=== fetch_sequencer ===
Fig. 1: fetch_sequencer, port wiring
Bar = 20 um.
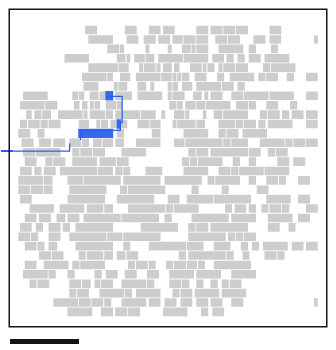

===== src/rtl/fetch_sequencer.sv =====
// Instruction-fetch controller: four byte reads per 32-bit big-endian instruction, valid/ready
// hand-off to decode, branch redirect and sticky halt detection. Optional counters: FETCH_PERF_EN.
module fetch_sequencer #(
    parameter int            N         = 32,
    parameter int            M         = 10,
    parameter logic [M+1:0]  RESET_PC  = '0,
    parameter logic [N-1:0]  HALT_WORD = 32'hFFFF_FFFF
) (
    input  logic           clk,
    input  logic           rst,
    output logic           mem_rd,
    output logic [M+1:0]   mem_addr,
    input  logic [7:0]     mem_data,
    output logic [N-1:0]   instr,
    output logic [M+1:0]   instr_pc,
    output logic           instr_valid,
    input  logic           instr_ready,
    input  logic           redirect,
    input  logic [M+1:0]   redirect_pc,
`ifdef FETCH_PERF_EN
    output logic [31:0]    fetch_count,
    output logic [31:0]    stall_count,
`endif
    output logic           is_halted
);

    localparam logic [1:0] S_FETCH  = 2'd0;
    localparam logic [1:0] S_DRAIN  = 2'd1;
    localparam logic [1:0] S_VALID  = 2'd2;
    localparam logic [1:0] S_HALTED = 2'd3;

    logic [1:0]   r_state;
    logic [1:0]   r_k;
    logic [M+1:0] r_pc;
    logic [23:0]  r_shift;
    logic [N-1:0] r_instr;
    logic [M+1:0] r_instr_pc;

    logic [N-1:0] w_word;
    logic [M+1:0] w_target;
    logic         w_redir;
    logic         w_xfer;

    assign w_word   = {r_shift, mem_data};
    assign w_target = redirect_pc & ~((M+2)'(3));
    assign w_redir  = redirect && (r_state != S_HALTED);
    assign w_xfer   = (r_state == S_VALID) && instr_ready;

    // Outputs are forced low while rst is held so nothing escapes during reset.
    assign mem_rd      = !rst && (r_state == S_FETCH);
    assign mem_addr    = {r_pc[M+1:2], r_k};
    assign instr_valid = !rst && (r_state == S_VALID);
    assign is_halted   = !rst && (r_state == S_HALTED);
    assign instr       = r_instr;
    assign instr_pc    = r_instr_pc;

    always_ff @(posedge clk) begin
        if (rst) begin
            r_state    <= S_FETCH;
            r_k        <= 2'd0;
            r_pc       <= RESET_PC;
            r_instr    <= '0;
            r_instr_pc <= '0;
        end else if (w_redir) begin
            r_state <= S_FETCH;
            r_k     <= 2'd0;
            r_pc    <= w_target;
        end else begin
            case (r_state)
                S_FETCH: begin
                    r_k <= r_k + 2'd1;
                    if (r_k == 2'd3)
                        r_state <= S_DRAIN;
                end
                S_DRAIN: begin
                    if (w_word == HALT_WORD) begin
                        r_state <= S_HALTED;
                    end else begin
                        r_state    <= S_VALID;
                        r_instr    <= w_word;
                        r_instr_pc <= r_pc;
                    end
                end
                S_VALID: begin
                    if (instr_ready) begin
                        r_state <= S_FETCH;
                        r_k     <= 2'd0;
                        r_pc    <= r_pc + (M+2)'(4);
                    end
                end
                default: r_state <= S_HALTED;
            endcase
        end
    end

    // Byte k arrives the cycle after its read: FETCH k=1..3 capture bytes 0..2, DRAIN sees byte 3.
    always_ff @(posedge clk) begin
        if (((r_state == S_FETCH) && (r_k != 2'd0)) || (r_state == S_DRAIN))
            r_shift <= {r_shift[15:0], mem_data};
    end

`ifdef FETCH_PERF_EN
    logic [31:0] r_fetch_count;
    logic [31:0] r_stall_count;

    always_ff @(posedge clk) begin
        if (rst) begin
            r_fetch_count <= '0;
            r_stall_count <= '0;
        end else begin
            if (w_xfer)
                r_fetch_count <= r_fetch_count + 32'd1;
            if ((r_state == S_VALID) && !instr_ready)
                r_stall_count <= r_stall_count + 32'd1;
        end
    end

    assign fetch_count = r_fetch_count;
    assign stall_count = r_stall_count;
`endif

endmodule


===== config.mk =====
export PLATFORM = sky130hd
export DESIGN_NAME = fetch_sequencer
export DESIGN_NICKNAME = d
export VERILOG_FILES = /design/src/rtl/fetch_sequencer.sv
export SDC_FILE = /design/constraint.sdc
export NUM_CORES = 1
export LEC_CHECK = 0
export CAP_MARGIN = 0
export CORE_MARGIN = 2
export CORE_UTILIZATION = 46
export DETAILED_ROUTE_END_ITERATION = 6
export PLACE_DENSITY = 0.78
export SLEW_MARGIN = 20
export SYNTH_ARGS = -nofsm -noshare
export SYNTH_HDL_FRONTEND = slang
export SYNTH_SLANG_ARGS = --single-unit

===== constraint.sdc =====
create_clock -name clk -period 5.5 [get_ports clk]
set_input_delay 0.825 -clock clk [delete_from_list [all_inputs] [get_ports clk]]
set_output_delay 0.825 -clock clk [all_outputs]
set_load 0.02 [all_outputs]

=== sm_accumulator ===
**src/rtl/sm_accumulator.sv**
```systemverilog
// sm_accumulator: sign-magnitude accumulator for the neuron datapath.
// Sums up to N_TERMS sign-magnitude terms (or fewer, closed by in_last) taken
// over a valid/ready input, then presents the sum and a sticky overflow flag on
// a valid/ready output.
//
// Ports:
//   clk, rst_n  - rising-edge clock, asynchronous active-low reset
//   clear       - synchronous abort, drops any partial or pending result
//   in_valid / in_ready / in_data / in_last - input term stream
//   out_valid / out_ready / out_data / out_ovf - result stream
//   term_cnt    - terms accepted in the current accumulation
module sm_accumulator #(
  parameter int unsigned MAG_W    = 22,
  parameter int unsigned N_TERMS  = 8,
  parameter bit          SATURATE = 1'b1,
  localparam int unsigned CNT_W   = $clog2(N_TERMS + 1)
) (
  input  logic             clk,
  input  logic             rst_n,
  input  logic             clear,
  input  logic             in_valid,
  output logic             in_ready,
  input  logic [MAG_W:0]   in_data,
  input  logic             in_last,
  output logic             out_valid,
  input  logic             out_ready,
  output logic [MAG_W:0]   out_data,
  output logic             out_ovf,
  output logic [CNT_W-1:0] term_cnt
);

  typedef enum logic [1:0] {
    S_IDLE = 2'd0,
    S_ACC  = 2'd1,
    S_OUT  = 2'd2
  } state_e;

  state_e state_q, next_state;

  logic [MAG_W:0]   acc_q, acc_d;
  logic [CNT_W-1:0] cnt_q, cnt_d;
  logic             ovf_q, ovf_d;
  logic             in_ready_d;
  logic             out_valid_d;

  logic             accept;
  logic             cnt_last;

  // Sign-magnitude adder operands and result
  logic [MAG_W-1:0] a_mag, b_mag, add_mag;
  logic             a_neg, b_neg, add_neg, add_ovf;
  logic [MAG_W:0]   sum_full;

  assign accept   = in_valid && in_ready;
  assign cnt_last = (cnt_q == CNT_W'(N_TERMS - 1));

  // Combinational sign-magnitude add of the incoming term onto the accumulator
  always_comb begin
    a_mag    = acc_q[MAG_W-1:0];
    a_neg    = acc_q[MAG_W];
    b_mag    = in_data[MAG_W-1:0];
    // negative zero behaves as +0
    b_neg    = in_data[MAG_W] && (b_mag != '0);
    sum_full = {1'b0, a_mag} + {1'b0, b_mag};
    add_mag  = '0;
    add_neg  = 1'b0;
    add_ovf  = 1'b0;
    if (a_neg == b_neg) begin
      add_ovf = sum_full[MAG_W];
      add_mag = (add_ovf && SATURATE) ? '1 : sum_full[MAG_W-1:0];
      add_neg = a_neg;
    end else if (a_mag >= b_mag) begin
      add_mag = a_mag - b_mag;
      add_neg = a_neg;
    end else begin
      add_mag = b_mag - a_mag;
      add_neg = b_neg;
    end
    // zero always carries a positive sign
    if (add_mag == '0) begin
      add_neg = 1'b0;
    end
  end

  // State register
  always_ff @(posedge clk or negedge rst_n) begin
    if (!rst_n) begin
      state_q <= S_IDLE;
    end else begin
      state_q <= next_state;
    end
  end

  // Next-state logic; clear overrides everything
  always_comb begin
    next_state = state_q;
    if (clear) begin
      next_state = S_IDLE;
    end else begin
      unique case (state_q)
        S_IDLE, S_ACC: begin
          if (accept) begin
            next_state = (in_last || cnt_last) ? S_OUT : S_ACC;
          end
        end
        S_OUT: begin
          if (out_ready) begin
            next_state = S_IDLE;
          end
        end
        default: next_state = S_IDLE;
      endcase
    end
  end

  // Datapath and handshake next values
  always_comb begin
    acc_d       = acc_q;
    cnt_d       = cnt_q;
    ovf_d       = ovf_q;
    in_ready_d  = (next_state != S_OUT);
    out_valid_d = (next_state == S_OUT);
    if (clear) begin
      acc_d = '0;
      cnt_d = '0;
      ovf_d = 1'b0;
    end else begin
      unique case (state_q)
        S_IDLE, S_ACC: begin
          if (accept) begin
            acc_d = {add_neg, add_mag};
            cnt_d = cnt_q + CNT_W'(1);
            ovf_d = ovf_q | add_ovf;
          end
        end
        S_OUT: begin
          if (out_ready) begin
            acc_d = '0;
            cnt_d = '0;
            ovf_d = 1'b0;
          end
        end
        default: begin
          acc_d = '0;
          cnt_d = '0;
          ovf_d = 1'b0;
        end
      endcase
    end
  end

  // Output and datapath registers
  always_ff @(posedge clk or negedge rst_n) begin
    if (!rst_n) begin
      acc_q     <= '0;
      cnt_q     <= '0;
      ovf_q     <= 1'b0;
      in_ready  <= 1'b1;
      out_valid <= 1'b0;
    end else begin
      acc_q     <= acc_d;
      cnt_q     <= cnt_d;
      ovf_q     <= ovf_d;
      in_ready  <= in_ready_d;
      out_valid <= out_valid_d;
    end
  end

  assign out_data = acc_q;
  assign out_ovf  = ovf_q;
  assign term_cnt = cnt_q;

endmodule

```
**config.mk**
```make
export PLATFORM = sky130hd
export DESIGN_NAME = sm_accumulator
export DESIGN_NICKNAME = d
export VERILOG_FILES = /design/src/rtl/sm_accumulator.sv
export SDC_FILE = /design/constraint.sdc
export NUM_CORES = 1
export LEC_CHECK = 0
export ABC_CLOCK_PERIOD_IN_PS = 4700
export CORE_UTILIZATION = 59
export DETAILED_ROUTE_END_ITERATION = 10
export PLACE_DENSITY_LB_ADDON = 0.15
export SLEW_MARGIN = 20
export SYNTH_ARGS = -nofsm -noshare
export SYNTH_HDL_FRONTEND = slang
export SYNTH_SLANG_ARGS = --single-unit
```
**constraint.sdc**
```tcl
create_clock -name clk -period 4.7 [get_ports clk]
set_input_delay 0.47 -clock clk [delete_from_list [all_inputs] [get_ports clk]]
set_output_delay 0.47 -clock clk [all_outputs]
set_load 0.02 [all_outputs]
```
=== flag_int_unit ===
===== src/rtl/rat_pkg.sv =====
// Constants shared between the RAT control unit and the flag/interrupt stage.
package rat_pkg;

  localparam logic FLG_SRC_ALU  = 1'b0;
  localparam logic FLG_SRC_SHAD = 1'b1;

  // Selects the flag load source from FLG_LD_SEL.
  function automatic logic flg_src(input logic sel, input logic alu_val, input logic shad_val);
    return (sel == FLG_SRC_SHAD) ? shad_val : alu_val;
  endfunction

endpackage


===== src/rtl/int_sync.sv =====
// Synchroniser chain for an asynchronous request line with a registered
// rising-edge detector on the synchronised output.
module int_sync #(
  parameter int unsigned SYNC_STAGES = 2
) (
  input  logic CLK,
  input  logic RESET,
  input  logic ASYNC_IN,
  output logic EDGE_OUT
);

  logic [SYNC_STAGES-1:0] sync_q, sync_d;
  logic                   prev_q, prev_d;

  always_comb begin
    sync_d = {sync_q[SYNC_STAGES-2:0], ASYNC_IN};
    prev_d = sync_q[SYNC_STAGES-1];
  end

  always_ff @(posedge CLK) begin
    if (RESET) begin
      sync_q <= '0;
      prev_q <= 1'b0;
    end else begin
      sync_q <= sync_d;
      prev_q <= prev_d;
    end
  end

  assign EDGE_OUT = sync_q[SYNC_STAGES-1] & ~prev_q;

endmodule


===== src/rtl/flag_int_unit.sv =====
// C/Z flags with shadow copies, interrupt-enable flag and the pending
// interrupt latch feeding the RAT control unit.
module flag_int_unit
  import rat_pkg::*;
#(
  parameter int unsigned SYNC_STAGES = 2
) (
  input  logic CLK,
  input  logic RESET,
  input  logic ALU_C,
  input  logic ALU_Z,
  input  logic FLG_C_SET,
  input  logic FLG_C_CLR,
  input  logic FLG_C_LD,
  input  logic FLG_Z_LD,
  input  logic FLG_LD_SEL,
  input  logic FLG_SHAD_LD,
  input  logic I_SET,
  input  logic I_CLR,
  input  logic INT_ACK,
  input  logic INT_IN,
  output logic C_FLAG,
  output logic Z_FLAG,
  output logic I_FLAG,
  output logic INT_CU
);

  logic c_q, c_d;
  logic z_q, z_d;
  logic shad_c_q, shad_c_d;
  logic shad_z_q, shad_z_d;
  logic i_q, i_d;
  logic pend_q, pend_d;
  logic int_edge;

  int_sync #(
    .SYNC_STAGES(SYNC_STAGES)
  ) u_int_sync (
    .CLK     (CLK),
    .RESET   (RESET),
    .ASYNC_IN(INT_IN),
    .EDGE_OUT(int_edge)
  );

  always_comb begin
    c_d = c_q;
    if (FLG_C_CLR) begin
      c_d = 1'b0;
    end else if (FLG_C_SET) begin
      c_d = 1'b1;
    end else if (FLG_C_LD) begin
      c_d = flg_src(FLG_LD_SEL, ALU_C, shad_c_q);
    end

    z_d = FLG_Z_LD ? flg_src(FLG_LD_SEL, ALU_Z, shad_z_q) : z_q;

    // Shadow takes the pre-edge flags, so a simultaneous restore swaps.
    shad_c_d = FLG_SHAD_LD ? c_q : shad_c_q;
    shad_z_d = FLG_SHAD_LD ? z_q : shad_z_q;

    i_d = i_q;
    if (I_CLR) begin
      i_d = 1'b0;
    end else if (I_SET) begin
      i_d = 1'b1;
    end

    // A fresh edge wins over an acknowledge so the new request survives.
    pend_d = int_edge | (pend_q & ~INT_ACK);
  end

  always_ff @(posedge CLK) begin
    if (RESET) begin
      c_q      <= 1'b0;
      z_q      <= 1'b0;
      shad_c_q <= 1'b0;
      shad_z_q <= 1'b0;
      i_q      <= 1'b0;
      pend_q   <= 1'b0;
    end else begin
      c_q      <= c_d;
      z_q      <= z_d;
      shad_c_q <= shad_c_d;
      shad_z_q <= shad_z_d;
      i_q      <= i_d;
      pend_q   <= pend_d;
    end
  end

  assign C_FLAG = c_q;
  assign Z_FLAG = z_q;
  assign I_FLAG = i_q;
  assign INT_CU = pend_q & i_q;

endmodule


===== config.mk =====
export PLATFORM = sky130hd
export DESIGN_NAME = flag_int_unit
export DESIGN_NICKNAME = d
export VERILOG_FILES = /design/src/rtl/rat_pkg.sv /design/src/rtl/int_sync.sv /design/src/rtl/flag_int_unit.sv
export SDC_FILE = /design/constraint.sdc
export NUM_CORES = 1
export LEC_CHECK = 0
export CAP_MARGIN = 5
export CELL_PAD_IN_SITES_DETAIL_PLACEMENT = 1
export CELL_PAD_IN_SITES_GLOBAL_PLACEMENT = 1
export CORE_MARGIN = 2
export CORE_UTILIZATION = 25
export DETAILED_ROUTE_END_ITERATION = 6
export HOLD_SLACK_MARGIN = 0.1
export PLACE_DENSITY_LB_ADDON = 0.1
export SYNTH_ARGS = -nofsm -noshare
export SYNTH_HDL_FRONTEND = slang
export SYNTH_SLANG_ARGS = --single-unit

===== constraint.sdc =====
create_clock -name CLK -period 1.39 [get_ports CLK]
set_clock_uncertainty 0.15 [all_clocks]
set_input_delay 0.3475 -clock CLK [delete_from_list [all_inputs] [get_ports CLK]]
set_output_delay 0.3475 -clock CLK [all_outputs]
set_load 0.01 [all_outputs]


==> notes/layouts.md <==
Pictures saved along the way, in no particular order.

Cell placement.
(a)
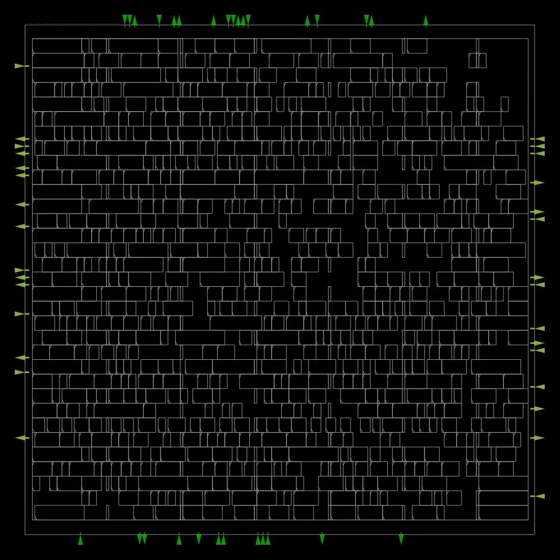
(b)
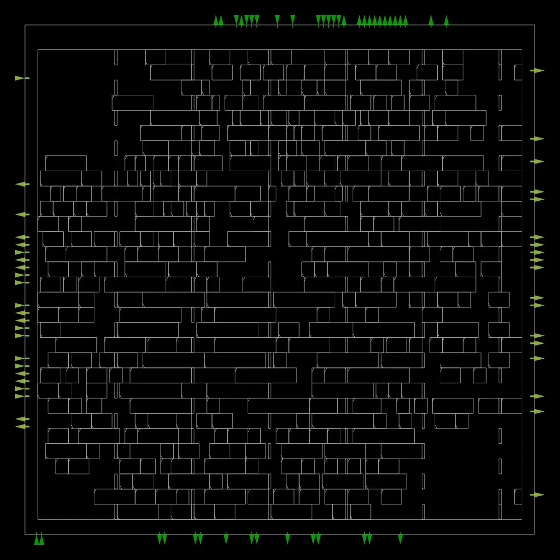
(c)
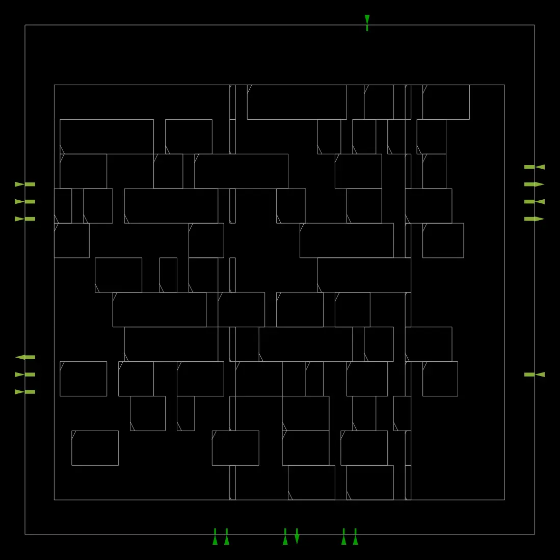
- fewest sequential cells: (c)
- highest utilization: (a)
sm_accumulator -> (a)
fetch_sequencer -> (b)
flag_int_unit -> (c)

Fig. 2: fetch_sequencer, M2 wires
Bar = 20 um.
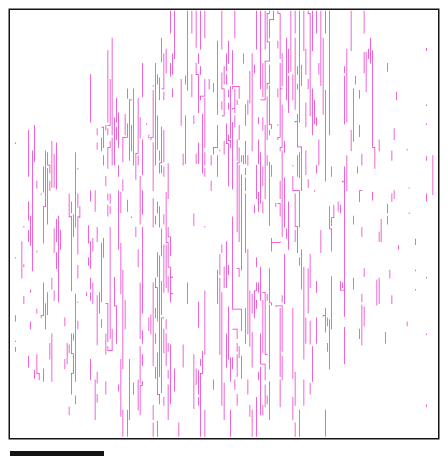
nets with wire on the layer: 358
longest straight run: 32.0 um
share of all routed wire: 45%
main direction: vertical

About Fig. 1:
[blue] `redirect` | bits: 1 | direction: input | end cells: 3 | buffers: 1 | wire: 48.1 um

==> run summary, fetch_sequencer <==
impl run done, here's what came out: Reg power frac 0.552, top-area cell type share of the netlist area 0.318, crit path DAT 2210 ps, Synth area leaders dfxtp_1, edfxtp_1, nand2b_1, Slew Viols, Final 0, initial DRC count between 100 and 150, Leakage 1.48 nW, RR Endpoint instr[26], Post-synth top cells nand2b_1, dfxtp_1, mux2i_1, most numerous logic cells after layout nand2b_1, clkdlybuf4s50_1, dfxtp_1, first-pass GRT wire length 11200 um, core area 7330 um^2, Row Count 31, WS Path Type in -> out, hold endpoint instr[27], status finished clean
-- fetch_sequencer: per-layer routing --
metal,track usage,share of wire
met3,0.0423,0.049
met4,0.0720,0.016
met2,0.245,0.45
met1,0.237,0.48
met5,0,0
-- fetch_sequencer: area by class of cell --
class | instances | area (um^2)
clock buffers | 10 | 128
multi-input cells | 207 | 1540
inverters | 4 | 17.5
flip-flops and latches | 80 | 1840
fillers | 603 | 2810
well taps | 99 | 124
clock inverters | 6 | 67.6
repair buffers | 81 | 798
-- fetch_sequencer: critical path, stage by stage --
cell and delay, ps:
buf_2 90, buf_4 600, nor2_1 110, clkdlybuf4s50_1 570
-- fetch_sequencer: kinds of logic after synthesis --
group / Yosys count / synth area share
and+or+nand+nor: 133 / 0.238
DFF: 80 / 0.523
muxes: 43 / 0.122
buffers and inverters: 25 / 0.0412
AOI/OAI and AO/OA: 18 / 0.0437
xor gates and xnor gates: 8 / 0.0199
adders and majority gates: 3 / 0.0107
other: 1 / 0.00107
-- fetch_sequencer: state kept, by name, summed over array words and instances (netlist names) --
register / flops
r_pc: 10
r_shift: 24
r_k: 2
instr_pc: 10
instr: 32
r_state: 2
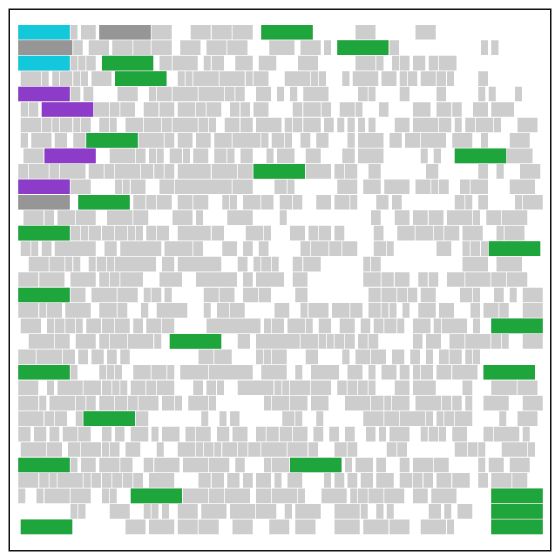
Fig. 3. Sequential cells grouped by signal name (sm_accumulator).
Other sequential cells in the stronger gray, the rest of the logic in the fainter gray.
[purple] `term_cnt` | sequential cells: 4 | where: upper left
[green] `out_data` | sequential cells: 23 | where: widely spread
[cyan] `state_q` | sequential cells: 2
not colored: 3

==> run summary, sm_accumulator <==
impl run done, here's what came out: FP Util 0.615, post-synthesis sequential area ratio 0.157, clock sink count 32, Synth area leaders ha_1, dfrtp_1, a21oi_1, Critical Path RT 4880 ps, TritonCTS buffer count 5, clock skew about 16 ps, reg2reg setup slack between 600 and 700 ps, async set or reset register ratio after synthesis 1.00, status finished clean, total wire length 18300 um, Synth Area in Adders 0.173, HP Class reg -> reg, largest net degree at the start of global routing 33, fillers about 660, Root Driver clkbuf_8
-- sm_accumulator: layer usage --
metal,global-route usage,up-vias,wire length (um)
li1,-,2638,-
met1,0.550,2761,7620
met2,0.681,376,8280
met3,0.0750,55,1820
met4,0.157,0,573
met5,0,-,0
-- sm_accumulator: power by group --
group	internal, mW	switching [mW]	leakage, nW	total [mW]
clock	0.105	0.144	0.0404	0.250
sequential	0.311	0.0527	0.428	0.364
combinational	0.542	0.836	2.20	1.38
total	0.958	1.03	2.67	1.99
-- sm_accumulator: final cells by class --
cell class	count	area (um^2)	share of cell area
multi-input cells	547	3870	0.643
repair buffers	94	863	0.143
flip-flops and latches	32	802	0.133
inverters	70	263	0.0436
clock inverters	3	23.8	0.00395
clock buffers	5	68.8	0.0114
well taps	105	131	0.0218
-- sm_accumulator: worst max-delay path, stage by stage --
cell and delay, ps:
clkdlybuf4s50_1 580, inv_1 70, ha_1 520, nand2_1 180, o211ai_1 370, a211oi_2 190, o211ai_4 550, mux2i_1 390
o21ai_1 120, xor2_1 170, or4b_1 570, nor4b_2 240, a31oi_1 130
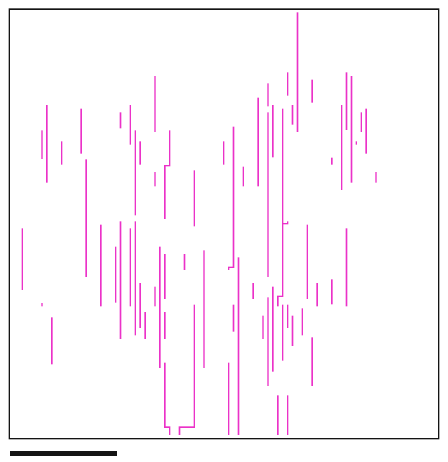
Fig. 4. M2 wires (flag_int_unit).
Bar = 10 um.
main direction: vertical
wire length on this layer: 372 um
nets with wire on the layer: 63

==> run summary, flag_int_unit <==
impl run done, here's what came out: Synth area leaders dfxtp_1, mux2i_1, nor2b_1, total wire length 763 um, post-CTS setup buffers 0, layout overhead on the synthesized area 67.7%, antenna violations before repair 0, status finished clean, GR Overflow Total 0, final hold viol count 0, Final #Nets about 70, initial DRC count 0, Post-Layout Cell Count 68, FP Util 0.281, CP Cell Sequence dlygate4sd2_1, fillers about 130, top-area cell type share of the netlist area 0.554, Hold Buf Count CTS 0, depth of the most critical reg-to-reg path 3, DR vias 297, most numerous logic cells after layout clkdlybuf4s50_1, dfxtp_1, mux2i_1, nor2_1, DR DRC count 0, Vias/cell 4.37, hold endpoint u_int_sync.sync_q[1], hpwl dp between 600 and 700 um, CP Launch Type register, ys flop type dfxtp_1, post-synthesis sequential area ratio 0.554, syn nets 45, synth warn 0, Row Count 12, count of cell types in the netlist 13
-- flag_int_unit: layout make-up --
type,count,area share
well taps,14,0.0321
inverters,1,0.00688
flip-flops and latches,9,0.333
multi-input cells,20,0.239
repair buffers,20,0.342
clock buffers,4,0.0482
-- flag_int_unit: routing by layer --
layer,part of all wire,up-vias,GRT usage
met2,0.49,11,0.218
li1,-,151,-
met3,0.096,0,0.0722
met4,0,0,0
met5,0,-,0
met1,0.42,135,0.126
-- flag_int_unit: cell families after synthesis --
group | Yosys count | synth area share
AOI/OAI and AO/OA | 3 | 0.0654
buffers and inverters | 2 | 0.0461
DFF | 9 | 0.554
muxes | 4 | 0.123
and+or+nand+nor | 13 | 0.212
-- flag_int_unit: where the power goes --
part / total [mW] / switching, mW / internal, mW
combinational: 0.0811 / 0.0257 / 0.0554
sequential: 0.275 / 0.00536 / 0.270
clock: 0.191 / 0.0813 / 0.110
total: 0.548 / 0.112 / 0.435
-- flag_int_unit: per-stage QoR --
stage               area [um^2]   util  TNS [ps]
floorplan                   325      -         0
global placement            524  0.453      -144
detailed placement          524  0.453      -261
CTS                         543  0.470         0
global route                546  0.472         0
finish                      546  0.472         0

=== alu_muldiv_ctrl ===
--- src/rtl/alu_muldiv_ctrl_pkg.sv ---
// Shared encodings for the ALU control decode and the iterative mul/div engine.
// Holds ALUOp values, funct codes, ALU control codes and the engine FSM states.
package alu_muldiv_ctrl_pkg;

    localparam logic [3:0] ALUOP_ADD   = 4'b0000;
    localparam logic [3:0] ALUOP_SUB   = 4'b0001;
    localparam logic [3:0] ALUOP_RTYPE = 4'b0010;
    localparam logic [3:0] ALUOP_AND   = 4'b0011;
    localparam logic [3:0] ALUOP_EXT4  = 4'b0100;
    localparam logic [3:0] ALUOP_OR    = 4'b0101;
    localparam logic [3:0] ALUOP_SLT   = 4'b0110;

    localparam logic [5:0] FUNCT_ADD   = 6'b100000;
    localparam logic [5:0] FUNCT_SUB   = 6'b100010;
    localparam logic [5:0] FUNCT_AND   = 6'b100100;
    localparam logic [5:0] FUNCT_OR    = 6'b100101;
    localparam logic [5:0] FUNCT_SLT   = 6'b101010;
    localparam logic [5:0] FUNCT_NOR   = 6'b100111;
    localparam logic [5:0] FUNCT_SLTU  = 6'b101011;
    localparam logic [5:0] FUNCT_MULT  = 6'b011000;
    localparam logic [5:0] FUNCT_MULTU = 6'b011001;
    localparam logic [5:0] FUNCT_DIV   = 6'b011010;
    localparam logic [5:0] FUNCT_DIVU  = 6'b011011;
    localparam logic [5:0] FUNCT_MFHI  = 6'b010000;
    localparam logic [5:0] FUNCT_MFLO  = 6'b010010;

    localparam logic [3:0] CTL_AND  = 4'b0000;
    localparam logic [3:0] CTL_OR   = 4'b0001;
    localparam logic [3:0] CTL_ADD  = 4'b0010;
    localparam logic [3:0] CTL_EXT4 = 4'b0100;
    localparam logic [3:0] CTL_SUB  = 4'b0110;
    localparam logic [3:0] CTL_SLT  = 4'b0111;
    localparam logic [3:0] CTL_NOR  = 4'b1100;
    localparam logic [3:0] CTL_SLTU = 4'b1111;

    typedef enum logic [1:0] {
        ST_IDLE = 2'd0,
        ST_MUL  = 2'd1,
        ST_DIV  = 2'd2,
        ST_FIX  = 2'd3
    } md_state_t;

    function automatic logic is_md_funct(input logic [5:0] f);
        return (f == FUNCT_MULT) || (f == FUNCT_MULTU) ||
               (f == FUNCT_DIV)  || (f == FUNCT_DIVU);
    endfunction

endpackage

--- src/rtl/alu_muldiv_ctrl_muldiv_core.sv ---
// Iterative shift-add multiplier / restoring divider on magnitudes, with a final
// sign-fix cycle that writes HI/LO.
module alu_muldiv_ctrl_muldiv_core
    import alu_muldiv_ctrl_pkg::*;
#(
    parameter int WIDTH = 32
) (
    input  logic             clk,
    input  logic             rst_n,
    input  logic             start,
    input  logic             is_div,
    input  logic             is_signed,
    input  logic [WIDTH-1:0] a,
    input  logic [WIDTH-1:0] b,
    output logic             busy,
    output logic             done,
    output logic             div_by_zero,
    output logic [WIDTH-1:0] hi,
    output logic [WIDTH-1:0] lo
);
    localparam int CW = $clog2(WIDTH + 1);

    md_state_t          state;
    logic [CW-1:0]      count;
    logic [WIDTH-1:0]   opnd, acc_hi, acc_lo, a_raw;
    logic               neg_lo, neg_hi, b_zero, mul_op;

    logic [WIDTH-1:0]   a_mag, b_mag, quo_fix, rem_fix;
    logic [WIDTH:0]     mul_sum, div_shift, div_diff;
    logic               div_ge;
    logic [2*WIDTH-1:0] prod_fix;

    always_comb begin
        a_mag     = (is_signed && a[WIDTH-1]) ? -a : a;
        b_mag     = (is_signed && b[WIDTH-1]) ? -b : b;
        mul_sum   = {1'b0, acc_hi} + (acc_lo[0] ? {1'b0, opnd} : '0);
        // Remainder is always below the divisor, so the shifted value fits WIDTH+1 bits.
        div_shift = {acc_hi, acc_lo[WIDTH-1]};
        div_ge    = div_shift >= {1'b0, opnd};
        div_diff  = div_shift - {1'b0, opnd};
        prod_fix  = neg_lo ? -{acc_hi, acc_lo} : {acc_hi, acc_lo};
        quo_fix   = neg_lo ? -acc_lo : acc_lo;
        rem_fix   = neg_hi ? -acc_hi : acc_hi;
    end

    assign busy        = (state != ST_IDLE);
    assign done        = (state == ST_FIX);
    assign div_by_zero = (state == ST_FIX) && !mul_op && b_zero;

    always_ff @(posedge clk or negedge rst_n) begin
        if (!rst_n) begin
            state  <= ST_IDLE;
            count  <= '0;
            opnd   <= '0;
            acc_hi <= '0;
            acc_lo <= '0;
            a_raw  <= '0;
            neg_lo <= 1'b0;
            neg_hi <= 1'b0;
            b_zero <= 1'b0;
            mul_op <= 1'b0;
            hi     <= '0;
            lo     <= '0;
        end else begin
            case (state)
                ST_IDLE: begin
                    if (start) begin
                        opnd   <= is_div ? b_mag : a_mag;
                        acc_hi <= '0;
                        acc_lo <= is_div ? a_mag : b_mag;
                        a_raw  <= a;
                        b_zero <= (b == '0);
                        mul_op <= !is_div;
                        neg_lo <= is_signed && (a[WIDTH-1] ^ b[WIDTH-1]);
                        neg_hi <= is_signed && a[WIDTH-1];
                        count  <= CW'(WIDTH);
                        state  <= is_div ? ST_DIV : ST_MUL;
                    end
                end
                ST_MUL: begin
                    {acc_hi, acc_lo} <= {mul_sum, acc_lo[WIDTH-1:1]};
                    count <= count - CW'(1);
                    if (count == CW'(1)) state <= ST_FIX;
                end
                ST_DIV: begin
                    acc_hi <= div_ge ? div_diff[WIDTH-1:0] : div_shift[WIDTH-1:0];
                    acc_lo <= {acc_lo[WIDTH-2:0], div_ge};
                    count  <= count - CW'(1);
                    if (count == CW'(1)) state <= ST_FIX;
                end
                default: begin
                    if (mul_op) begin
                        {hi, lo} <= prod_fix;
                    end else if (b_zero) begin
                        hi <= a_raw;
                        lo <= '1;
                    end else begin
                        hi <= rem_fix;
                        lo <= quo_fix;
                    end
                    state <= ST_IDLE;
                end
            endcase
        end
    end

endmodule

--- src/rtl/alu_muldiv_ctrl.sv ---
// EX-stage ALU control: ALUOp/funct decode, mul/div issue, pipeline stall and
// mfhi/mflo read-out around the iterative mul/div engine.
module alu_muldiv_ctrl
    import alu_muldiv_ctrl_pkg::*;
#(
    parameter int WIDTH = 32,
    parameter int OP_W  = 4
) (
    input  logic             clk,
    input  logic             rst_n,
    input  logic             valid,
    input  logic [OP_W-1:0]  op,
    input  logic [5:0]       funct,
    input  logic [WIDTH-1:0] rs_val,
    input  logic [WIDTH-1:0] rt_val,
    output logic [3:0]       control,
    output logic             busy,
    output logic             stall,
    output logic             hilo_rd,
    output logic [WIDTH-1:0] hilo_data,
    output logic             done,
    output logic             div_by_zero
);
    logic             is_rtype, md_op, is_mfhi, is_mflo, start;
    logic [WIDTH-1:0] hi, lo;

    always_comb begin
        control = CTL_AND;
        if (op == OP_W'(ALUOP_RTYPE)) begin
            case (funct)
                FUNCT_ADD:  control = CTL_ADD;
                FUNCT_SUB:  control = CTL_SUB;
                FUNCT_AND:  control = CTL_AND;
                FUNCT_OR:   control = CTL_OR;
                FUNCT_SLT:  control = CTL_SLT;
                FUNCT_NOR:  control = CTL_NOR;
                FUNCT_SLTU: control = CTL_SLTU;
                default:    control = CTL_AND;
            endcase
        end else begin
            case (op)
                OP_W'(ALUOP_ADD):  control = CTL_ADD;
                OP_W'(ALUOP_SUB):  control = CTL_SUB;
                OP_W'(ALUOP_AND):  control = CTL_AND;
                OP_W'(ALUOP_OR):   control = CTL_OR;
                OP_W'(ALUOP_EXT4): control = CTL_EXT4;
                OP_W'(ALUOP_SLT):  control = CTL_SLT;
                default:           control = CTL_AND;
            endcase
        end
    end

    assign is_rtype = (op == OP_W'(ALUOP_RTYPE));
    assign md_op    = is_rtype && is_md_funct(funct);
    assign is_mfhi  = is_rtype && (funct == FUNCT_MFHI);
    assign is_mflo  = is_rtype && (funct == FUNCT_MFLO);

    // A held md-op is re-presented by the stalled pipeline, so only issue when idle.
    assign start     = valid && md_op && !busy;
    assign stall     = busy && valid && (md_op || is_mfhi || is_mflo);
    assign hilo_rd   = valid && !busy && (is_mfhi || is_mflo);
    assign hilo_data = hilo_rd ? (is_mfhi ? hi : lo) : '0;

    alu_muldiv_ctrl_muldiv_core #(.WIDTH(WIDTH)) u_core (
        .clk         (clk),
        .rst_n       (rst_n),
        .start       (start),
        .is_div      ((funct == FUNCT_DIV) || (funct == FUNCT_DIVU)),
        .is_signed   ((funct == FUNCT_MULT) || (funct == FUNCT_DIV)),
        .a           (rs_val),
        .b           (rt_val),
        .busy        (busy),
        .done        (done),
        .div_by_zero (div_by_zero),
        .hi          (hi),
        .lo          (lo)
    );

endmodule

--- config.mk ---
export PLATFORM = sky130hd
export DESIGN_NAME = alu_muldiv_ctrl
export DESIGN_NICKNAME = d
export VERILOG_FILES = /design/src/rtl/alu_muldiv_ctrl_pkg.sv /design/src/rtl/alu_muldiv_ctrl_muldiv_core.sv /design/src/rtl/alu_muldiv_ctrl.sv
export SDC_FILE = /design/constraint.sdc
export NUM_CORES = 1
export LEC_CHECK = 0
export CAP_MARGIN = 20
export CORE_MARGIN = 4
export CORE_UTILIZATION = 45
export CTS_CLUSTER_DIAMETER = 40
export CTS_CLUSTER_SIZE = 16
export DETAILED_ROUTE_END_ITERATION = 8
export PLACE_DENSITY_LB_ADDON = 0.05
export REMOVE_ABC_BUFFERS = 1
export SYNTH_ARGS = -nofsm -noshare
export SYNTH_HDL_FRONTEND = slang
export SYNTH_SLANG_ARGS = --single-unit
--- constraint.sdc ---
create_clock -name clk -period 3.6 [get_ports clk]
set_clock_uncertainty 0.05 [all_clocks]
set_input_delay 0.72 -clock clk [delete_from_list [all_inputs] [get_ports clk]]
set_output_delay 0.72 -clock clk [all_outputs]
set_load 0.1 [all_outputs]
=== uart_tx ===
<file path="src/rtl/uart_pkg.sv">
// Shared UART definitions: state encoding, frame geometry and a frame-length helper.
// Used by the transmitter and intended for reuse by the matching receiver.
package uart_pkg;

    localparam int unsigned DATA_BITS  = 8;
    localparam int unsigned START_BITS = 1;
    localparam int unsigned STATE_W    = 3;
    localparam int unsigned BIT_IDX_W  = $clog2(DATA_BITS);

    typedef logic [STATE_W-1:0] uart_state_t;

    localparam uart_state_t ST_IDLE   = 3'd0;
    localparam uart_state_t ST_START  = 3'd1;
    localparam uart_state_t ST_DATA   = 3'd2;
    localparam uart_state_t ST_PARITY = 3'd3;
    localparam uart_state_t ST_STOP   = 3'd4;

    // Number of serial bit periods in one frame for a given configuration.
    function automatic int unsigned frame_bits(input int unsigned parity_en,
                                               input int unsigned stop_bits);
        return START_BITS + DATA_BITS + parity_en + stop_bits;
    endfunction

endpackage

</file>
<file path="src/rtl/uart_baud_gen.sv">
// Bit-period timer: pulses bit_done_c on the last cycle of every CLKS_PER_BIT-cycle period.
// reload restarts the period at RELOAD_VAL (a receiver uses a mid-bit value for sampling).
module uart_baud_gen #(
    parameter int unsigned CLKS_PER_BIT = 87,
    parameter int unsigned RELOAD_VAL   = 0
) (
    input  logic clk,
    input  logic rst_n,
    input  logic reload,
    output logic bit_done_c
);

    localparam int unsigned     CNT_W    = $clog2(CLKS_PER_BIT);
    localparam logic [CNT_W-1:0] CNT_LAST = CNT_W'(CLKS_PER_BIT - 1);
    localparam logic [CNT_W-1:0] CNT_INIT = CNT_W'(RELOAD_VAL);

    logic [CNT_W-1:0] cnt;

    // Wrapping at the end of a period is the per-bit reload.
    always_ff @(posedge clk) begin
        if (!rst_n) begin
            cnt <= '0;
        end else if (reload) begin
            cnt <= CNT_INIT;
        end else if (cnt == CNT_LAST) begin
            cnt <= '0;
        end else begin
            cnt <= cnt + CNT_W'(1);
        end
    end

    assign bit_done_c = (cnt == CNT_LAST);

endmodule

</file>
<file path="src/rtl/uart_tx.sv">
// Byte-wide UART transmitter with valid/ready input, LSB first, optional parity, 1 or 2 stops.
// All outputs, including the serial line, come straight from flops.
module uart_tx
    import uart_pkg::*;
#(
    parameter int unsigned CLKS_PER_BIT = 87,
    parameter int unsigned PARITY_EN    = 0,
    parameter int unsigned PARITY_ODD   = 0,
    parameter int unsigned STOP_BITS    = 1
) (
    input  logic                 clk,
    input  logic                 rst_n,
    input  logic                 ena,
    input  logic [DATA_BITS-1:0] tx_data,
    input  logic                 tx_valid,
    output logic                 tx_ready,
    output logic                 tx,
    output logic                 busy
);

    localparam logic                 HAS_PARITY    = (PARITY_EN != 0);
    localparam logic                 ODD_BIT       = 1'(PARITY_ODD);
    localparam logic [BIT_IDX_W-1:0] LAST_DATA_IDX = BIT_IDX_W'(DATA_BITS - 1);
    localparam logic [BIT_IDX_W-1:0] LAST_STOP_IDX = BIT_IDX_W'(STOP_BITS - 1);

    uart_state_t          state, state_next;
    logic [DATA_BITS-1:0] shreg, shreg_next;
    logic [BIT_IDX_W-1:0] bit_idx, bit_idx_next;
    logic                 parity, parity_next;
    logic                 tx_next, busy_next, tx_ready_next;
    logic                 accept_c, reload_c, bit_done_c;

    // ena is checked again so a same-cycle ena drop never starts a frame.
    assign accept_c = tx_valid && tx_ready && ena;
    assign reload_c = (state == ST_IDLE);

    uart_baud_gen #(
        .CLKS_PER_BIT(CLKS_PER_BIT),
        .RELOAD_VAL  (0)
    ) u_baud (
        .clk       (clk),
        .rst_n     (rst_n),
        .reload    (reload_c),
        .bit_done_c(bit_done_c)
    );

    always_ff @(posedge clk) begin
        if (!rst_n) begin
            state    <= ST_IDLE;
            tx       <= 1'b1;
            busy     <= 1'b0;
            tx_ready <= 1'b0;
            shreg    <= '0;
            bit_idx  <= '0;
            parity   <= 1'b0;
        end else begin
            state    <= state_next;
            tx       <= tx_next;
            busy     <= busy_next;
            tx_ready <= tx_ready_next;
            shreg    <= shreg_next;
            bit_idx  <= bit_idx_next;
            parity   <= parity_next;
        end
    end

    always_comb begin
        state_next   = state;
        tx_next      = tx;
        busy_next    = busy;
        shreg_next   = shreg;
        bit_idx_next = bit_idx;
        parity_next  = parity;

        case (state)
            ST_IDLE: begin
                tx_next   = 1'b1;
                busy_next = 1'b0;
                if (accept_c) begin
                    state_next   = ST_START;
                    tx_next      = 1'b0;
                    busy_next    = 1'b1;
                    shreg_next   = tx_data;
                    bit_idx_next = '0;
                    parity_next  = (^tx_data) ^ ODD_BIT;
                end
            end
            ST_START: begin
                if (bit_done_c) begin
                    state_next   = ST_DATA;
                    tx_next      = shreg[0];
                    bit_idx_next = '0;
                end
            end
            ST_DATA: begin
                if (bit_done_c) begin
                    if (bit_idx == LAST_DATA_IDX) begin
                        bit_idx_next = '0;
                        if (HAS_PARITY) begin
                            state_next = ST_PARITY;
                            tx_next    = parity;
                        end else begin
                            state_next = ST_STOP;
                            tx_next    = 1'b1;
                        end
                    end else begin
                        bit_idx_next = bit_idx + BIT_IDX_W'(1);
                        shreg_next   = shreg >> 1;
                        tx_next      = shreg_next[0];
                    end
                end
            end
            ST_PARITY: begin
                if (bit_done_c) begin
                    state_next   = ST_STOP;
                    tx_next      = 1'b1;
                    bit_idx_next = '0;
                end
            end
            ST_STOP: begin
                tx_next = 1'b1;
                if (bit_done_c) begin
                    if (bit_idx == LAST_STOP_IDX) begin
                        state_next   = ST_IDLE;
                        busy_next    = 1'b0;
                        bit_idx_next = '0;
                    end else begin
                        bit_idx_next = bit_idx + BIT_IDX_W'(1);
                    end
                end
            end
            default: begin
                state_next   = ST_IDLE;
                tx_next      = 1'b1;
                busy_next    = 1'b0;
                bit_idx_next = '0;
            end
        endcase

        // Ready mirrors the state being entered so it drops on the accepting edge.
        tx_ready_next = (state_next == ST_IDLE) && ena;
    end

endmodule

</file>
<file path="config.mk">
export PLATFORM = sky130hd
export DESIGN_NAME = uart_tx
export DESIGN_NICKNAME = d
export VERILOG_FILES = /design/src/rtl/uart_pkg.sv /design/src/rtl/uart_baud_gen.sv /design/src/rtl/uart_tx.sv
export SDC_FILE = /design/constraint.sdc
export NUM_CORES = 1
export LEC_CHECK = 0
export ABC_AREA = 1
export CORE_UTILIZATION = 52
export CTS_BUF_LIST = sky130_fd_sc_hd__clkbuf_8
export CTS_CLUSTER_DIAMETER = 80
export DETAILED_ROUTE_END_ITERATION = 7
export PLACE_DENSITY_LB_ADDON = 0.25
export SKIP_LAST_GASP = 1
export SLEW_MARGIN = 10
export SYNTH_ARGS = -nofsm -noshare
export SYNTH_HDL_FRONTEND = slang
export SYNTH_SLANG_ARGS = --single-unit
</file>
<file path="constraint.sdc">
create_clock -name clk -period 1.5 [get_ports clk]
set_clock_uncertainty 0.05 [all_clocks]
set_input_delay 0.3 -clock clk [delete_from_list [all_inputs] [get_ports clk]]
set_output_delay 0.3 -clock clk [all_outputs]
set_load 0.01 [all_outputs]
</file>
=== add_arb_2pl ===
## src/rtl/add_arb_2pl.sv

```systemverilog
// add_arb_2pl: two-requester arbiter feeding a shared 2-stage ripple-carry
// adder. Stage 1 adds the low LO bits, stage 2 adds the high bits plus the
// stage-1 carry and registers a result tagged with the winning requester.
// Optional build macro: ARB_FIXED_PRIO_EN selects strict priority for
// requester 0 instead of the default round-robin.
module add_arb_2pl #(
    parameter int WIDTH = 4,
    parameter int CNT_W = 8
) (
    input  logic             clk,
    input  logic             rst,
    input  logic             req0,
    input  logic [WIDTH-1:0] a0,
    input  logic [WIDTH-1:0] b0,
    input  logic             cin0,
    output logic             gnt0,
    input  logic             req1,
    input  logic [WIDTH-1:0] a1,
    input  logic [WIDTH-1:0] b1,
    input  logic             cin1,
    output logic             gnt1,
    output logic             rsp_valid0,
    output logic             rsp_valid1,
    output logic [WIDTH-1:0] sum,
    output logic             cout,
    output logic [CNT_W-1:0] ops_done
);

    localparam int LO = WIDTH / 2;
    localparam int HI = WIDTH - LO;

    typedef enum logic {
        REQ0 = 1'b0,
        REQ1 = 1'b1
    } req_id_e;

`ifdef ARB_FIXED_PRIO_EN
    // Strict priority: requester 0 always wins, requester 1 may starve.
    always_comb begin
        gnt0 = req0;
        gnt1 = req1 & ~req0;
    end
`else
    req_id_e last_gnt_q, last_gnt_d;

    // Round-robin grant: a tie goes to whichever requester did not win last.
    always_comb begin
        gnt0 = req0 & (~req1 | (last_gnt_q == REQ1));
        gnt1 = req1 & (~req0 | (last_gnt_q == REQ0));
    end

    // Remember the winner only on cycles that actually grant.
    always_comb begin
        // NOTE: default first so every path assigns it; no latch is inferred.
        last_gnt_d = last_gnt_q;
        if (gnt1) begin
            last_gnt_d = REQ1;
        end else if (gnt0) begin
            last_gnt_d = REQ0;
        end
    end

    // Last-winner register; reset to requester 1 so requester 0 wins the first tie.
    always_ff @(posedge clk) begin
        // NOTE: sequential state uses non-blocking assignments only.
        if (rst) begin
            last_gnt_q <= REQ1;
        end else begin
            last_gnt_q <= last_gnt_d;
        end
    end
`endif

    logic             grant;
    req_id_e          win;
    logic [WIDTH-1:0] a_sel;
    logic [WIDTH-1:0] b_sel;
    logic             cin_sel;
    logic [LO:0]      lo_sum;

    // Operand mux for the winner and the stage-1 low-half add.
    always_comb begin
        grant   = gnt0 | gnt1;
        win     = gnt1 ? REQ1 : REQ0;
        a_sel   = gnt1 ? a1 : a0;
        b_sel   = gnt1 ? b1 : b0;
        cin_sel = gnt1 ? cin1 : cin0;
        lo_sum  = (LO+1)'(a_sel[LO-1:0]) + (LO+1)'(b_sel[LO-1:0]) + (LO+1)'(cin_sel);
    end

    logic          v1_q;
    req_id_e       tag1_q;
    logic [LO-1:0] s_lo_q;
    logic          c_lo_q;
    logic [HI-1:0] a_hi_q;
    logic [HI-1:0] b_hi_q;

    // Stage-1 valid bit; reset drops anything granted this cycle.
    always_ff @(posedge clk) begin
        if (rst) begin
            v1_q <= 1'b0;
        end else begin
            v1_q <= grant;
        end
    end

    // Stage-1 data, loaded only on a grant.
    always_ff @(posedge clk) begin
        // NOTE: datapath registers are not reset; v1_q qualifies every use of them.
        if (grant) begin
            tag1_q <= win;
            s_lo_q <= lo_sum[LO-1:0];
            c_lo_q <= lo_sum[LO];
            a_hi_q <= a_sel[WIDTH-1:LO];
            b_hi_q <= b_sel[WIDTH-1:LO];
        end
    end

    logic [HI:0]      hi_sum;
    logic [WIDTH-1:0] sum_q, sum_d;
    logic             cout_q, cout_d;
    logic             rsp_valid0_q, rsp_valid0_d;
    logic             rsp_valid1_q, rsp_valid1_d;
    logic [CNT_W-1:0] ops_done_q, ops_done_d;

    // Stage-2 high-half add and result/counter next state.
    always_comb begin
        hi_sum       = (HI+1)'(a_hi_q) + (HI+1)'(b_hi_q) + (HI+1)'(c_lo_q);
        sum_d        = sum_q;
        cout_d       = cout_q;
        ops_done_d   = ops_done_q;
        rsp_valid0_d = v1_q & (tag1_q == REQ0);
        rsp_valid1_d = v1_q & (tag1_q == REQ1);
        if (v1_q) begin
            sum_d      = {hi_sum[HI-1:0], s_lo_q};
            cout_d     = hi_sum[HI];
            ops_done_d = ops_done_q + CNT_W'(1);
        end
    end

    // Stage-2 output registers; reset discards in-flight results.
    always_ff @(posedge clk) begin
        if (rst) begin
            sum_q        <= '0;
            cout_q       <= 1'b0;
            rsp_valid0_q <= 1'b0;
            rsp_valid1_q <= 1'b0;
            ops_done_q   <= '0;
        end else begin
            sum_q        <= sum_d;
            cout_q       <= cout_d;
            rsp_valid0_q <= rsp_valid0_d;
            rsp_valid1_q <= rsp_valid1_d;
            ops_done_q   <= ops_done_d;
        end
    end

    assign sum        = sum_q;
    assign cout       = cout_q;
    assign rsp_valid0 = rsp_valid0_q;
    assign rsp_valid1 = rsp_valid1_q;
    assign ops_done   = ops_done_q;

endmodule
```

## config.mk

```make
export PLATFORM = sky130hd
export DESIGN_NAME = add_arb_2pl
export DESIGN_NICKNAME = d
export VERILOG_FILES = /design/src/rtl/add_arb_2pl.sv
export SDC_FILE = /design/constraint.sdc
export NUM_CORES = 1
export LEC_CHECK = 0
export CAP_MARGIN = 40
export CORE_MARGIN = 1
export CORE_UTILIZATION = 40
export CTS_CLUSTER_DIAMETER = 50
export CTS_CLUSTER_SIZE = 20
export DETAILED_ROUTE_END_ITERATION = 10
export PLACE_DENSITY = 0.72
export SYNTH_ARGS = -nofsm -noshare
export SYNTH_HDL_FRONTEND = slang
export SYNTH_SLANG_ARGS = --single-unit
```

## constraint.sdc

```tcl
create_clock -name clk -period 3.65 [get_ports clk]
set_input_delay 0.365 -clock clk [delete_from_list [all_inputs] [get_ports clk]]
set_output_delay 0.365 -clock clk [all_outputs]
set_load 0.02 [all_outputs]
```


## Gallery

M2 wires.
panel A
Bar = 50 um.
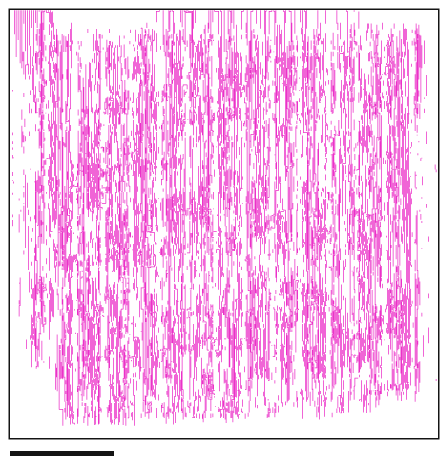
panel B
Bar = 20 um.
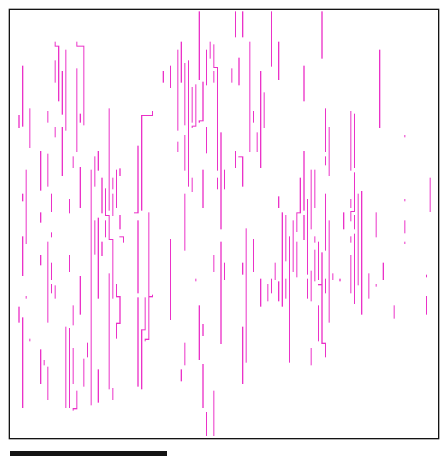
panel C
Bar = 20 um.
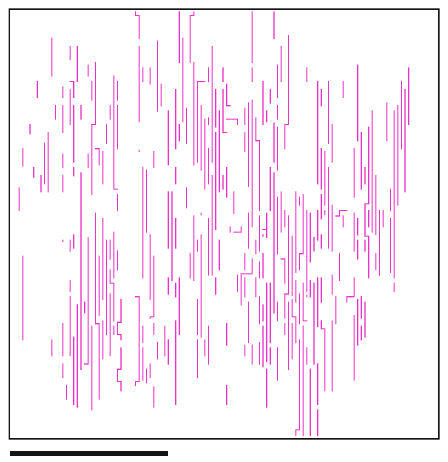
add_arb_2pl: panel B
alu_muldiv_ctrl: panel A
uart_tx: panel C

Fig. 5: alu_muldiv_ctrl, port wiring
Bar = 50 um.
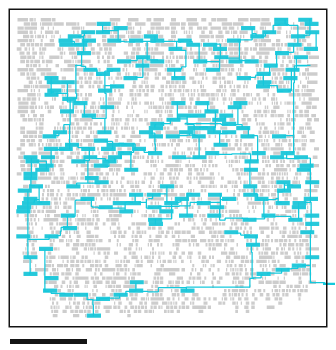
[cyan] `rst_n` | bits: 1 | direction: input | end cells: 204 | buffers: 6 | wire: 2040 um

==> run summary, alu_muldiv_ctrl <==
impl run done, here's what came out: status finished clean, drt first pass iters 5, Worst Path Max Fanout 8, count of library flops with an enable pin 0, delay-heaviest family, CP buffers and inverters, Leakage between 9 and 10 nW, Peak Freq approximately 280 MHz, Synth Area in Adders 0.0553, ao+oa area frac 0.262, FFs & Latches 204, XORs/XNORs by Area 0.0906, HP Class in -> async, slowest stage delay, CP 620 ps, P_seq approximately 3.8 mW, internal power slightly below 9 mW, most frequent logic cell in the layout nand2_1, total wire length between 60000 and 70000 um, antenna violations before repair 0, fillers 3593, DP Worst Slack -163 ps, final hold viol count 0, clock network power share 0.236, CP endpoint kind output port, Worst Tran Pin Value approximately 870 ps, Reg power frac 0.236
## alu_muldiv_ctrl: synthesized netlist by cell type (22+ instances only)
library cell,number
or3_1,22
a211oi_1,24
xnor2_1,113
mux2_2,34
o21ai_0,204
nor2_1,218
mux2i_1,35
a22oi_1,24
dfrtp_1,204
ha_1,75
nand2_1,299
a21o_1,32
a21oi_1,216
nor3_1,42
nand3_1,60
inv_1,78
o31ai_1,26
o22a_1,33
clkbuf_1,144
a31oi_1,24
xor2_1,70
## alu_muldiv_ctrl: routing by layer
metal  track usage  routed length [um]  vias up
met2         0.509               32000      716
met5             0                   0        -
li1              -                   -     8813
met3        0.0383                4230      124
met1         0.415               28900     9149
met4         0.121                2790        0
## alu_muldiv_ctrl: path summary, 6_finish.rpt
check | start | end | slack, ps | depth (start not counted)
worst min register to register | u_core.opnd[3] | u_core.opnd[3] | 430 | 2
worst max register to register | u_core.acc_lo[0] | u_core.acc_hi[28] | 180 | 15
worst min-delay path | rst_n | u_core.acc_hi[5] | 150 | 1
worst max-delay path | funct[2] | hilo_data[28] | 20 | 8
min in group clk | u_core.opnd[3] | u_core.opnd[3] | 430 | 2
max in group asynchronous | rst_n | u_core.acc_lo[23] | 2380 | 2
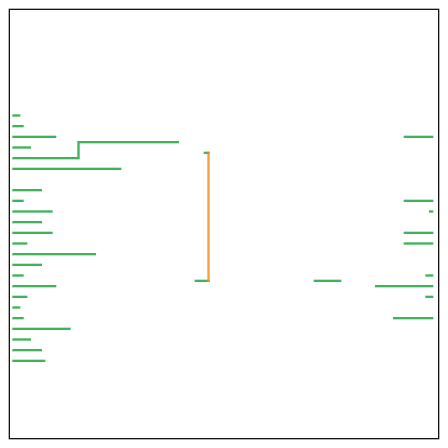
Fig. 6. Routed metal, one color a layer (add_arb_2pl).
Two of the layers only.
[orange] met4 | wire length: 16.3 um
[green] met3 | wire length: 138 um

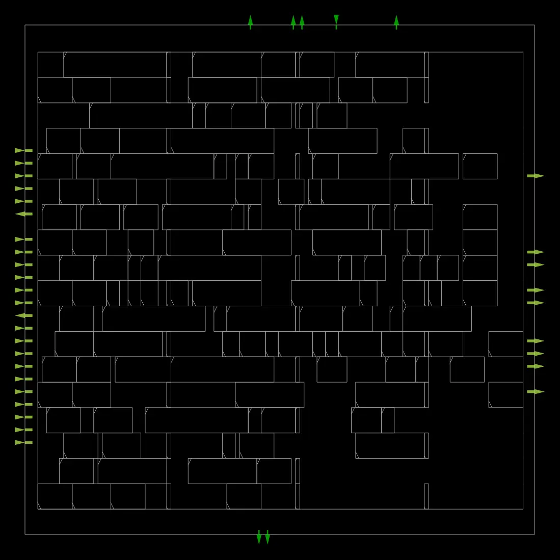
Fig. 7. Cell placement (add_arb_2pl).
fillers: 212
FFs & Latches: 25
core area: 2540 um^2
Final Core Density: 0.602

==> run summary, add_arb_2pl <==
impl run done, here's what came out: crit path DAT around 2500 ps, met2 wire length about 940 um, Worst VDD drop 0.259 mV, Buffers on Ports 38, Finished Cell Area 1530 um^2, Row Count 18, Slew Viols, Final 0, async set or reset register ratio after synthesis 0, Net Sw Frac 0.255, DR DRC count 0, Tool Warnings 26, share of post-route cells with drive strength above 1 0.120, CP endpoint kind register, syn_area_per_cell 11.6 um^2, initial DRC count 18, worst setup margin 1220 ps, Gate power share 0.198, DP Worst Slack around 850 ps, drt first pass iters 4, internal power about 420 uW, antenna diode count 0, Post-synth top cells dfxtp_1, nor2_1, mux2_2, routability cong. 0.629, DR vias 823, top sig layer met4, count of cell types in the netlist 26, status finished clean
## add_arb_2pl: worst max-delay path, delay by kind of cell
family	cells	cell delay, ps
buffers and inverters	1	490
adder cells (fa/ha/maj)	2	890
AND-OR/OR-AND	1	360
multiplexers	1	400
## add_arb_2pl: power groups by stage
stage	Sequential, mW	Combinational, mW	Clock, mW
3_3_place_gp	0.333	0.108	0
6_report	0.328	0.111	0.122
5_1_grt	0.331	0.123	0.135
3_5_place_dp	0.334	0.112	0
2_1_floorplan	0.340	0.0526	0
4_1_cts	0.328	0.113	0.125
## add_arb_2pl: logic make-up after synthesis
logic type      count (synthesis)  share of synthesized area
compound gates                 12                     0.0735
buf+inv                        11                     0.0419
xor+xnor                        4                     0.0317
flops                          25                      0.525
mux                            13                      0.129
simple gates                   25                      0.115
fa+ha+maj                       5                     0.0837
## add_arb_2pl: layout make-up
class,count,area (um^2)
Sequential cell,25,581
Timing Repair Buffer,38,380
Clock inverter,1,5.00
Fill cell,212,1010
Inverter,7,26.3
Tap cell,30,37.5
Clock buffer,3,22.5
Multi-Input combinational cell,59,479
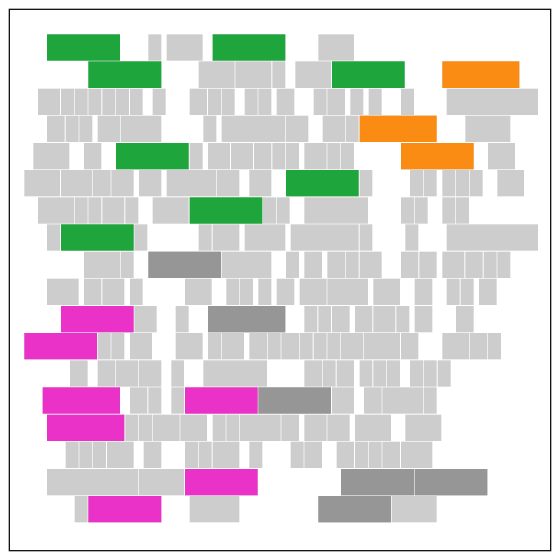
Fig. 8. Sequential cells grouped by signal name (uart_tx).
Other sequential cells in the stronger gray, the rest of the logic in the fainter gray.
[magenta] `u_baud.cnt` | sequential cells: 7
[green] `shreg` | sequential cells: 8
[orange] `bit_idx` | sequential cells: 3

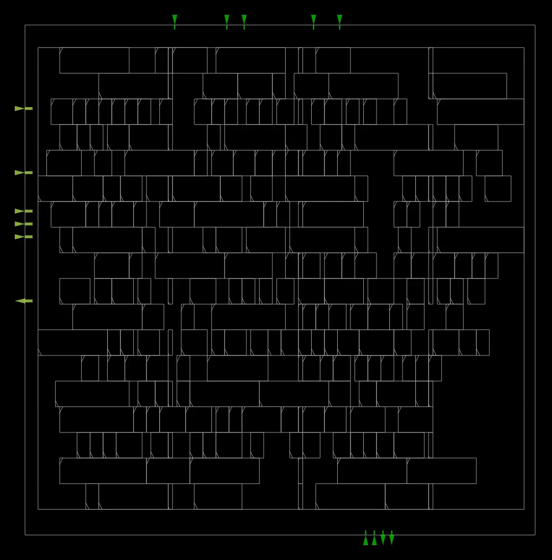
Fig. 9. Cell placement (uart_tx).
core area: 2520 um^2
register share of the cell area: 0.280
fillers: 220
tap cell count: 30
Final Core Density: 0.688

==> run summary, uart_tx <==
impl run done, here's what came out: Synth mux share 0, reg2reg setup slack 70 ps, Peak Freq 697 MHz, Finished Cell Area 1740 um^2, hpwl dp 2070 um, DR DRC count 0, Row Count 18, HP Class reg -> reg, met1 WL approximately 1300 um, WP buf/inv 0, CP Launch Type register, Pwr per Cell Area ~900 nW/um^2, Die ar. 2920 um^2, ys flops 24, Vias/cell roughly 5.0, status finished clean, Top reg by flops shreg, Worst path slowest cell dfxtp_2, depth of the most critical reg-to-reg path 7, Critical Path RT between 1500 and 2000 ps, most frequent logic cell in the layout nand2_1, crit path DAT 1590 ps, worst relative slew slack 0.769, met2 wire length 1390 um, clock sink count 24, Met3 Wirelength 83 um, Final #Nets 243
-- uart_tx: Yosys cell counts, types with 2 or more instances --
master / n / area share
inv_2: 4 / 0.011
nor3b_1: 2 / 0.011
inv_1: 24 / 0.064
nor2_4: 2 / 0.016
nor2_2: 11 / 0.049
nor3_1: 4 / 0.014
a31oi_1: 2 / 0.0089
o21ai_0: 6 / 0.021
a21oi_1: 9 / 0.032
o21ai_1: 8 / 0.028
nand3_1: 9 / 0.032
nor4_1: 2 / 0.0089
nand3_4: 2 / 0.025
nand2_1: 42 / 0.11
dfxtp_1: 24 / 0.34
nor2_1: 27 / 0.072
nand2_2: 5 / 0.022
buf_6: 2 / 0.016
ha_1: 5 / 0.044
nand2_4: 2 / 0.016
-- uart_tx: repair_timing --
item,CTS,global route
setup endpoints to repair,12,17
pin swaps,3,9
buffers inserted,0,1
gates resized,5,20
cloned,1,0
-- uart_tx: power by group --
part	switching [mW]	internal, mW	total [mW]	leakage, nW
logic	0.255	0.182	0.437	0.551
clock network	0.190	0.180	0.370	0.0216
registers	0.0383	0.697	0.736	0.198
total	0.484	1.06	1.54	0.771

=== mem_stage ===
Fig. 10: mem_stage, port wiring
Bar = 50 um.
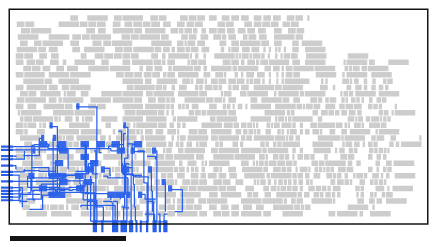

===== src/rtl/mem_stage.sv =====
// mem_stage: memory-access stage between EX and WB.
// Starts on the EX_kick_up pulse and runs one request/ready transaction on the
// data bus for loads and stores. Load data is aligned and extended before it
// reaches WB. Illegal accesses and bus timeouts finish early with mem_fault set.
// Everything else passes through with one cycle of latency.
module mem_stage #(
  parameter int unsigned TIMEOUT_CYCLES = 255
) (
  input  logic        clk,
  input  logic        reset,
  input  logic        EX_kick_up,
  input  logic [31:0] ALU_result,
  input  logic [31:0] rs2_data,
  input  logic        Controller_memread,
  input  logic        Controller_memwrite,
  input  logic [2:0]  funct3,
  output logic        dmem_req,
  output logic        dmem_we,
  output logic [31:0] dmem_addr,
  output logic [31:0] dmem_wdata,
  output logic [3:0]  dmem_be,
  input  logic        dmem_ready,
  input  logic [31:0] dmem_rdata,
  output logic [31:0] mem_read_data,
  output logic        MEM_kick_up,
  output logic        mem_fault
);

  typedef enum logic [1:0] {IDLE, BUS, DONE} state_t;

  state_t      state_q;
  logic [1:0]  offset_q;
  logic [2:0]  funct3_q;
  logic [31:0] timeoutCount_q;
  logic        dmemReq_q;
  logic        dmemWe_q;
  logic [31:0] dmemAddr_q;
  logic [31:0] dmemWdata_q;
  logic [3:0]  dmemBe_q;
  logic [31:0] memReadData_q;
  logic        memKickUp_q;
  logic        memFault_q;

  logic [3:0]  storeBe_d;
  logic [31:0] storeWdata_d;
  logic        accessFault_d;
  logic [31:0] laneShifted;
  logic [31:0] loadData_d;
  logic        timeoutHit;

  // Decode the incoming access: byte lanes for stores, and whether it is illegal.
  always_comb begin
    storeBe_d     = 4'b1111;
    storeWdata_d  = rs2_data;
    accessFault_d = 1'b0;
    case (funct3[1:0])
      2'b00: begin
        storeBe_d    = 4'b0001 << ALU_result[1:0];
        storeWdata_d = {4{rs2_data[7:0]}};
      end
      2'b01: begin
        storeBe_d    = 4'b0011 << ALU_result[1:0];
        storeWdata_d = {2{rs2_data[15:0]}};
      end
      default: begin
        storeBe_d    = 4'b1111;
        storeWdata_d = rs2_data;
      end
    endcase
    if (Controller_memread && Controller_memwrite) begin
      accessFault_d = 1'b1;
    end else if (Controller_memread) begin
      case (funct3)
        3'b000, 3'b100: accessFault_d = 1'b0;
        3'b001, 3'b101: accessFault_d = ALU_result[0];
        3'b010:         accessFault_d = |ALU_result[1:0];
        default:        accessFault_d = 1'b1;
      endcase
    end else if (Controller_memwrite) begin
      case (funct3)
        3'b000:  accessFault_d = 1'b0;
        3'b001:  accessFault_d = ALU_result[0];
        3'b010:  accessFault_d = |ALU_result[1:0];
        default: accessFault_d = 1'b1;
      endcase
    end
  end

  // Shift the addressed lane of the raw bus word down to bit 0, then extend it.
  always_comb begin
    laneShifted = dmem_rdata >> {offset_q, 3'b000};
    case (funct3_q)
      3'b000:  loadData_d = {{24{laneShifted[7]}}, laneShifted[7:0]};
      3'b001:  loadData_d = {{16{laneShifted[15]}}, laneShifted[15:0]};
      3'b100:  loadData_d = {24'h000000, laneShifted[7:0]};
      3'b101:  loadData_d = {16'h0000, laneShifted[15:0]};
      default: loadData_d = laneShifted;
    endcase
    timeoutHit = (TIMEOUT_CYCLES != 0) && ((timeoutCount_q + 32'd1) == TIMEOUT_CYCLES);
  end

  // Stage FSM. All bus and WB-facing outputs are registered here.
  always_ff @(posedge clk or negedge reset) begin
    if (!reset) begin
      state_q        <= IDLE;
      offset_q       <= 2'b00;
      funct3_q       <= 3'b000;
      timeoutCount_q <= '0;
      dmemReq_q      <= 1'b0;
      dmemWe_q       <= 1'b0;
      dmemAddr_q     <= '0;
      dmemWdata_q    <= '0;
      dmemBe_q       <= 4'b0000;
      memReadData_q  <= '0;
      memKickUp_q    <= 1'b0;
      memFault_q     <= 1'b0;
    end else begin
      memKickUp_q <= 1'b0;
      case (state_q)
        IDLE: begin
          if (EX_kick_up) begin
            offset_q       <= ALU_result[1:0];
            funct3_q       <= funct3;
            timeoutCount_q <= '0;
            memFault_q     <= 1'b0;
            if (accessFault_d) begin
              memFault_q  <= 1'b1;
              memKickUp_q <= 1'b1;
              state_q     <= DONE;
            end else if (!Controller_memread && !Controller_memwrite) begin
              memKickUp_q <= 1'b1;
              state_q     <= DONE;
            end else begin
              dmemReq_q   <= 1'b1;
              dmemWe_q    <= Controller_memwrite;
              dmemAddr_q  <= {ALU_result[31:2], 2'b00};
              dmemBe_q    <= Controller_memwrite ? storeBe_d : 4'b1111;
              dmemWdata_q <= Controller_memwrite ? storeWdata_d : 32'h0;
              state_q     <= BUS;
            end
          end
        end
        BUS: begin
          if (dmem_ready) begin
            dmemReq_q   <= 1'b0;
            dmemWe_q    <= 1'b0;
            memKickUp_q <= 1'b1;
            if (!dmemWe_q) begin
              memReadData_q <= loadData_d;
            end
            state_q <= DONE;
          end else if (timeoutHit) begin
            dmemReq_q     <= 1'b0;
            dmemWe_q      <= 1'b0;
            memFault_q    <= 1'b1;
            memReadData_q <= '0;
            memKickUp_q   <= 1'b1;
            state_q       <= DONE;
          end else begin
            timeoutCount_q <= timeoutCount_q + 32'd1;
          end
        end
        DONE: begin
          state_q <= IDLE;
        end
        default: begin
          state_q <= IDLE;
        end
      endcase
    end
  end

  assign dmem_req      = dmemReq_q;
  assign dmem_we       = dmemWe_q;
  assign dmem_addr     = dmemAddr_q;
  assign dmem_wdata    = dmemWdata_q;
  assign dmem_be       = dmemBe_q;
  assign mem_read_data = memReadData_q;
  assign MEM_kick_up   = memKickUp_q;
  assign mem_fault     = memFault_q;

endmodule


===== config.mk =====
export PLATFORM = sky130hd
export DESIGN_NAME = mem_stage
export DESIGN_NICKNAME = d
export VERILOG_FILES = /design/src/rtl/mem_stage.sv
export SDC_FILE = /design/constraint.sdc
export NUM_CORES = 1
export LEC_CHECK = 0
export CORE_ASPECT_RATIO = 0.5
export CORE_MARGIN = 2
export CORE_UTILIZATION = 49
export CTS_CLUSTER_DIAMETER = 50
export DETAILED_ROUTE_END_ITERATION = 6
export HOLD_SLACK_MARGIN = 0.12
export PLACE_DENSITY = 0.81
export SLEW_MARGIN = 10
export SYNTH_ARGS = -nofsm -noshare
export SYNTH_HDL_FRONTEND = slang
export SYNTH_SLANG_ARGS = --single-unit
export TNS_END_PERCENT = 100

===== constraint.sdc =====
create_clock -name clk -period 3.95 [get_ports clk]
set_clock_uncertainty 0.05 [all_clocks]
set_input_delay 0.9875 -clock clk [delete_from_list [all_inputs] [get_ports clk]]
set_output_delay 0.9875 -clock clk [all_outputs]
set_load 0.1 [all_outputs]

=== pipeline_stage_buffer ===
==> src/rtl/pipeline_stage_buffer.sv <==
// Elastic DEPTH-entry pipeline register with valid/ready handshakes, synchronous flush and occupancy count.
// Optional combinational bypass when empty is enabled by defining PIPELINE_STAGE_BYPASS_EN.
module pipeline_stage_buffer #(
  parameter int WIDTH = 32,
  parameter int DEPTH = 2,
  parameter int CNTW  = $clog2(DEPTH + 1)
) (
  input  logic             CLK,
  input  logic             RST,
  input  logic             flush,
  input  logic             in_valid,
  output logic             in_ready,
  input  logic [WIDTH-1:0] in_data,
  output logic             out_valid,
  input  logic             out_ready,
  output logic [WIDTH-1:0] out_data,
  output logic [CNTW-1:0]  count,
  output logic             full,
  output logic             empty
);

  localparam int PW = (DEPTH > 1) ? $clog2(DEPTH) : 1;
  localparam logic [PW-1:0]   LAST_PTR = PW'(DEPTH - 1);
  localparam logic [CNTW-1:0] DEPTH_C  = CNTW'(DEPTH);

  logic [WIDTH-1:0] mem_q [DEPTH];
  logic [PW-1:0]    wrPtr_q, wrPtr_d;
  logic [PW-1:0]    rdPtr_q, rdPtr_d;
  logic [CNTW-1:0]  count_q, count_d;
  logic             push, pop, bypass, doWrite, doRead;

  // Pointers wrap explicitly so non-power-of-two depths work.
  function automatic logic [PW-1:0] nextPtr(input logic [PW-1:0] p);
    return (p == LAST_PTR) ? '0 : p + PW'(1);
  endfunction

  assign full     = (count_q == DEPTH_C);
  assign empty    = (count_q == '0);
  assign count    = count_q;
  assign in_ready = !full && !RST;
  assign push     = in_valid && in_ready;
  assign pop      = out_valid && out_ready;

`ifdef PIPELINE_STAGE_BYPASS_EN
  assign bypass = empty && !flush && !RST;
`else
  assign bypass = 1'b0;
`endif

  always_comb begin
    out_valid = !empty;
    out_data  = empty ? '0 : mem_q[rdPtr_q];
    if (bypass) begin
      out_valid = in_valid;
      out_data  = in_data;
    end
  end

  // A payload consumed straight through the bypass is never written.
  assign doWrite = push && !(bypass && out_ready);
  assign doRead  = pop && !empty;

  always_comb begin
    wrPtr_d = wrPtr_q;
    rdPtr_d = rdPtr_q;
    count_d = count_q;
    if (flush) begin
      wrPtr_d = '0;
      rdPtr_d = '0;
      count_d = '0;
    end else begin
      if (doWrite) wrPtr_d = nextPtr(wrPtr_q);
      if (doRead)  rdPtr_d = nextPtr(rdPtr_q);
      if (doWrite && !doRead)      count_d = count_q + CNTW'(1);
      else if (doRead && !doWrite) count_d = count_q - CNTW'(1);
    end
  end

  always_ff @(posedge CLK) begin
    if (RST) begin
      wrPtr_q <= '0;
      rdPtr_q <= '0;
      count_q <= '0;
      for (int i = 0; i < DEPTH; i++) mem_q[i] <= '0;
    end else begin
      wrPtr_q <= wrPtr_d;
      rdPtr_q <= rdPtr_d;
      count_q <= count_d;
      if (doWrite && !flush) mem_q[wrPtr_q] <= in_data;
    end
  end

`ifndef SYNTHESIS
  countBound: assert property (@(posedge CLK) disable iff (RST) count_q <= DEPTH_C);
`endif

endmodule

==> config.mk <==
export PLATFORM = sky130hd
export DESIGN_NAME = pipeline_stage_buffer
export DESIGN_NICKNAME = d
export VERILOG_FILES = /design/src/rtl/pipeline_stage_buffer.sv
export SDC_FILE = /design/constraint.sdc
export NUM_CORES = 1
export LEC_CHECK = 0
export CELL_PAD_IN_SITES_DETAIL_PLACEMENT = 1
export CELL_PAD_IN_SITES_GLOBAL_PLACEMENT = 1
export CORE_ASPECT_RATIO = 1.2
export CORE_MARGIN = 2
export CORE_UTILIZATION = 39
export CTS_CLUSTER_SIZE = 16
export DETAILED_ROUTE_END_ITERATION = 10
export GPL_ROUTABILITY_DRIVEN = 1
export PLACE_DENSITY = 0.89
export SLEW_MARGIN = 30
export SYNTH_ARGS = -nofsm -noshare
export SYNTH_HDL_FRONTEND = slang
export SYNTH_SLANG_ARGS = --single-unit
==> constraint.sdc <==
create_clock -name CLK -period 2.6 [get_ports CLK]
set_input_delay 0.39 -clock CLK [delete_from_list [all_inputs] [get_ports CLK]]
set_output_delay 0.39 -clock CLK [all_outputs]
set_load 0.05 [all_outputs]
=== counter_load_sequencer ===
--- config.mk ---
export PLATFORM = sky130hd
export DESIGN_NAME = counter_load_sequencer
export DESIGN_NICKNAME = d
export VERILOG_FILES = /design/src/rtl/counter_load_sequencer.sv
export SDC_FILE = /design/constraint.sdc
export NUM_CORES = 1
export LEC_CHECK = 0
export CAP_MARGIN = 25
export CORE_ASPECT_RATIO = 0.75
export CORE_MARGIN = 2
export CORE_UTILIZATION = 49
export CTS_CLUSTER_DIAMETER = 40
export CTS_CLUSTER_SIZE = 14
export DETAILED_ROUTE_END_ITERATION = 7
export PLACE_DENSITY = 0.71
export SLEW_MARGIN = 10
export SYNTH_ARGS = -nofsm -noshare
export SYNTH_HDL_FRONTEND = slang
export SYNTH_SLANG_ARGS = --single-unit
--- constraint.sdc ---
create_clock -name clk -period 4.7 [get_ports clk]
set_input_delay 0.94 -clock clk [delete_from_list [all_inputs] [get_ports clk]]
set_output_delay 0.94 -clock clk [all_outputs]
set_load 0.02 [all_outputs]
--- src/rtl/counter_load_sequencer.sv ---
// Command sequencer for an 8-bit loadable up counter: queues (start, end) segments and drives load/enable until each terminal value is seen.
// Optional build macro SEQ_DONE_CNT_EN adds a saturating done_count output.
module counter_load_sequencer #(
    parameter int WIDTH = 8,
    parameter int DEPTH = 4
) (
    input  logic                     clk,
    input  logic                     reset,
    input  logic                     cmd_valid,
    output logic                     cmd_ready,
    input  logic [WIDTH-1:0]         cmd_start,
    input  logic [WIDTH-1:0]         cmd_end,
    input  logic                     go,
    input  logic [WIDTH-1:0]         cnt_in,
    output logic [WIDTH-1:0]         data,
    output logic                     load,
    output logic                     enable,
    output logic                     busy,
    output logic                     done,
    output logic [$clog2(DEPTH):0]   fifo_level
`ifdef SEQ_DONE_CNT_EN
    ,
    output logic [15:0]              done_count
`endif
);

    localparam int PTR_W = $clog2(DEPTH);
    localparam int LVL_W = PTR_W + 1;

    typedef enum logic [1:0] {
        IDLE = 2'd0,
        LOAD = 2'd1,
        RUN  = 2'd2
    } state_t;

    typedef struct packed {
        logic [WIDTH-1:0] start_val;
        logic [WIDTH-1:0] end_val;
    } seg_t;

    seg_t             mem [DEPTH];
    logic [PTR_W-1:0] wr_ptr;
    logic [PTR_W-1:0] rd_ptr;
    logic [LVL_W-1:0] level;
    state_t           state;
    state_t           next_state;
    logic             push;
    logic             pop;
    logic             at_end;
    logic [WIDTH-1:0] cur_start;
    logic [WIDTH-1:0] cur_end;

    assign cmd_ready  = (level < LVL_W'(DEPTH));
    assign push       = cmd_valid && cmd_ready;
    assign fifo_level = level;
    assign at_end     = (state == RUN) && (cnt_in == cur_end);

    // NOTE: sequential state uses non-blocking (<=) so every register samples pre-edge values.
    always_ff @(posedge clk) begin
        if (reset) begin
            wr_ptr <= '0;
            rd_ptr <= '0;
            level  <= '0;
        end else begin
            if (push) wr_ptr <= wr_ptr + PTR_W'(1);
            if (pop)  rd_ptr <= rd_ptr + PTR_W'(1);
            case ({push, pop})
                2'b10:   level <= level + LVL_W'(1);
                2'b01:   level <= level - LVL_W'(1);
                default: level <= level;
            endcase
        end
    end

    // NOTE: storage is not reset; the pointers and level define which entries are meaningful.
    always_ff @(posedge clk) begin
        if (push) mem[wr_ptr] <= '{start_val: cmd_start, end_val: cmd_end};
    end

    always_ff @(posedge clk) begin
        if (reset) begin
            state     <= IDLE;
            cur_start <= '0;
            cur_end   <= '0;
            done      <= 1'b0;
        end else begin
            state <= next_state;
            done  <= at_end;
            if (pop) begin
                cur_start <= mem[rd_ptr].start_val;
                cur_end   <= mem[rd_ptr].end_val;
            end
        end
    end

    // NOTE: every always_comb output gets a default first, so no path can infer a latch.
    always_comb begin
        next_state = state;
        pop        = 1'b0;
        case (state)
            IDLE: begin
                if (level != '0) begin
                    pop        = 1'b1;
                    next_state = LOAD;
                end
            end
            LOAD: next_state = RUN;
            RUN: begin
                // Terminal value reached: chain straight into the next queued segment.
                if (at_end) begin
                    if (level != '0) begin
                        pop        = 1'b1;
                        next_state = LOAD;
                    end else begin
                        next_state = IDLE;
                    end
                end
            end
            default: next_state = IDLE;
        endcase
    end

    always_comb begin
        load   = (state == LOAD);
        enable = (state == RUN) && go && (cnt_in != cur_end);
        busy   = (state != IDLE);
        data   = cur_start;
    end

`ifdef SEQ_DONE_CNT_EN
    always_ff @(posedge clk) begin
        if (reset) begin
            done_count <= '0;
        end else if (done && (done_count != 16'hFFFF)) begin
            done_count <= done_count + 16'd1;
        end
    end
`endif

endmodule
=== shift_register_collect_flat ===
$ cat config.mk
export PLATFORM = sky130hd
export DESIGN_NAME = shift_register_collect_flat
export DESIGN_NICKNAME = d
export VERILOG_FILES = /design/src/rtl/shift_register_collect_if.sv /design/src/rtl/shift_register_collect.sv /design/src/flat_wrapper.sv
export SDC_FILE = /design/constraint.sdc
export NUM_CORES = 2
export LEC_CHECK = 0
export CAP_MARGIN = 20
export CORE_AREA = 2 2 406 408
export DETAILED_ROUTE_END_ITERATION = 10
export DIE_AREA = 0 0 408 410
export PLACE_DENSITY = 0.58
export RECOVER_POWER = 50
export SYNTH_ARGS = -nofsm -noshare
export SYNTH_HDL_FRONTEND = slang
export SYNTH_SLANG_ARGS = --single-unit
$ cat constraint.sdc
create_clock -name clk -period 51.4 [get_ports clk]
set_input_delay 10.28 -clock clk [delete_from_list [all_inputs] [get_ports clk]]
set_output_delay 10.28 -clock clk [all_outputs]
set_load 0.01 [all_outputs]
$ cat src/rtl/shift_register_collect_if.sv
// Handshake bundle for the radix-2^DIGIT result collector: digit input side,
// assembled-number output side, and the start/ack controls.
interface shift_register_collect_if #(
  parameter int WIDTH = 1028,
  parameter int DIGIT = 2
);
  localparam int NDIG = WIDTH / DIGIT;
  localparam int CW   = $clog2(NDIG + 1);

  logic             start;
  logic [DIGIT-1:0] in_digit;
  logic             in_valid;
  logic             in_ready;
  logic [WIDTH-1:0] out_number;
  logic             out_valid;
  logic             out_ack;
  logic [CW-1:0]    digit_count;

  modport master (
    output start, in_digit, in_valid, out_ack,
    input  in_ready, out_number, out_valid, digit_count
  );

  modport slave (
    input  start, in_digit, in_valid, out_ack,
    output in_ready, out_number, out_valid, digit_count
  );
endinterface

$ cat src/rtl/shift_register_collect.sv
// Collects NDIG LSB-first digits into a WIDTH-bit number by shifting in from the top;
// out_valid rises one cycle after the last accept and holds until out_ack or start.
module shift_register_collect #(
  parameter int WIDTH = 1028,
  parameter int DIGIT = 2
) (
  input  logic                     clk,
  input  logic                     reset,
  shift_register_collect_if.slave  bus
);
  localparam int NDIG = WIDTH / DIGIT;
  localparam int CW   = $clog2(NDIG + 1);

  if (WIDTH % DIGIT != 0) begin : g_bad_width
    $error("shift_register_collect: WIDTH must be a multiple of DIGIT");
  end

  typedef enum logic [1:0] {
    S_IDLE,
    S_COLLECT,
    S_FULL
  } state_t;

  state_t           state_q, state_d;
  logic [WIDTH-1:0] num_q, num_d;
  logic [CW-1:0]    cnt_q, cnt_d;
  logic             in_ready_q, in_ready_d;
  logic             out_valid_q, out_valid_d;
  logic             accept;

  assign accept = in_ready_q & bus.in_valid;

  always_comb begin
    state_d = state_q;
    num_d   = num_q;
    cnt_d   = cnt_q;
    // start overrides everything, including a digit offered in the same cycle
    if (bus.start) begin
      num_d   = '0;
      cnt_d   = '0;
      state_d = S_COLLECT;
    end else begin
      case (state_q)
        S_COLLECT: begin
          if (accept) begin
            num_d = {bus.in_digit, num_q[WIDTH-1:DIGIT]};
            cnt_d = cnt_q + CW'(1);
            if (cnt_q == CW'(NDIG - 1)) begin
              state_d = S_FULL;
            end
          end
        end
        S_FULL: begin
          if (bus.out_ack) begin
            state_d = S_IDLE;
          end
        end
        default: begin
        end
      endcase
    end
    in_ready_d  = (state_d == S_COLLECT);
    out_valid_d = (state_d == S_FULL);
  end

  always_ff @(posedge clk or posedge reset) begin
    if (reset) begin
      state_q     <= S_IDLE;
      num_q       <= '0;
      cnt_q       <= '0;
      in_ready_q  <= 1'b0;
      out_valid_q <= 1'b0;
    end else begin
      state_q     <= state_d;
      num_q       <= num_d;
      cnt_q       <= cnt_d;
      in_ready_q  <= in_ready_d;
      out_valid_q <= out_valid_d;
    end
  end

  assign bus.in_ready    = in_ready_q;
  assign bus.out_valid   = out_valid_q;
  assign bus.out_number  = num_q;
  assign bus.digit_count = cnt_q;
endmodule
$ cat src/flat_wrapper.sv
// flat-port wrapper written by rule: the top's interface ports become plain ports
module shift_register_collect_flat 
#(
  parameter int WIDTH = 1028,
  parameter int DIGIT = 2
)
  (clk, reset, bus_start, bus_in_digit, bus_in_valid, bus_out_ack, bus_in_ready, bus_out_number, bus_out_valid, bus_digit_count);
  shift_register_collect_if #(.WIDTH(WIDTH), .DIGIT(DIGIT)) bus_i ();
  input  logic clk;
  input  logic reset;
  input wire logic [$bits(bus_i.start)-1:0] bus_start;
  input wire logic [$bits(bus_i.in_digit)-1:0] bus_in_digit;
  input wire logic [$bits(bus_i.in_valid)-1:0] bus_in_valid;
  input wire logic [$bits(bus_i.out_ack)-1:0] bus_out_ack;
  output wire logic [$bits(bus_i.in_ready)-1:0] bus_in_ready;
  output wire logic [$bits(bus_i.out_number)-1:0] bus_out_number;
  output wire logic [$bits(bus_i.out_valid)-1:0] bus_out_valid;
  output wire logic [$bits(bus_i.digit_count)-1:0] bus_digit_count;
  assign bus_i.start = bus_start;
  assign bus_i.in_digit = bus_in_digit;
  assign bus_i.in_valid = bus_in_valid;
  assign bus_i.out_ack = bus_out_ack;
  assign bus_in_ready = bus_i.in_ready;
  assign bus_out_number = bus_i.out_number;
  assign bus_out_valid = bus_i.out_valid;
  assign bus_digit_count = bus_i.digit_count;
  shift_register_collect #(.WIDTH(WIDTH), .DIGIT(DIGIT)) u_core (.clk(clk), .reset(reset), .bus(bus_i));
endmodule
=== serial_adder ===
$ cat config.mk
export PLATFORM = sky130hd
export DESIGN_NAME = serial_adder
export DESIGN_NICKNAME = d
export VERILOG_FILES = /design/src/rtl/serial_adder_pkg.sv /design/src/rtl/full_adder_bit.sv /design/src/rtl/half_adder.sv /design/src/rtl/serial_adder.sv
export SDC_FILE = /design/constraint.sdc
export NUM_CORES = 1
export LEC_CHECK = 0
export ABC_AREA = 1
export CAP_MARGIN = 5
export CORE_MARGIN = 8
export CORE_UTILIZATION = 52
export CTS_BUF_LIST = sky130_fd_sc_hd__clkbuf_16
export DETAILED_ROUTE_END_ITERATION = 6
export PLACE_DENSITY = 0.79
export SLEW_MARGIN = 20
export SYNTH_ARGS = -nofsm -noshare
export SYNTH_HDL_FRONTEND = slang
export SYNTH_SLANG_ARGS = --single-unit
$ cat constraint.sdc
create_clock -name clk_in -period 1.2 [get_ports clk_in]
set_input_delay 0.24 -clock clk_in [delete_from_list [all_inputs] [get_ports clk_in]]
set_output_delay 0.24 -clock clk_in [all_outputs]
set_load 0.05 [all_outputs]
$ cat src/rtl/serial_adder_pkg.sv
// Shared definitions for the bit-serial adder: FSM state encoding and
// counter sizing helper.
package serial_adder_pkg;

  typedef enum logic [1:0] {
    IDLE  = 2'd0,
    SHIFT = 2'd1,
    DONE  = 2'd2
  } sa_state_t;

  localparam int SA_MIN_WIDTH = 2;
  localparam int SA_MAX_WIDTH = 32;

  // One spare bit so the bit counter never wraps while reaching WIDTH-1.
  function automatic int sa_cnt_width(input int width);
    return $clog2(width) + 1;
  endfunction

endpackage

$ cat src/rtl/full_adder_bit.sv
// Combinational full-adder bit cell built from two half adders and an OR.
module full_adder_bit (
  input  logic a_in,
  input  logic b_in,
  input  logic c_in,
  output logic s_out,
  output logic c_out
);

  logic s1, c1, c2;

  half_adder u_ha0 (
    .a_in  (a_in),
    .b_in  (b_in),
    .s_out (s1),
    .c_out (c1)
  );

  half_adder u_ha1 (
    .a_in  (s1),
    .b_in  (c_in),
    .s_out (s_out),
    .c_out (c2)
  );

  assign c_out = c1 | c2;

endmodule

$ cat src/rtl/half_adder.sv
// Single-bit half adder: sum and carry of two input bits.
module half_adder (
  input  logic a_in,
  input  logic b_in,
  output logic s_out,
  output logic c_out
);

  assign s_out = a_in ^ b_in;
  assign c_out = a_in & b_in;

endmodule

$ cat src/rtl/serial_adder.sv
// Bit-serial WIDTH-bit adder: one full-adder cell reused over WIDTH cycles.
// Optional signed-overflow output enabled by defining SERIAL_ADDER_OVF_EN.
module serial_adder
  import serial_adder_pkg::*;
#(
  parameter int WIDTH = 8
) (
  input  logic             clk_in,
  input  logic             rst_n_in,
  input  logic             start_in,
  input  logic [WIDTH-1:0] a_in,
  input  logic [WIDTH-1:0] b_in,
  input  logic             cin_in,
  output logic             busy_out,
  output logic             done_out,
  output logic [WIDTH-1:0] sum_out,
  output logic             cout_out
`ifdef SERIAL_ADDER_OVF_EN
  ,
  output logic             ovf_out
`endif
);

  localparam int CNT_W = sa_cnt_width(WIDTH);

  sa_state_t        state_q, state_d;
  logic [WIDTH-1:0] a_sr_q, a_sr_d;
  logic [WIDTH-1:0] b_sr_q, b_sr_d;
  logic [WIDTH-2:0] sum_sr_q, sum_sr_d;
  logic             carry_q, carry_d;
  logic [CNT_W-1:0] cnt_q, cnt_d;
  logic [WIDTH-1:0] sum_q, sum_d;
  logic             cout_q, cout_d;
  logic             done_q, done_d;
`ifdef SERIAL_ADDER_OVF_EN
  logic             ovf_q, ovf_d;
`endif

  logic             bit_s, bit_c;
  logic [WIDTH-1:0] sum_next;

  full_adder_bit u_fa (
    .a_in  (a_sr_q[0]),
    .b_in  (b_sr_q[0]),
    .c_in  (carry_q),
    .s_out (bit_s),
    .c_out (bit_c)
  );

  // Sum bits collected so far sit in the low WIDTH-1 bits; the new bit enters at the top.
  assign sum_next = {bit_s, sum_sr_q};

  always_ff @(posedge clk_in or negedge rst_n_in) begin
    if (!rst_n_in) begin
      state_q  <= IDLE;
      a_sr_q   <= '0;
      b_sr_q   <= '0;
      sum_sr_q <= '0;
      carry_q  <= 1'b0;
      cnt_q    <= '0;
      sum_q    <= '0;
      cout_q   <= 1'b0;
      done_q   <= 1'b0;
`ifdef SERIAL_ADDER_OVF_EN
      ovf_q    <= 1'b0;
`endif
    end else begin
      state_q  <= state_d;
      a_sr_q   <= a_sr_d;
      b_sr_q   <= b_sr_d;
      sum_sr_q <= sum_sr_d;
      carry_q  <= carry_d;
      cnt_q    <= cnt_d;
      sum_q    <= sum_d;
      cout_q   <= cout_d;
      done_q   <= done_d;
`ifdef SERIAL_ADDER_OVF_EN
      ovf_q    <= ovf_d;
`endif
    end
  end

  always_comb begin
    state_d  = state_q;
    a_sr_d   = a_sr_q;
    b_sr_d   = b_sr_q;
    sum_sr_d = sum_sr_q;
    carry_d  = carry_q;
    cnt_d    = cnt_q;
    sum_d    = sum_q;
    cout_d   = cout_q;
    done_d   = 1'b0;
`ifdef SERIAL_ADDER_OVF_EN
    ovf_d    = ovf_q;
`endif
    case (state_q)
      IDLE, DONE: begin
        if (start_in) begin
          a_sr_d  = a_in;
          b_sr_d  = b_in;
          carry_d = cin_in;
          cnt_d   = '0;
          state_d = SHIFT;
        end else begin
          state_d = IDLE;
        end
      end
      SHIFT: begin
        carry_d  = bit_c;
        sum_sr_d = sum_next[WIDTH-1:1];
        a_sr_d   = a_sr_q >> 1;
        b_sr_d   = b_sr_q >> 1;
        cnt_d    = cnt_q + CNT_W'(1);
        if (cnt_q == CNT_W'(WIDTH - 1)) begin
          sum_d   = sum_next;
          cout_d  = bit_c;
          done_d  = 1'b1;
          state_d = DONE;
`ifdef SERIAL_ADDER_OVF_EN
          // carry_q is the carry into the MSB while the MSB is being added.
          ovf_d   = carry_q ^ bit_c;
`endif
        end
      end
      default: state_d = IDLE;
    endcase
  end

  assign busy_out = (state_q == SHIFT);
  assign done_out = done_q;
  assign sum_out  = sum_q;
  assign cout_out = cout_q;
`ifdef SERIAL_ADDER_OVF_EN
  assign ovf_out  = ovf_q;
`endif

endmodule


==> gallery <==
Port wiring.
image #1
Bar = 20 um.
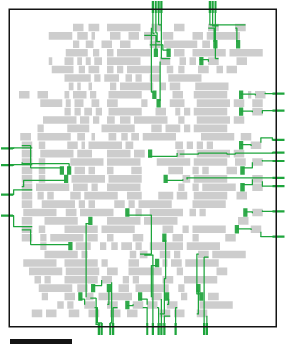
image #2
Bar = 20 um.
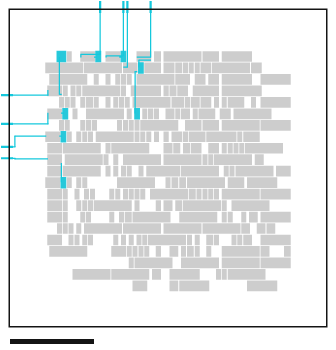
image #3
Bar = 20 um.
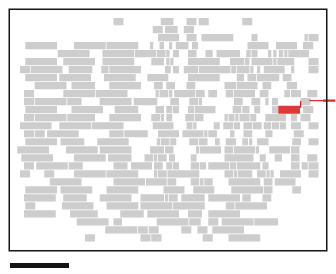
image #4
Bar = 100 um.
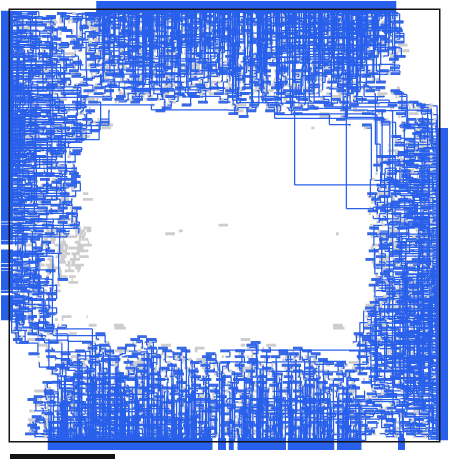
- fewest cells: image #2
- largest die: image #4
- counter_load_sequencer = image #3
- serial_adder = image #2
- pipeline_stage_buffer = image #1
- shift_register_collect_flat = image #4

Fig. 11: mem_stage, M2 wires
Bar = 50 um.
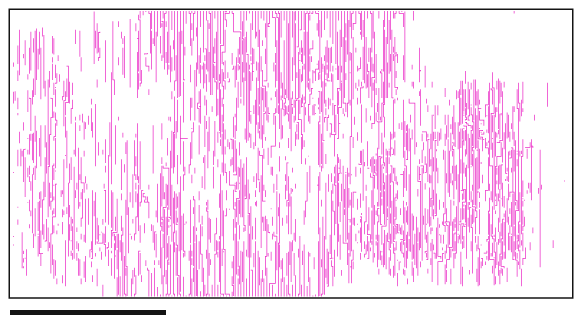
longest straight run: 38.2 um
nets with wire on the layer: 939
share of all routed wire: 49%
main direction: vertical

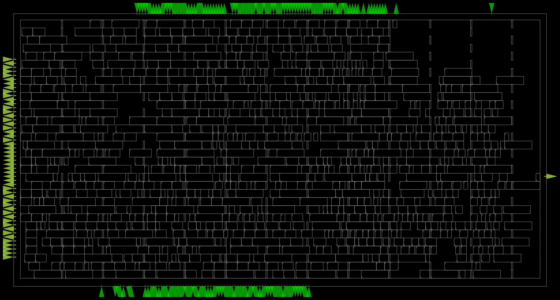
Fig. 12. Cell placement (mem_stage).
Final Core Density: 0.683
tap cell count: 204

Notes on Fig. 10 above:
[blue] `rs2_data` | bits: 32 | direction: input | end cells: 40 | buffers: 32 | wire: 1290 um

==> run summary, mem_stage <==
impl run done, here's what came out: Synth Area in Adders 0.00331, WHS between 400 and 500 ps, clock sink count ~140, drt first pass iters 5, Hold Buf Count CTS 0, XORs/XNORs by Area 0.00810, synth warn 0, Die ar. around 17000 um^2, share of post-route cells with drive strength above 1 0.112, Mapped Cells 775, final hold viol count 0, Clock Buffer Count 20, Pwr per Cell Area between 800 and 900 nW/um^2, status finished clean, ao+oa area frac 0.202, largest class logic gates, Final ANT Viol Nets 0, Critical Path RT 4200 ps, FFs & Latches 141, worst setup margin between 200 and 250 ps, register share of the cell area 0.339, CP startpoint timeoutCount_q[1], most numerous logic cells after layout clkdlybuf4s50_1, dfrtp_1, nand2_1, top-area cell type share of the netlist area 0.466, async set or reset register ratio after synthesis 1.00
## mem_stage: per-layer routing
metal	wire length (um)	up-vias	track usage
li1	-	3245	-
met1	9190	3353	0.342
met2	11000	310	0.457
met3	1740	59	0.0707
met4	562	0	0.0935
met5	0	-	0
## mem_stage: path summary, 6_finish.rpt
path                                     endpoint  slack, ps  cells past startpoint
worst max-delay path            mem_read_data[26]        210                     10
worst min-delay path               dmem_wdata[18]        420                      2
worst max register to register  mem_read_data[26]        210                     10
worst min register to register     dmem_wdata[18]        420                      2
max in group asynchronous            dmem_addr[6]       2230                      2
min in group asynchronous          dmem_wdata[28]        660                      1
## mem_stage: flip-flops by register name, indices dropped and copies added, names as in the netlist
| name | cells |
|---|---|
| funct3_q | 3 |
| dmem_be | 4 |
| state_q | 2 |
| dmem_addr | 30 |
| dmem_wdata | 32 |
| mem_fault | 1 |
| mem_read_data | 32 |
| dmem_we | 1 |
| offset_q | 2 |
| timeoutCount_q | 32 |
| MEM_kick_up | 1 |
| dmem_req | 1 |
## mem_stage: power by group
part	switching [mW]	internal, mW	leakage, nW	total, mW
clock network	0.647	0.920	0.279	1.57
logic	3.59	1.14	2.31	4.73
registers	0.275	1.86	1.82	2.13
total	4.51	3.92	4.40	8.43
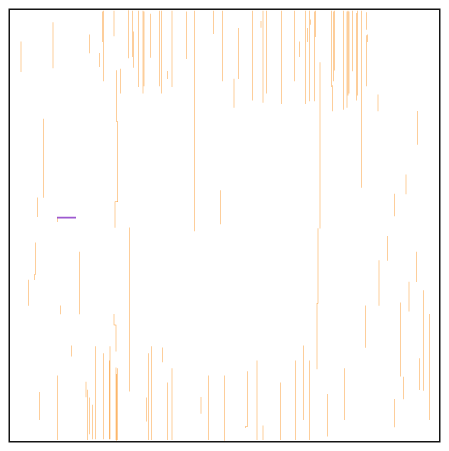
Fig. 13. Routed metal, one color a layer (shift_register_collect_flat).
Two of the layers only.
[orange] met4 | wire length: 6250 um
[purple] met5 | wire length: 16.6 um

==> run summary, shift_register_collect_flat <==
impl run done, here's what came out: status finished, violations left, maxcap violations 9, Slew Viols, Final 654, Met3 Wirelength ~11000 um, violated checks capacitance limit, slew limit, Synth mux share 0.000546, final-report setup violation count 0, crit path DAT 20980 ps, FP Util 0.252, Critical Path RT approximately 52000 ps, count of library flops with an enable pin 0, clock sink count 1042, met1 WL 59200 um, chip area in the Yosys report 41300 um^2, Die X 408 um, final hold viol count 0
-- shift_register_collect_flat: registers in the layout (all words and copies together) (netlist names) --
| register | flops |
|---|---|
| u_core.bus.out_valid | 1 |
| u_core.bus.in_ready | 1 |
| u_core.bus.digit_count | 10 |
| u_core.bus.out_number | 1028 |
| u_core.state_q | 2 |
-- shift_register_collect_flat: area by class of cell --
cell class	instances	area, um^2	area share
flip-flops and latches	1042	26100	0.459
multi-input cells	3142	13300	0.233
well taps	2189	2740	0.0482
inverters	5	20.0	0.000352
clock buffers	170	3420	0.0601
clock inverters	33	432	0.00760
repair buffers	1090	10900	0.191
diodes	5	12.5	0.000220
-- shift_register_collect_flat: worst max-delay path, delay by kind of cell --
kind | cells | cell delay, ps
buffers and inverters | 6 | 10410
-- shift_register_collect_flat: cell usage after synthesis, drive strengths merged, types with 3 or more instances --
master  instances  area (um^2)
or4             3         22.5
a21oi        1035         5180
nor2            6         22.5
o31ai           3         22.5
inv             5         18.8
nand2        2058         7720
ha              4         50.1
nand4           5         31.3
buf           160         1230
clkbuf        186          698
nand3           5         30.0
dfrtp        1042        26100
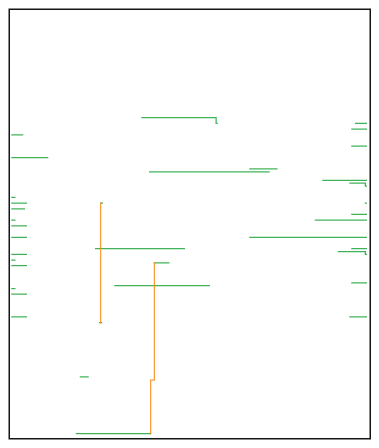
Fig. 14. Routed metal, one color a layer (pipeline_stage_buffer).
Two of the layers only.
[orange] met4 | wire length: 70.3 um
[green] met3 | wire length: 249 um

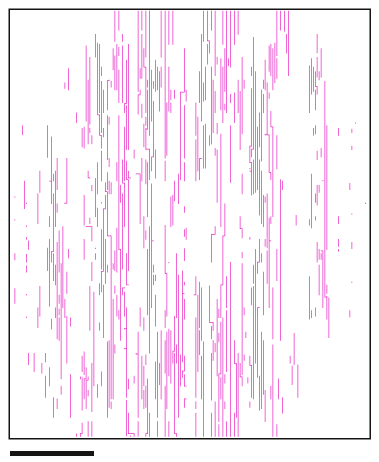
Fig. 15. M2 wires (pipeline_stage_buffer).
Bar = 20 um.
wire length on this layer: 3740 um
longest straight run: 51.5 um
nets with wire on the layer: 322
share of all routed wire: 58%
main direction: vertical

==> run summary, pipeline_stage_buffer <==
impl run done, here's what came out: met2 wire length 3740 um, drt wl/cell 15.7 um, DR vias 2000, maxcap violations 0, clock sink count 69, P_comb 360 uW, r2r startpoint count[0], worst setup margin 183 ps, setup TNS 0 ps, clock skew 5.69 ps, RR Endpoint mem_q[0][13], Clock transition at path regs 70 ps, DR DRC count 2, # IOs 75, HP Class reg -> reg, FFs & Latches 69, met1 usage 0.179, synth warn 0, status finished, violations left, Tool Warnings 26, peak-usage layer in the global routing report met2, combinational gates ~150, violated checks DRC, CTS tree built, most numerous logic cells after layout clkdlybuf4s50_1, and2_1, edfxtp_1
pipeline_stage_buffer: worst max-delay path, delay by kind of cell (launching register included):
kind | cells | cell delay (ps)
simple gates | 2 | 220
flops | 1 | 460
buf+inv | 2 | 1020
pipeline_stage_buffer: synthesized netlist by cell type:
master | count | area (um^2)
xor2_1 | 3 | 26.3
nor2_1 | 38 | 143
ha_1 | 1 | 12.5
mux2i_1 | 32 | 320
buf_2 | 6 | 30.0
a21oi_1 | 2 | 10.0
and2_1 | 64 | 400
buf_6 | 4 | 45.0
nor2b_1 | 1 | 6.26
edfxtp_1 | 64 | 1920
nand2b_1 | 1 | 6.26
or3_1 | 2 | 12.5
o21ai_0 | 3 | 15.0
clkbuf_1 | 4 | 15.0
dfxtp_1 | 5 | 100
nor4_4 | 1 | 21.3
inv_1 | 2 | 7.51
or2_2 | 3 | 18.8
nor4b_4 | 1 | 23.8
pipeline_stage_buffer: through the flow:
step | hold WS, ps | instance area (um^2) | power [mW]
floorplan | 472 | 3140 | 1.52
global placement | 487 | 3960 | 1.67
CTS | 533 | 4220 | 2.80
global route | 558 | 4220 | 2.87
finish | 521 | 4220 | 2.77
detailed placement | 522 | 3960 | 1.68
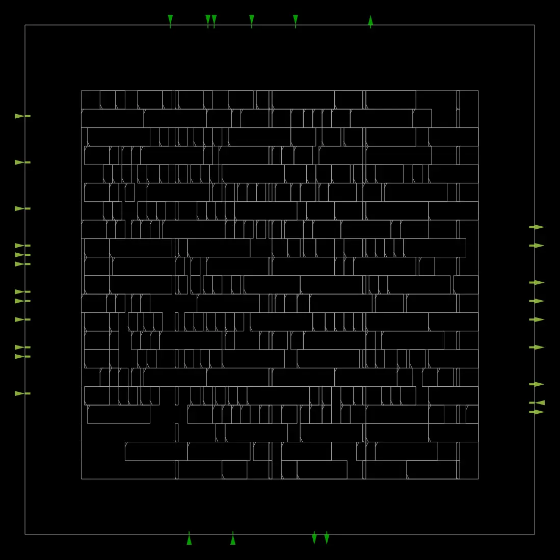
Fig. 16. Cell placement (serial_adder).
Row Count: 21
Final Core Density: 0.787
Post-Layout Cell Count: 318
fillers: 225

==> run summary, serial_adder <==
impl run done, here's what came out: status finished, violations left, violated checks setup timing, Post-CTS Resized 9, CP Launch Type register, Comb area 763 um^2, Tool Warnings 28, DR vias 1525, post-synthesis sequential area ratio 0.554, async set or reset register ratio after synthesis 1.00, clock sink count roughly 40, critical path depth 2, final-report setup violation count 15, layout overhead on the synthesized area 45.3%, vias in the first global route approximately 1500, delay-heaviest family, CP flip-flops, P_clk 1.27 mW, Worst VDD drop 1.50 mV, Slew Viols, Final 0, drt wl/cell 13.2 um, crit path DAT 1010 ps, hpwl dp 2510 um, count of library flops with an enable pin 0, P_seq 2.49 mW, worst setup margin -54.6 ps, Top logic family simple AND/OR/NAND/NOR gates
## serial_adder: through the flow
| step | util | cell area [um^2] | hold slack (ps) | TNS [ps] | total power [mW] |
|---|---|---|---|---|---|
| final | 0.787 | 2630 | 469 | -294 | 7.66 |
| after CTS | 0.754 | 2520 | 461 | -69.2 | 7.31 |
| after global routing | 0.787 | 2630 | 501 | -1670 | 8.17 |
| after floorplan | - | 1810 | -55.6 | 0 | 4.47 |
| after detailed placement | 0.689 | 2300 | 224 | -3170 | 5.78 |
| after global placement | 0.689 | 2300 | 222 | -2360 | 5.64 |
## serial_adder: registers in the layout (all words and copies together) (netlist names)
signal    flops
state_q       2
b_sr_q        8
a_sr_q        8
cnt_q         4
done_out      1
sum_out       8
carry_q       1
cout_out      1
sum_sr_q      7
## serial_adder: cell type report
cell class / count / share of cell area
repair buffers: 47 / 0.218
flip-flops and latches: 40 / 0.382
inverters: 23 / 0.0348
clock inverters: 3 / 0.00524
clock buffers: 5 / 0.0477
well taps: 46 / 0.0219
multi-input cells: 154 / 0.291
## serial_adder: metal layers
metal  GRT usage  up-vias  routed length [um]
li1            -      755                   -
met3      0.0546       10                 241
met2       0.261       45                2110
met4      0.0783        0                 112
met5           0        -                   0
met1       0.191      715                1730
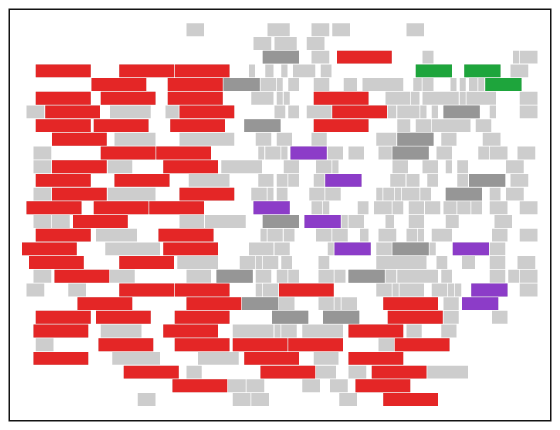
Fig. 17. Sequential cells grouped by signal name (counter_load_sequencer).
Other sequential cells in the stronger gray, the rest of the logic in the fainter gray.
[green] `fifo_level` | sequential cells: 3
[purple] `cur_end` | sequential cells: 8
[red] `mem` | sequential cells: 64

==> run summary, counter_load_sequencer <==
impl run done, here's what came out: worst setup margin ~860 ps, initial DRC count 139, Most common cell on crit path clkdlybuf4s50_1, delay-heaviest family, CP buffers and inverters, CP Launch Type primary input, Final ANT Viol Nets 0, ys flop type edfxtp_1, Root Driver clkbuf_8, Synth area leaders edfxtp_1, dfxtp_1, mux4_2, gr usage total 0.196, max reg flops between 60 and 70, ys flops 90, Synth area leader edfxtp_1, synth warn 0, Reg area about 2400 um^2, Critical Path RT 3760 ps, FP Util 0.502, top-area cell type share of the netlist area 0.490, routability cong. 0.758, Peak Freq 261 MHz, status finished clean, layout overhead on the synthesized area 18.6%
[counter_load_sequencer: power breakdown]
group          switching, mW  internal (mW)  leakage [nW]
Combinational          0.419          0.371         0.540
Sequential             0.147           1.00         0.800
Clock                  0.290          0.311         0.118
Total                  0.856           1.69          1.46
[counter_load_sequencer: final cells by class]
| class | instances | area share |
|---|---|---|
| clock buffer | 9 | 0.0266 |
| clock inverter | 7 | 0.0234 |
| timing repair buffer | 48 | 0.105 |
| inverter | 8 | 0.00646 |
| tap | 105 | 0.0283 |
| multi-input combinational | 146 | 0.285 |
| sequential | 90 | 0.525 |
[counter_load_sequencer: logic make-up after synthesis]
logic type	Yosys count	synth area share
buf+inv	30	0.0386
simple gates	68	0.103
mux	17	0.0964
flops	90	0.623
xor+xnor	11	0.0246
fa+ha+maj	6	0.0211
compound gates	44	0.0926
[counter_load_sequencer: worst paths after layout]
kind	from	endpoint	slack, ps	cells past startpoint
setup / recovery	cnt_in[1]	enable	860	7
hold / removal	data[1]	data[1]	520	2
setup reg to reg	cur_end[0]	fifo_level[2]	1960	11
hold reg to reg	data[1]	data[1]	520	2

=== ft_tx_ctrl ===
File: src/rtl/ft_tx_ctrl.sv
// ft_tx_ctrl: streams bytes from the ADC read-side FIFO into the FT232H
// synchronous FIFO write port (ADBUS / WR# / TXE#), clocked by CLKOUT.
//
// Data path: normal-mode FIFO read (data valid one cycle after fifo_rdreq),
// an output register driving ADBUS/WR#, and a 2-entry skid buffer that
// absorbs reads already in flight when TXE# deasserts. Order is strictly FIFO.
//
// Optional feature: define FT_SIWU_EN to build the send-immediate FSM, which
// pulses SIWU# low for one cycle after IDLE_TIMEOUT idle cycles that follow a
// burst. Without FT_SIWU_EN, ft_siwu_n is tied high and the data path is
// unchanged.
//
// Handshake: the output register is the "valid" side (out_valid_q, shown as
// WR# low) and ~ft_txe_i is the "ready" side. A byte transfers at a rising
// edge where both are true; while valid is high and ready is low, ADBUS and
// WR# hold their values. Once valid is raised it is never withdrawn before
// the transfer (except by rst).
`timescale 1ns/1ps

module ft_tx_ctrl #(
  parameter int IDLE_TIMEOUT = 64
) (
  input  logic       ft_shift_clk,
  input  logic       rst,
  input  logic [7:0] fifo_q,
  input  logic       fifo_empty,
  output logic       fifo_rdreq,
  input  logic       ft_txe_i,
  output logic [7:0] ft_adbus_o,
  output logic       ft_wr_n,
  output logic       ft_rd_n,
  output logic       ft_oe_n,
  output logic       ft_siwu_n,
  output logic       busy,
  output logic [1:0] fsm_state_o
);

  // The idle counter compares against IDLE_TIMEOUT-1, so it must be >= 2.
  if (IDLE_TIMEOUT < 2) begin : g_bad_timeout
    $error("ft_tx_ctrl: IDLE_TIMEOUT must be at least 2");
  end

  // ---------------------------------------------------------------------
  // State registers
  // ---------------------------------------------------------------------
  logic       out_valid_q, out_valid_d;
  logic [7:0] out_data_q,  out_data_d;
  logic [7:0] buf0_q,      buf0_d;      // skid buffer head
  logic [7:0] buf1_q,      buf1_d;      // skid buffer second entry
  logic [1:0] buf_count_q, buf_count_d; // 0..2
  logic       rd_q;                     // a FIFO read returns data this cycle

  // ---------------------------------------------------------------------
  // Handshake and data-path control
  // ---------------------------------------------------------------------
  logic       accept;    // byte taken by the FT232H at this edge
  logic       out_load;  // output register is free to load at this edge
  logic       pop;       // buffer head moves to the output register
  logic       bypass;    // returning fifo_q goes straight to the output reg
  logic       push;      // returning fifo_q goes to the buffer tail
  logic [2:0] occ_next;  // buffer occupancy committed after this edge

  assign accept   = out_valid_q & ~ft_txe_i;
  assign out_load = ~out_valid_q | accept;
  assign pop      = out_load & (buf_count_q != 2'd0);
  assign bypass   = out_load & (buf_count_q == 2'd0) & rd_q;
  assign push     = rd_q & ~bypass;

  // Reads issued now land in the buffer next cycle at worst, so only request
  // while the committed occupancy leaves room for one more entry.
  assign occ_next   = {1'b0, buf_count_q} + {2'b00, rd_q} - {2'b00, pop};
  assign fifo_rdreq = ~fifo_empty & ~rst & (occ_next <= 3'd1);

  assign ft_adbus_o = out_data_q;
  assign ft_wr_n    = ~out_valid_q;
  assign ft_rd_n    = 1'b1;
  assign ft_oe_n    = 1'b1;
  assign busy       = out_valid_q | (buf_count_q != 2'd0) | rd_q;

  // Next-state for the output register and the skid buffer.
  always_comb begin
    out_valid_d = out_valid_q;
    out_data_d  = out_data_q;
    buf0_d      = buf0_q;
    buf1_d      = buf1_q;
    buf_count_d = buf_count_q;

    if (out_load) begin
      if (pop) begin
        out_valid_d = 1'b1;
        out_data_d  = buf0_q;
      end else if (rd_q) begin
        out_valid_d = 1'b1;
        out_data_d  = fifo_q;
      end else begin
        out_valid_d = 1'b0;
      end
    end

    case ({push, pop})
      2'b10: begin
        // Write at the tail; the read throttle keeps count below 2 here.
        if (buf_count_q == 2'd0) begin
          buf0_d      = fifo_q;
          buf_count_d = 2'd1;
        end else if (buf_count_q == 2'd1) begin
          buf1_d      = fifo_q;
          buf_count_d = 2'd2;
        end
      end
      2'b01: begin
        buf0_d      = buf1_q;
        buf_count_d = buf_count_q - 2'd1;
      end
      2'b11: begin
        // Head leaves, new byte enters the tail; count is unchanged.
        if (buf_count_q == 2'd1) begin
          buf0_d = fifo_q;
        end else begin
          buf0_d = buf1_q;
          buf1_d = fifo_q;
        end
      end
      default: ;
    endcase
  end

  // Data-path registers; reset drops every held or in-flight byte.
  always_ff @(posedge ft_shift_clk or posedge rst) begin
    if (rst) begin
      out_valid_q <= 1'b0;
      out_data_q  <= 8'h00;
      buf0_q      <= 8'h00;
      buf1_q      <= 8'h00;
      buf_count_q <= 2'd0;
      rd_q        <= 1'b0;
    end else begin
      out_valid_q <= out_valid_d;
      out_data_q  <= out_data_d;
      buf0_q      <= buf0_d;
      buf1_q      <= buf1_d;
      buf_count_q <= buf_count_d;
      rd_q        <= fifo_rdreq;
    end
  end

`ifdef FT_SIWU_EN
  // ---------------------------------------------------------------------
  // Send-immediate FSM: after a burst drains, count idle cycles and flush
  // the FT232H buffer with a one-cycle SIWU# pulse unless new data arrives.
  // ---------------------------------------------------------------------
  localparam int CNT_W = $clog2(IDLE_TIMEOUT) + 1;

  typedef enum logic [1:0] {
    ST_IDLE   = 2'd0,
    ST_STREAM = 2'd1,
    ST_WAIT   = 2'd2,
    ST_SIWU   = 2'd3
  } state_t;

  state_t             state_q;
  logic [CNT_W-1:0]   idle_cnt_q;
  logic               siwu_n_q;

  // FSM, idle counter and registered SIWU# in one process.
  always_ff @(posedge ft_shift_clk or posedge rst) begin
    if (rst) begin
      state_q    <= ST_IDLE;
      idle_cnt_q <= '0;
      siwu_n_q   <= 1'b1;
    end else begin
      siwu_n_q <= 1'b1;
      case (state_q)
        ST_IDLE: begin
          if (accept) state_q <= ST_STREAM;
        end
        ST_STREAM: begin
          if (!busy) begin
            state_q    <= ST_WAIT;
            idle_cnt_q <= '0;
          end
        end
        ST_WAIT: begin
          if (fifo_rdreq) begin
            state_q <= ST_STREAM;
          end else if (idle_cnt_q == CNT_W'(IDLE_TIMEOUT - 1)) begin
            state_q  <= ST_SIWU;
            siwu_n_q <= 1'b0;
          end else if (idle_cnt_q != {CNT_W{1'b1}}) begin
            idle_cnt_q <= idle_cnt_q + 1'b1;
          end
        end
        ST_SIWU: begin
          state_q <= ST_IDLE;
        end
        default: state_q <= ST_IDLE;
      endcase
    end
  end

  assign ft_siwu_n   = siwu_n_q;
  assign fsm_state_o = state_q;
`else
  // No send-immediate support: SIWU# idles high, state reads as idle.
  assign ft_siwu_n   = 1'b1;
  assign fsm_state_o = 2'd0;
`endif

endmodule
File: config.mk
export PLATFORM = sky130hd
export DESIGN_NAME = ft_tx_ctrl
export DESIGN_NICKNAME = d
export VERILOG_FILES = /design/src/rtl/ft_tx_ctrl.sv
export SDC_FILE = /design/constraint.sdc
export NUM_CORES = 1
export LEC_CHECK = 0
export CELL_PAD_IN_SITES_DETAIL_PLACEMENT = 0
export CELL_PAD_IN_SITES_GLOBAL_PLACEMENT = 1
export CORE_ASPECT_RATIO = 1.2
export CORE_MARGIN = 2
export CORE_UTILIZATION = 40
export DETAILED_ROUTE_END_ITERATION = 8
export HOLD_SLACK_MARGIN = 0.05
export PLACE_DENSITY = 0.87
export SYNTH_ARGS = -nofsm -noshare
export SYNTH_HDL_FRONTEND = slang
export SYNTH_SLANG_ARGS = --single-unit
export TNS_END_PERCENT = 1
File: constraint.sdc
create_clock -name ft_shift_clk -period 3.35 [get_ports ft_shift_clk]
set_input_delay 0.5025 -clock ft_shift_clk [delete_from_list [all_inputs] [get_ports ft_shift_clk]]
set_output_delay 0.5025 -clock ft_shift_clk [all_outputs]
set_load 0.05 [all_outputs]
==> run summary <==
impl run done, here's what came out: status finished clean, share of post-route cells with drive strength above 1 0.182, Synth area leaders dfrtp_1, mux2_2, a31oi_1, worst relative slew slack 0.537, HP Class reg -> reg, Leakage roughly 0.8 nW, Synth Area in Simple Gates 0.169, WHS 528 ps, vias in the first global route 1321, XORs/XNORs by Area 0.00545, RSZ-0062 raised after global routing no, top-area cell type share of the netlist area 0.436, GR Overflow Total 0, Top logic family simple AND/OR/NAND/NOR gates, Reg power frac 0.290
sequential cells by signal, indices dropped and copies added, names as in the netlist:
signal and count:
ft_adbus_o 8, buf_count_q 2, rd_q 1, buf1_q 8
buf0_q 8, out_valid_q 1
power by group through the flow:
stage / combinational [mW] / clock (mW) / sequential [mW]
3_5_place_dp: 1.25 / 0 / 0.637
3_3_place_gp: 1.22 / 0 / 0.619
2_1_floorplan: 0.809 / 0 / 0.770
5_1_grt: 1.39 / 0.290 / 0.653
4_1_cts: 1.26 / 0.278 / 0.629
6_report: 1.26 / 0.270 / 0.625
layer usage:
metal / GRT usage / wire length, um / vias to the layer above / share of wire
met1: 0.208 / 1410 / 627 / 0.42
li1: - / - / 618 / -
met3: 0.0194 / 144 / 4 / 0.043
met4: 0.0757 / 44 / 0 / 0.013
met2: 0.289 / 1770 / 31 / 0.52
met5: 0 / 0 / - / 0
area by class of cell:
class | instances | area (um^2)
fill | 367 | 1950
multi-input combinational | 119 | 806
sequential | 28 | 702
timing repair buffer | 29 | 283
tap | 54 | 67.6
clock buffer | 3 | 41.3
clock inverter | 1 | 30.0
inverter | 7 | 26.3
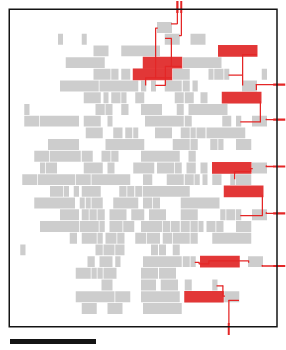
Fig. 18. Port wiring (ft_tx_ctrl).
Bar = 20 um.
[red] `ft_adbus_o` | bits: 8 | direction: output | end cells: 8 | buffers: 8 | wire: 127 um



==> gallery <==
Cell placement.
picture 1
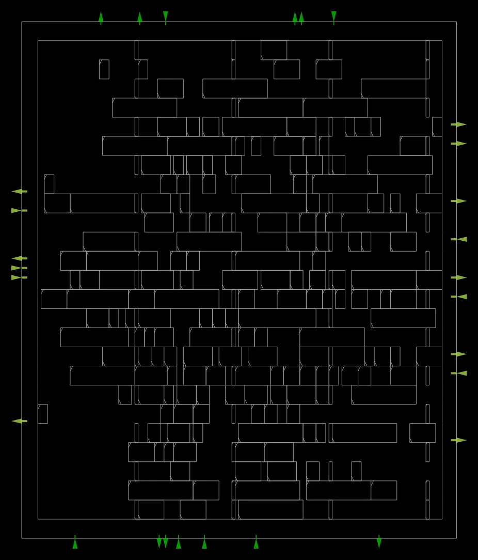
picture 2
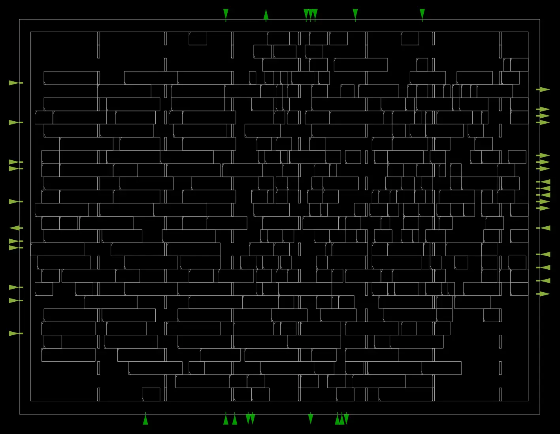
picture 3
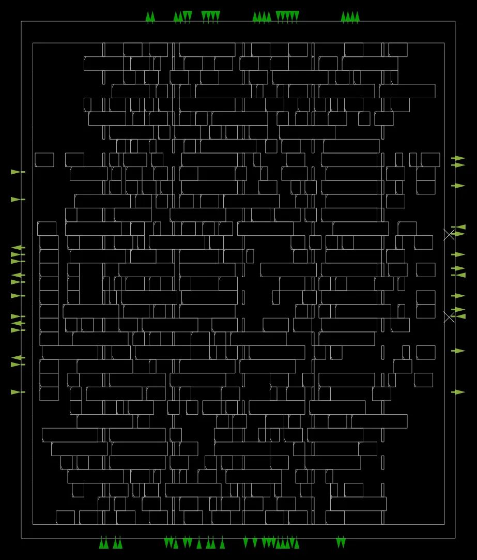
picture 4
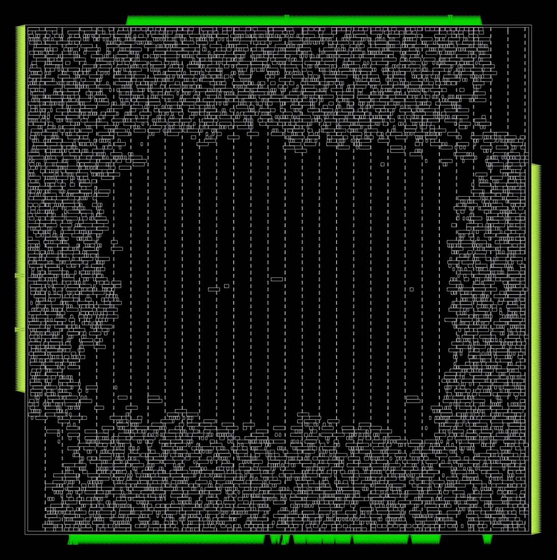
picture 5
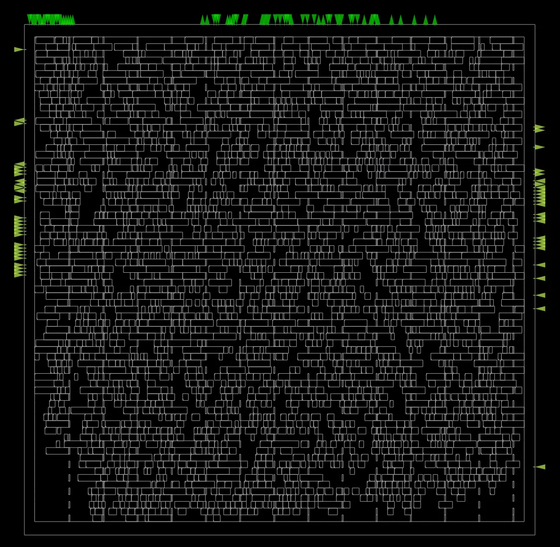
| picture | from |
|---|---|
| picture 4 | shift_register_collect_flat |
| picture 3 | pipeline_stage_buffer |
| picture 1 | ft_tx_ctrl |
| picture 5 | alu_muldiv_ctrl |
| picture 2 | counter_load_sequencer |
Of these, lowest utilization: picture 4


==> screenshots <==
M2 wires.
Plate I
Bar = 20 um.
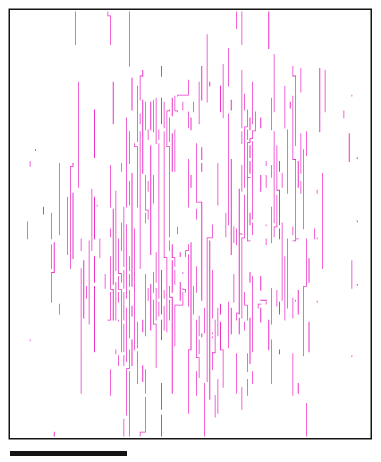
Plate II
Bar = 20 um.
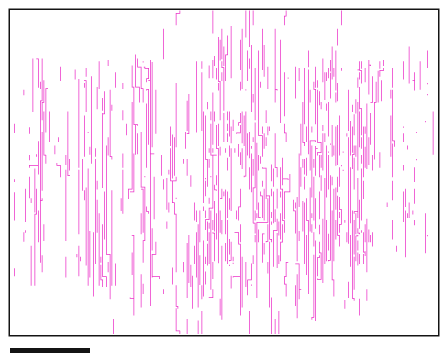
Plate III
Bar = 20 um.
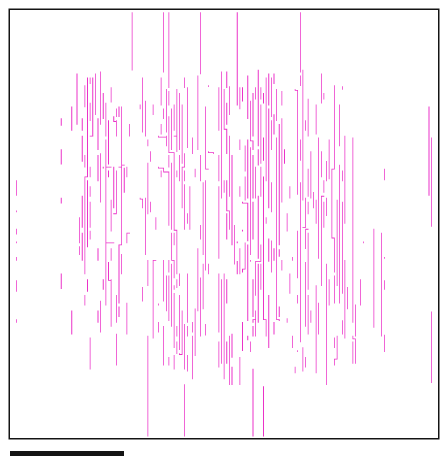
Plate IV
Bar = 20 um.
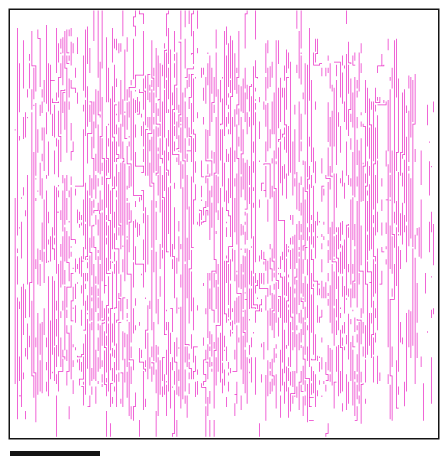
Plate V
Bar = 100 um.
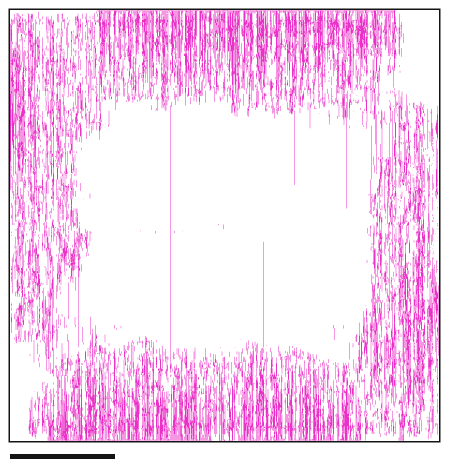
For counter_load_sequencer, see Plate II.
For shift_register_collect_flat, see Plate V.
For sm_accumulator, see Plate IV.
For ft_tx_ctrl, see Plate I.
For serial_adder, see Plate III.
Of these, smallest die: Plate I

Key to Plate III:
wire length on this layer: 2110 um
nets with wire on the layer: 227
main direction: vertical
longest straight run: 32.3 um
share of all routed wire: 50%

Power is estimated from default activity; no workload was simulated.
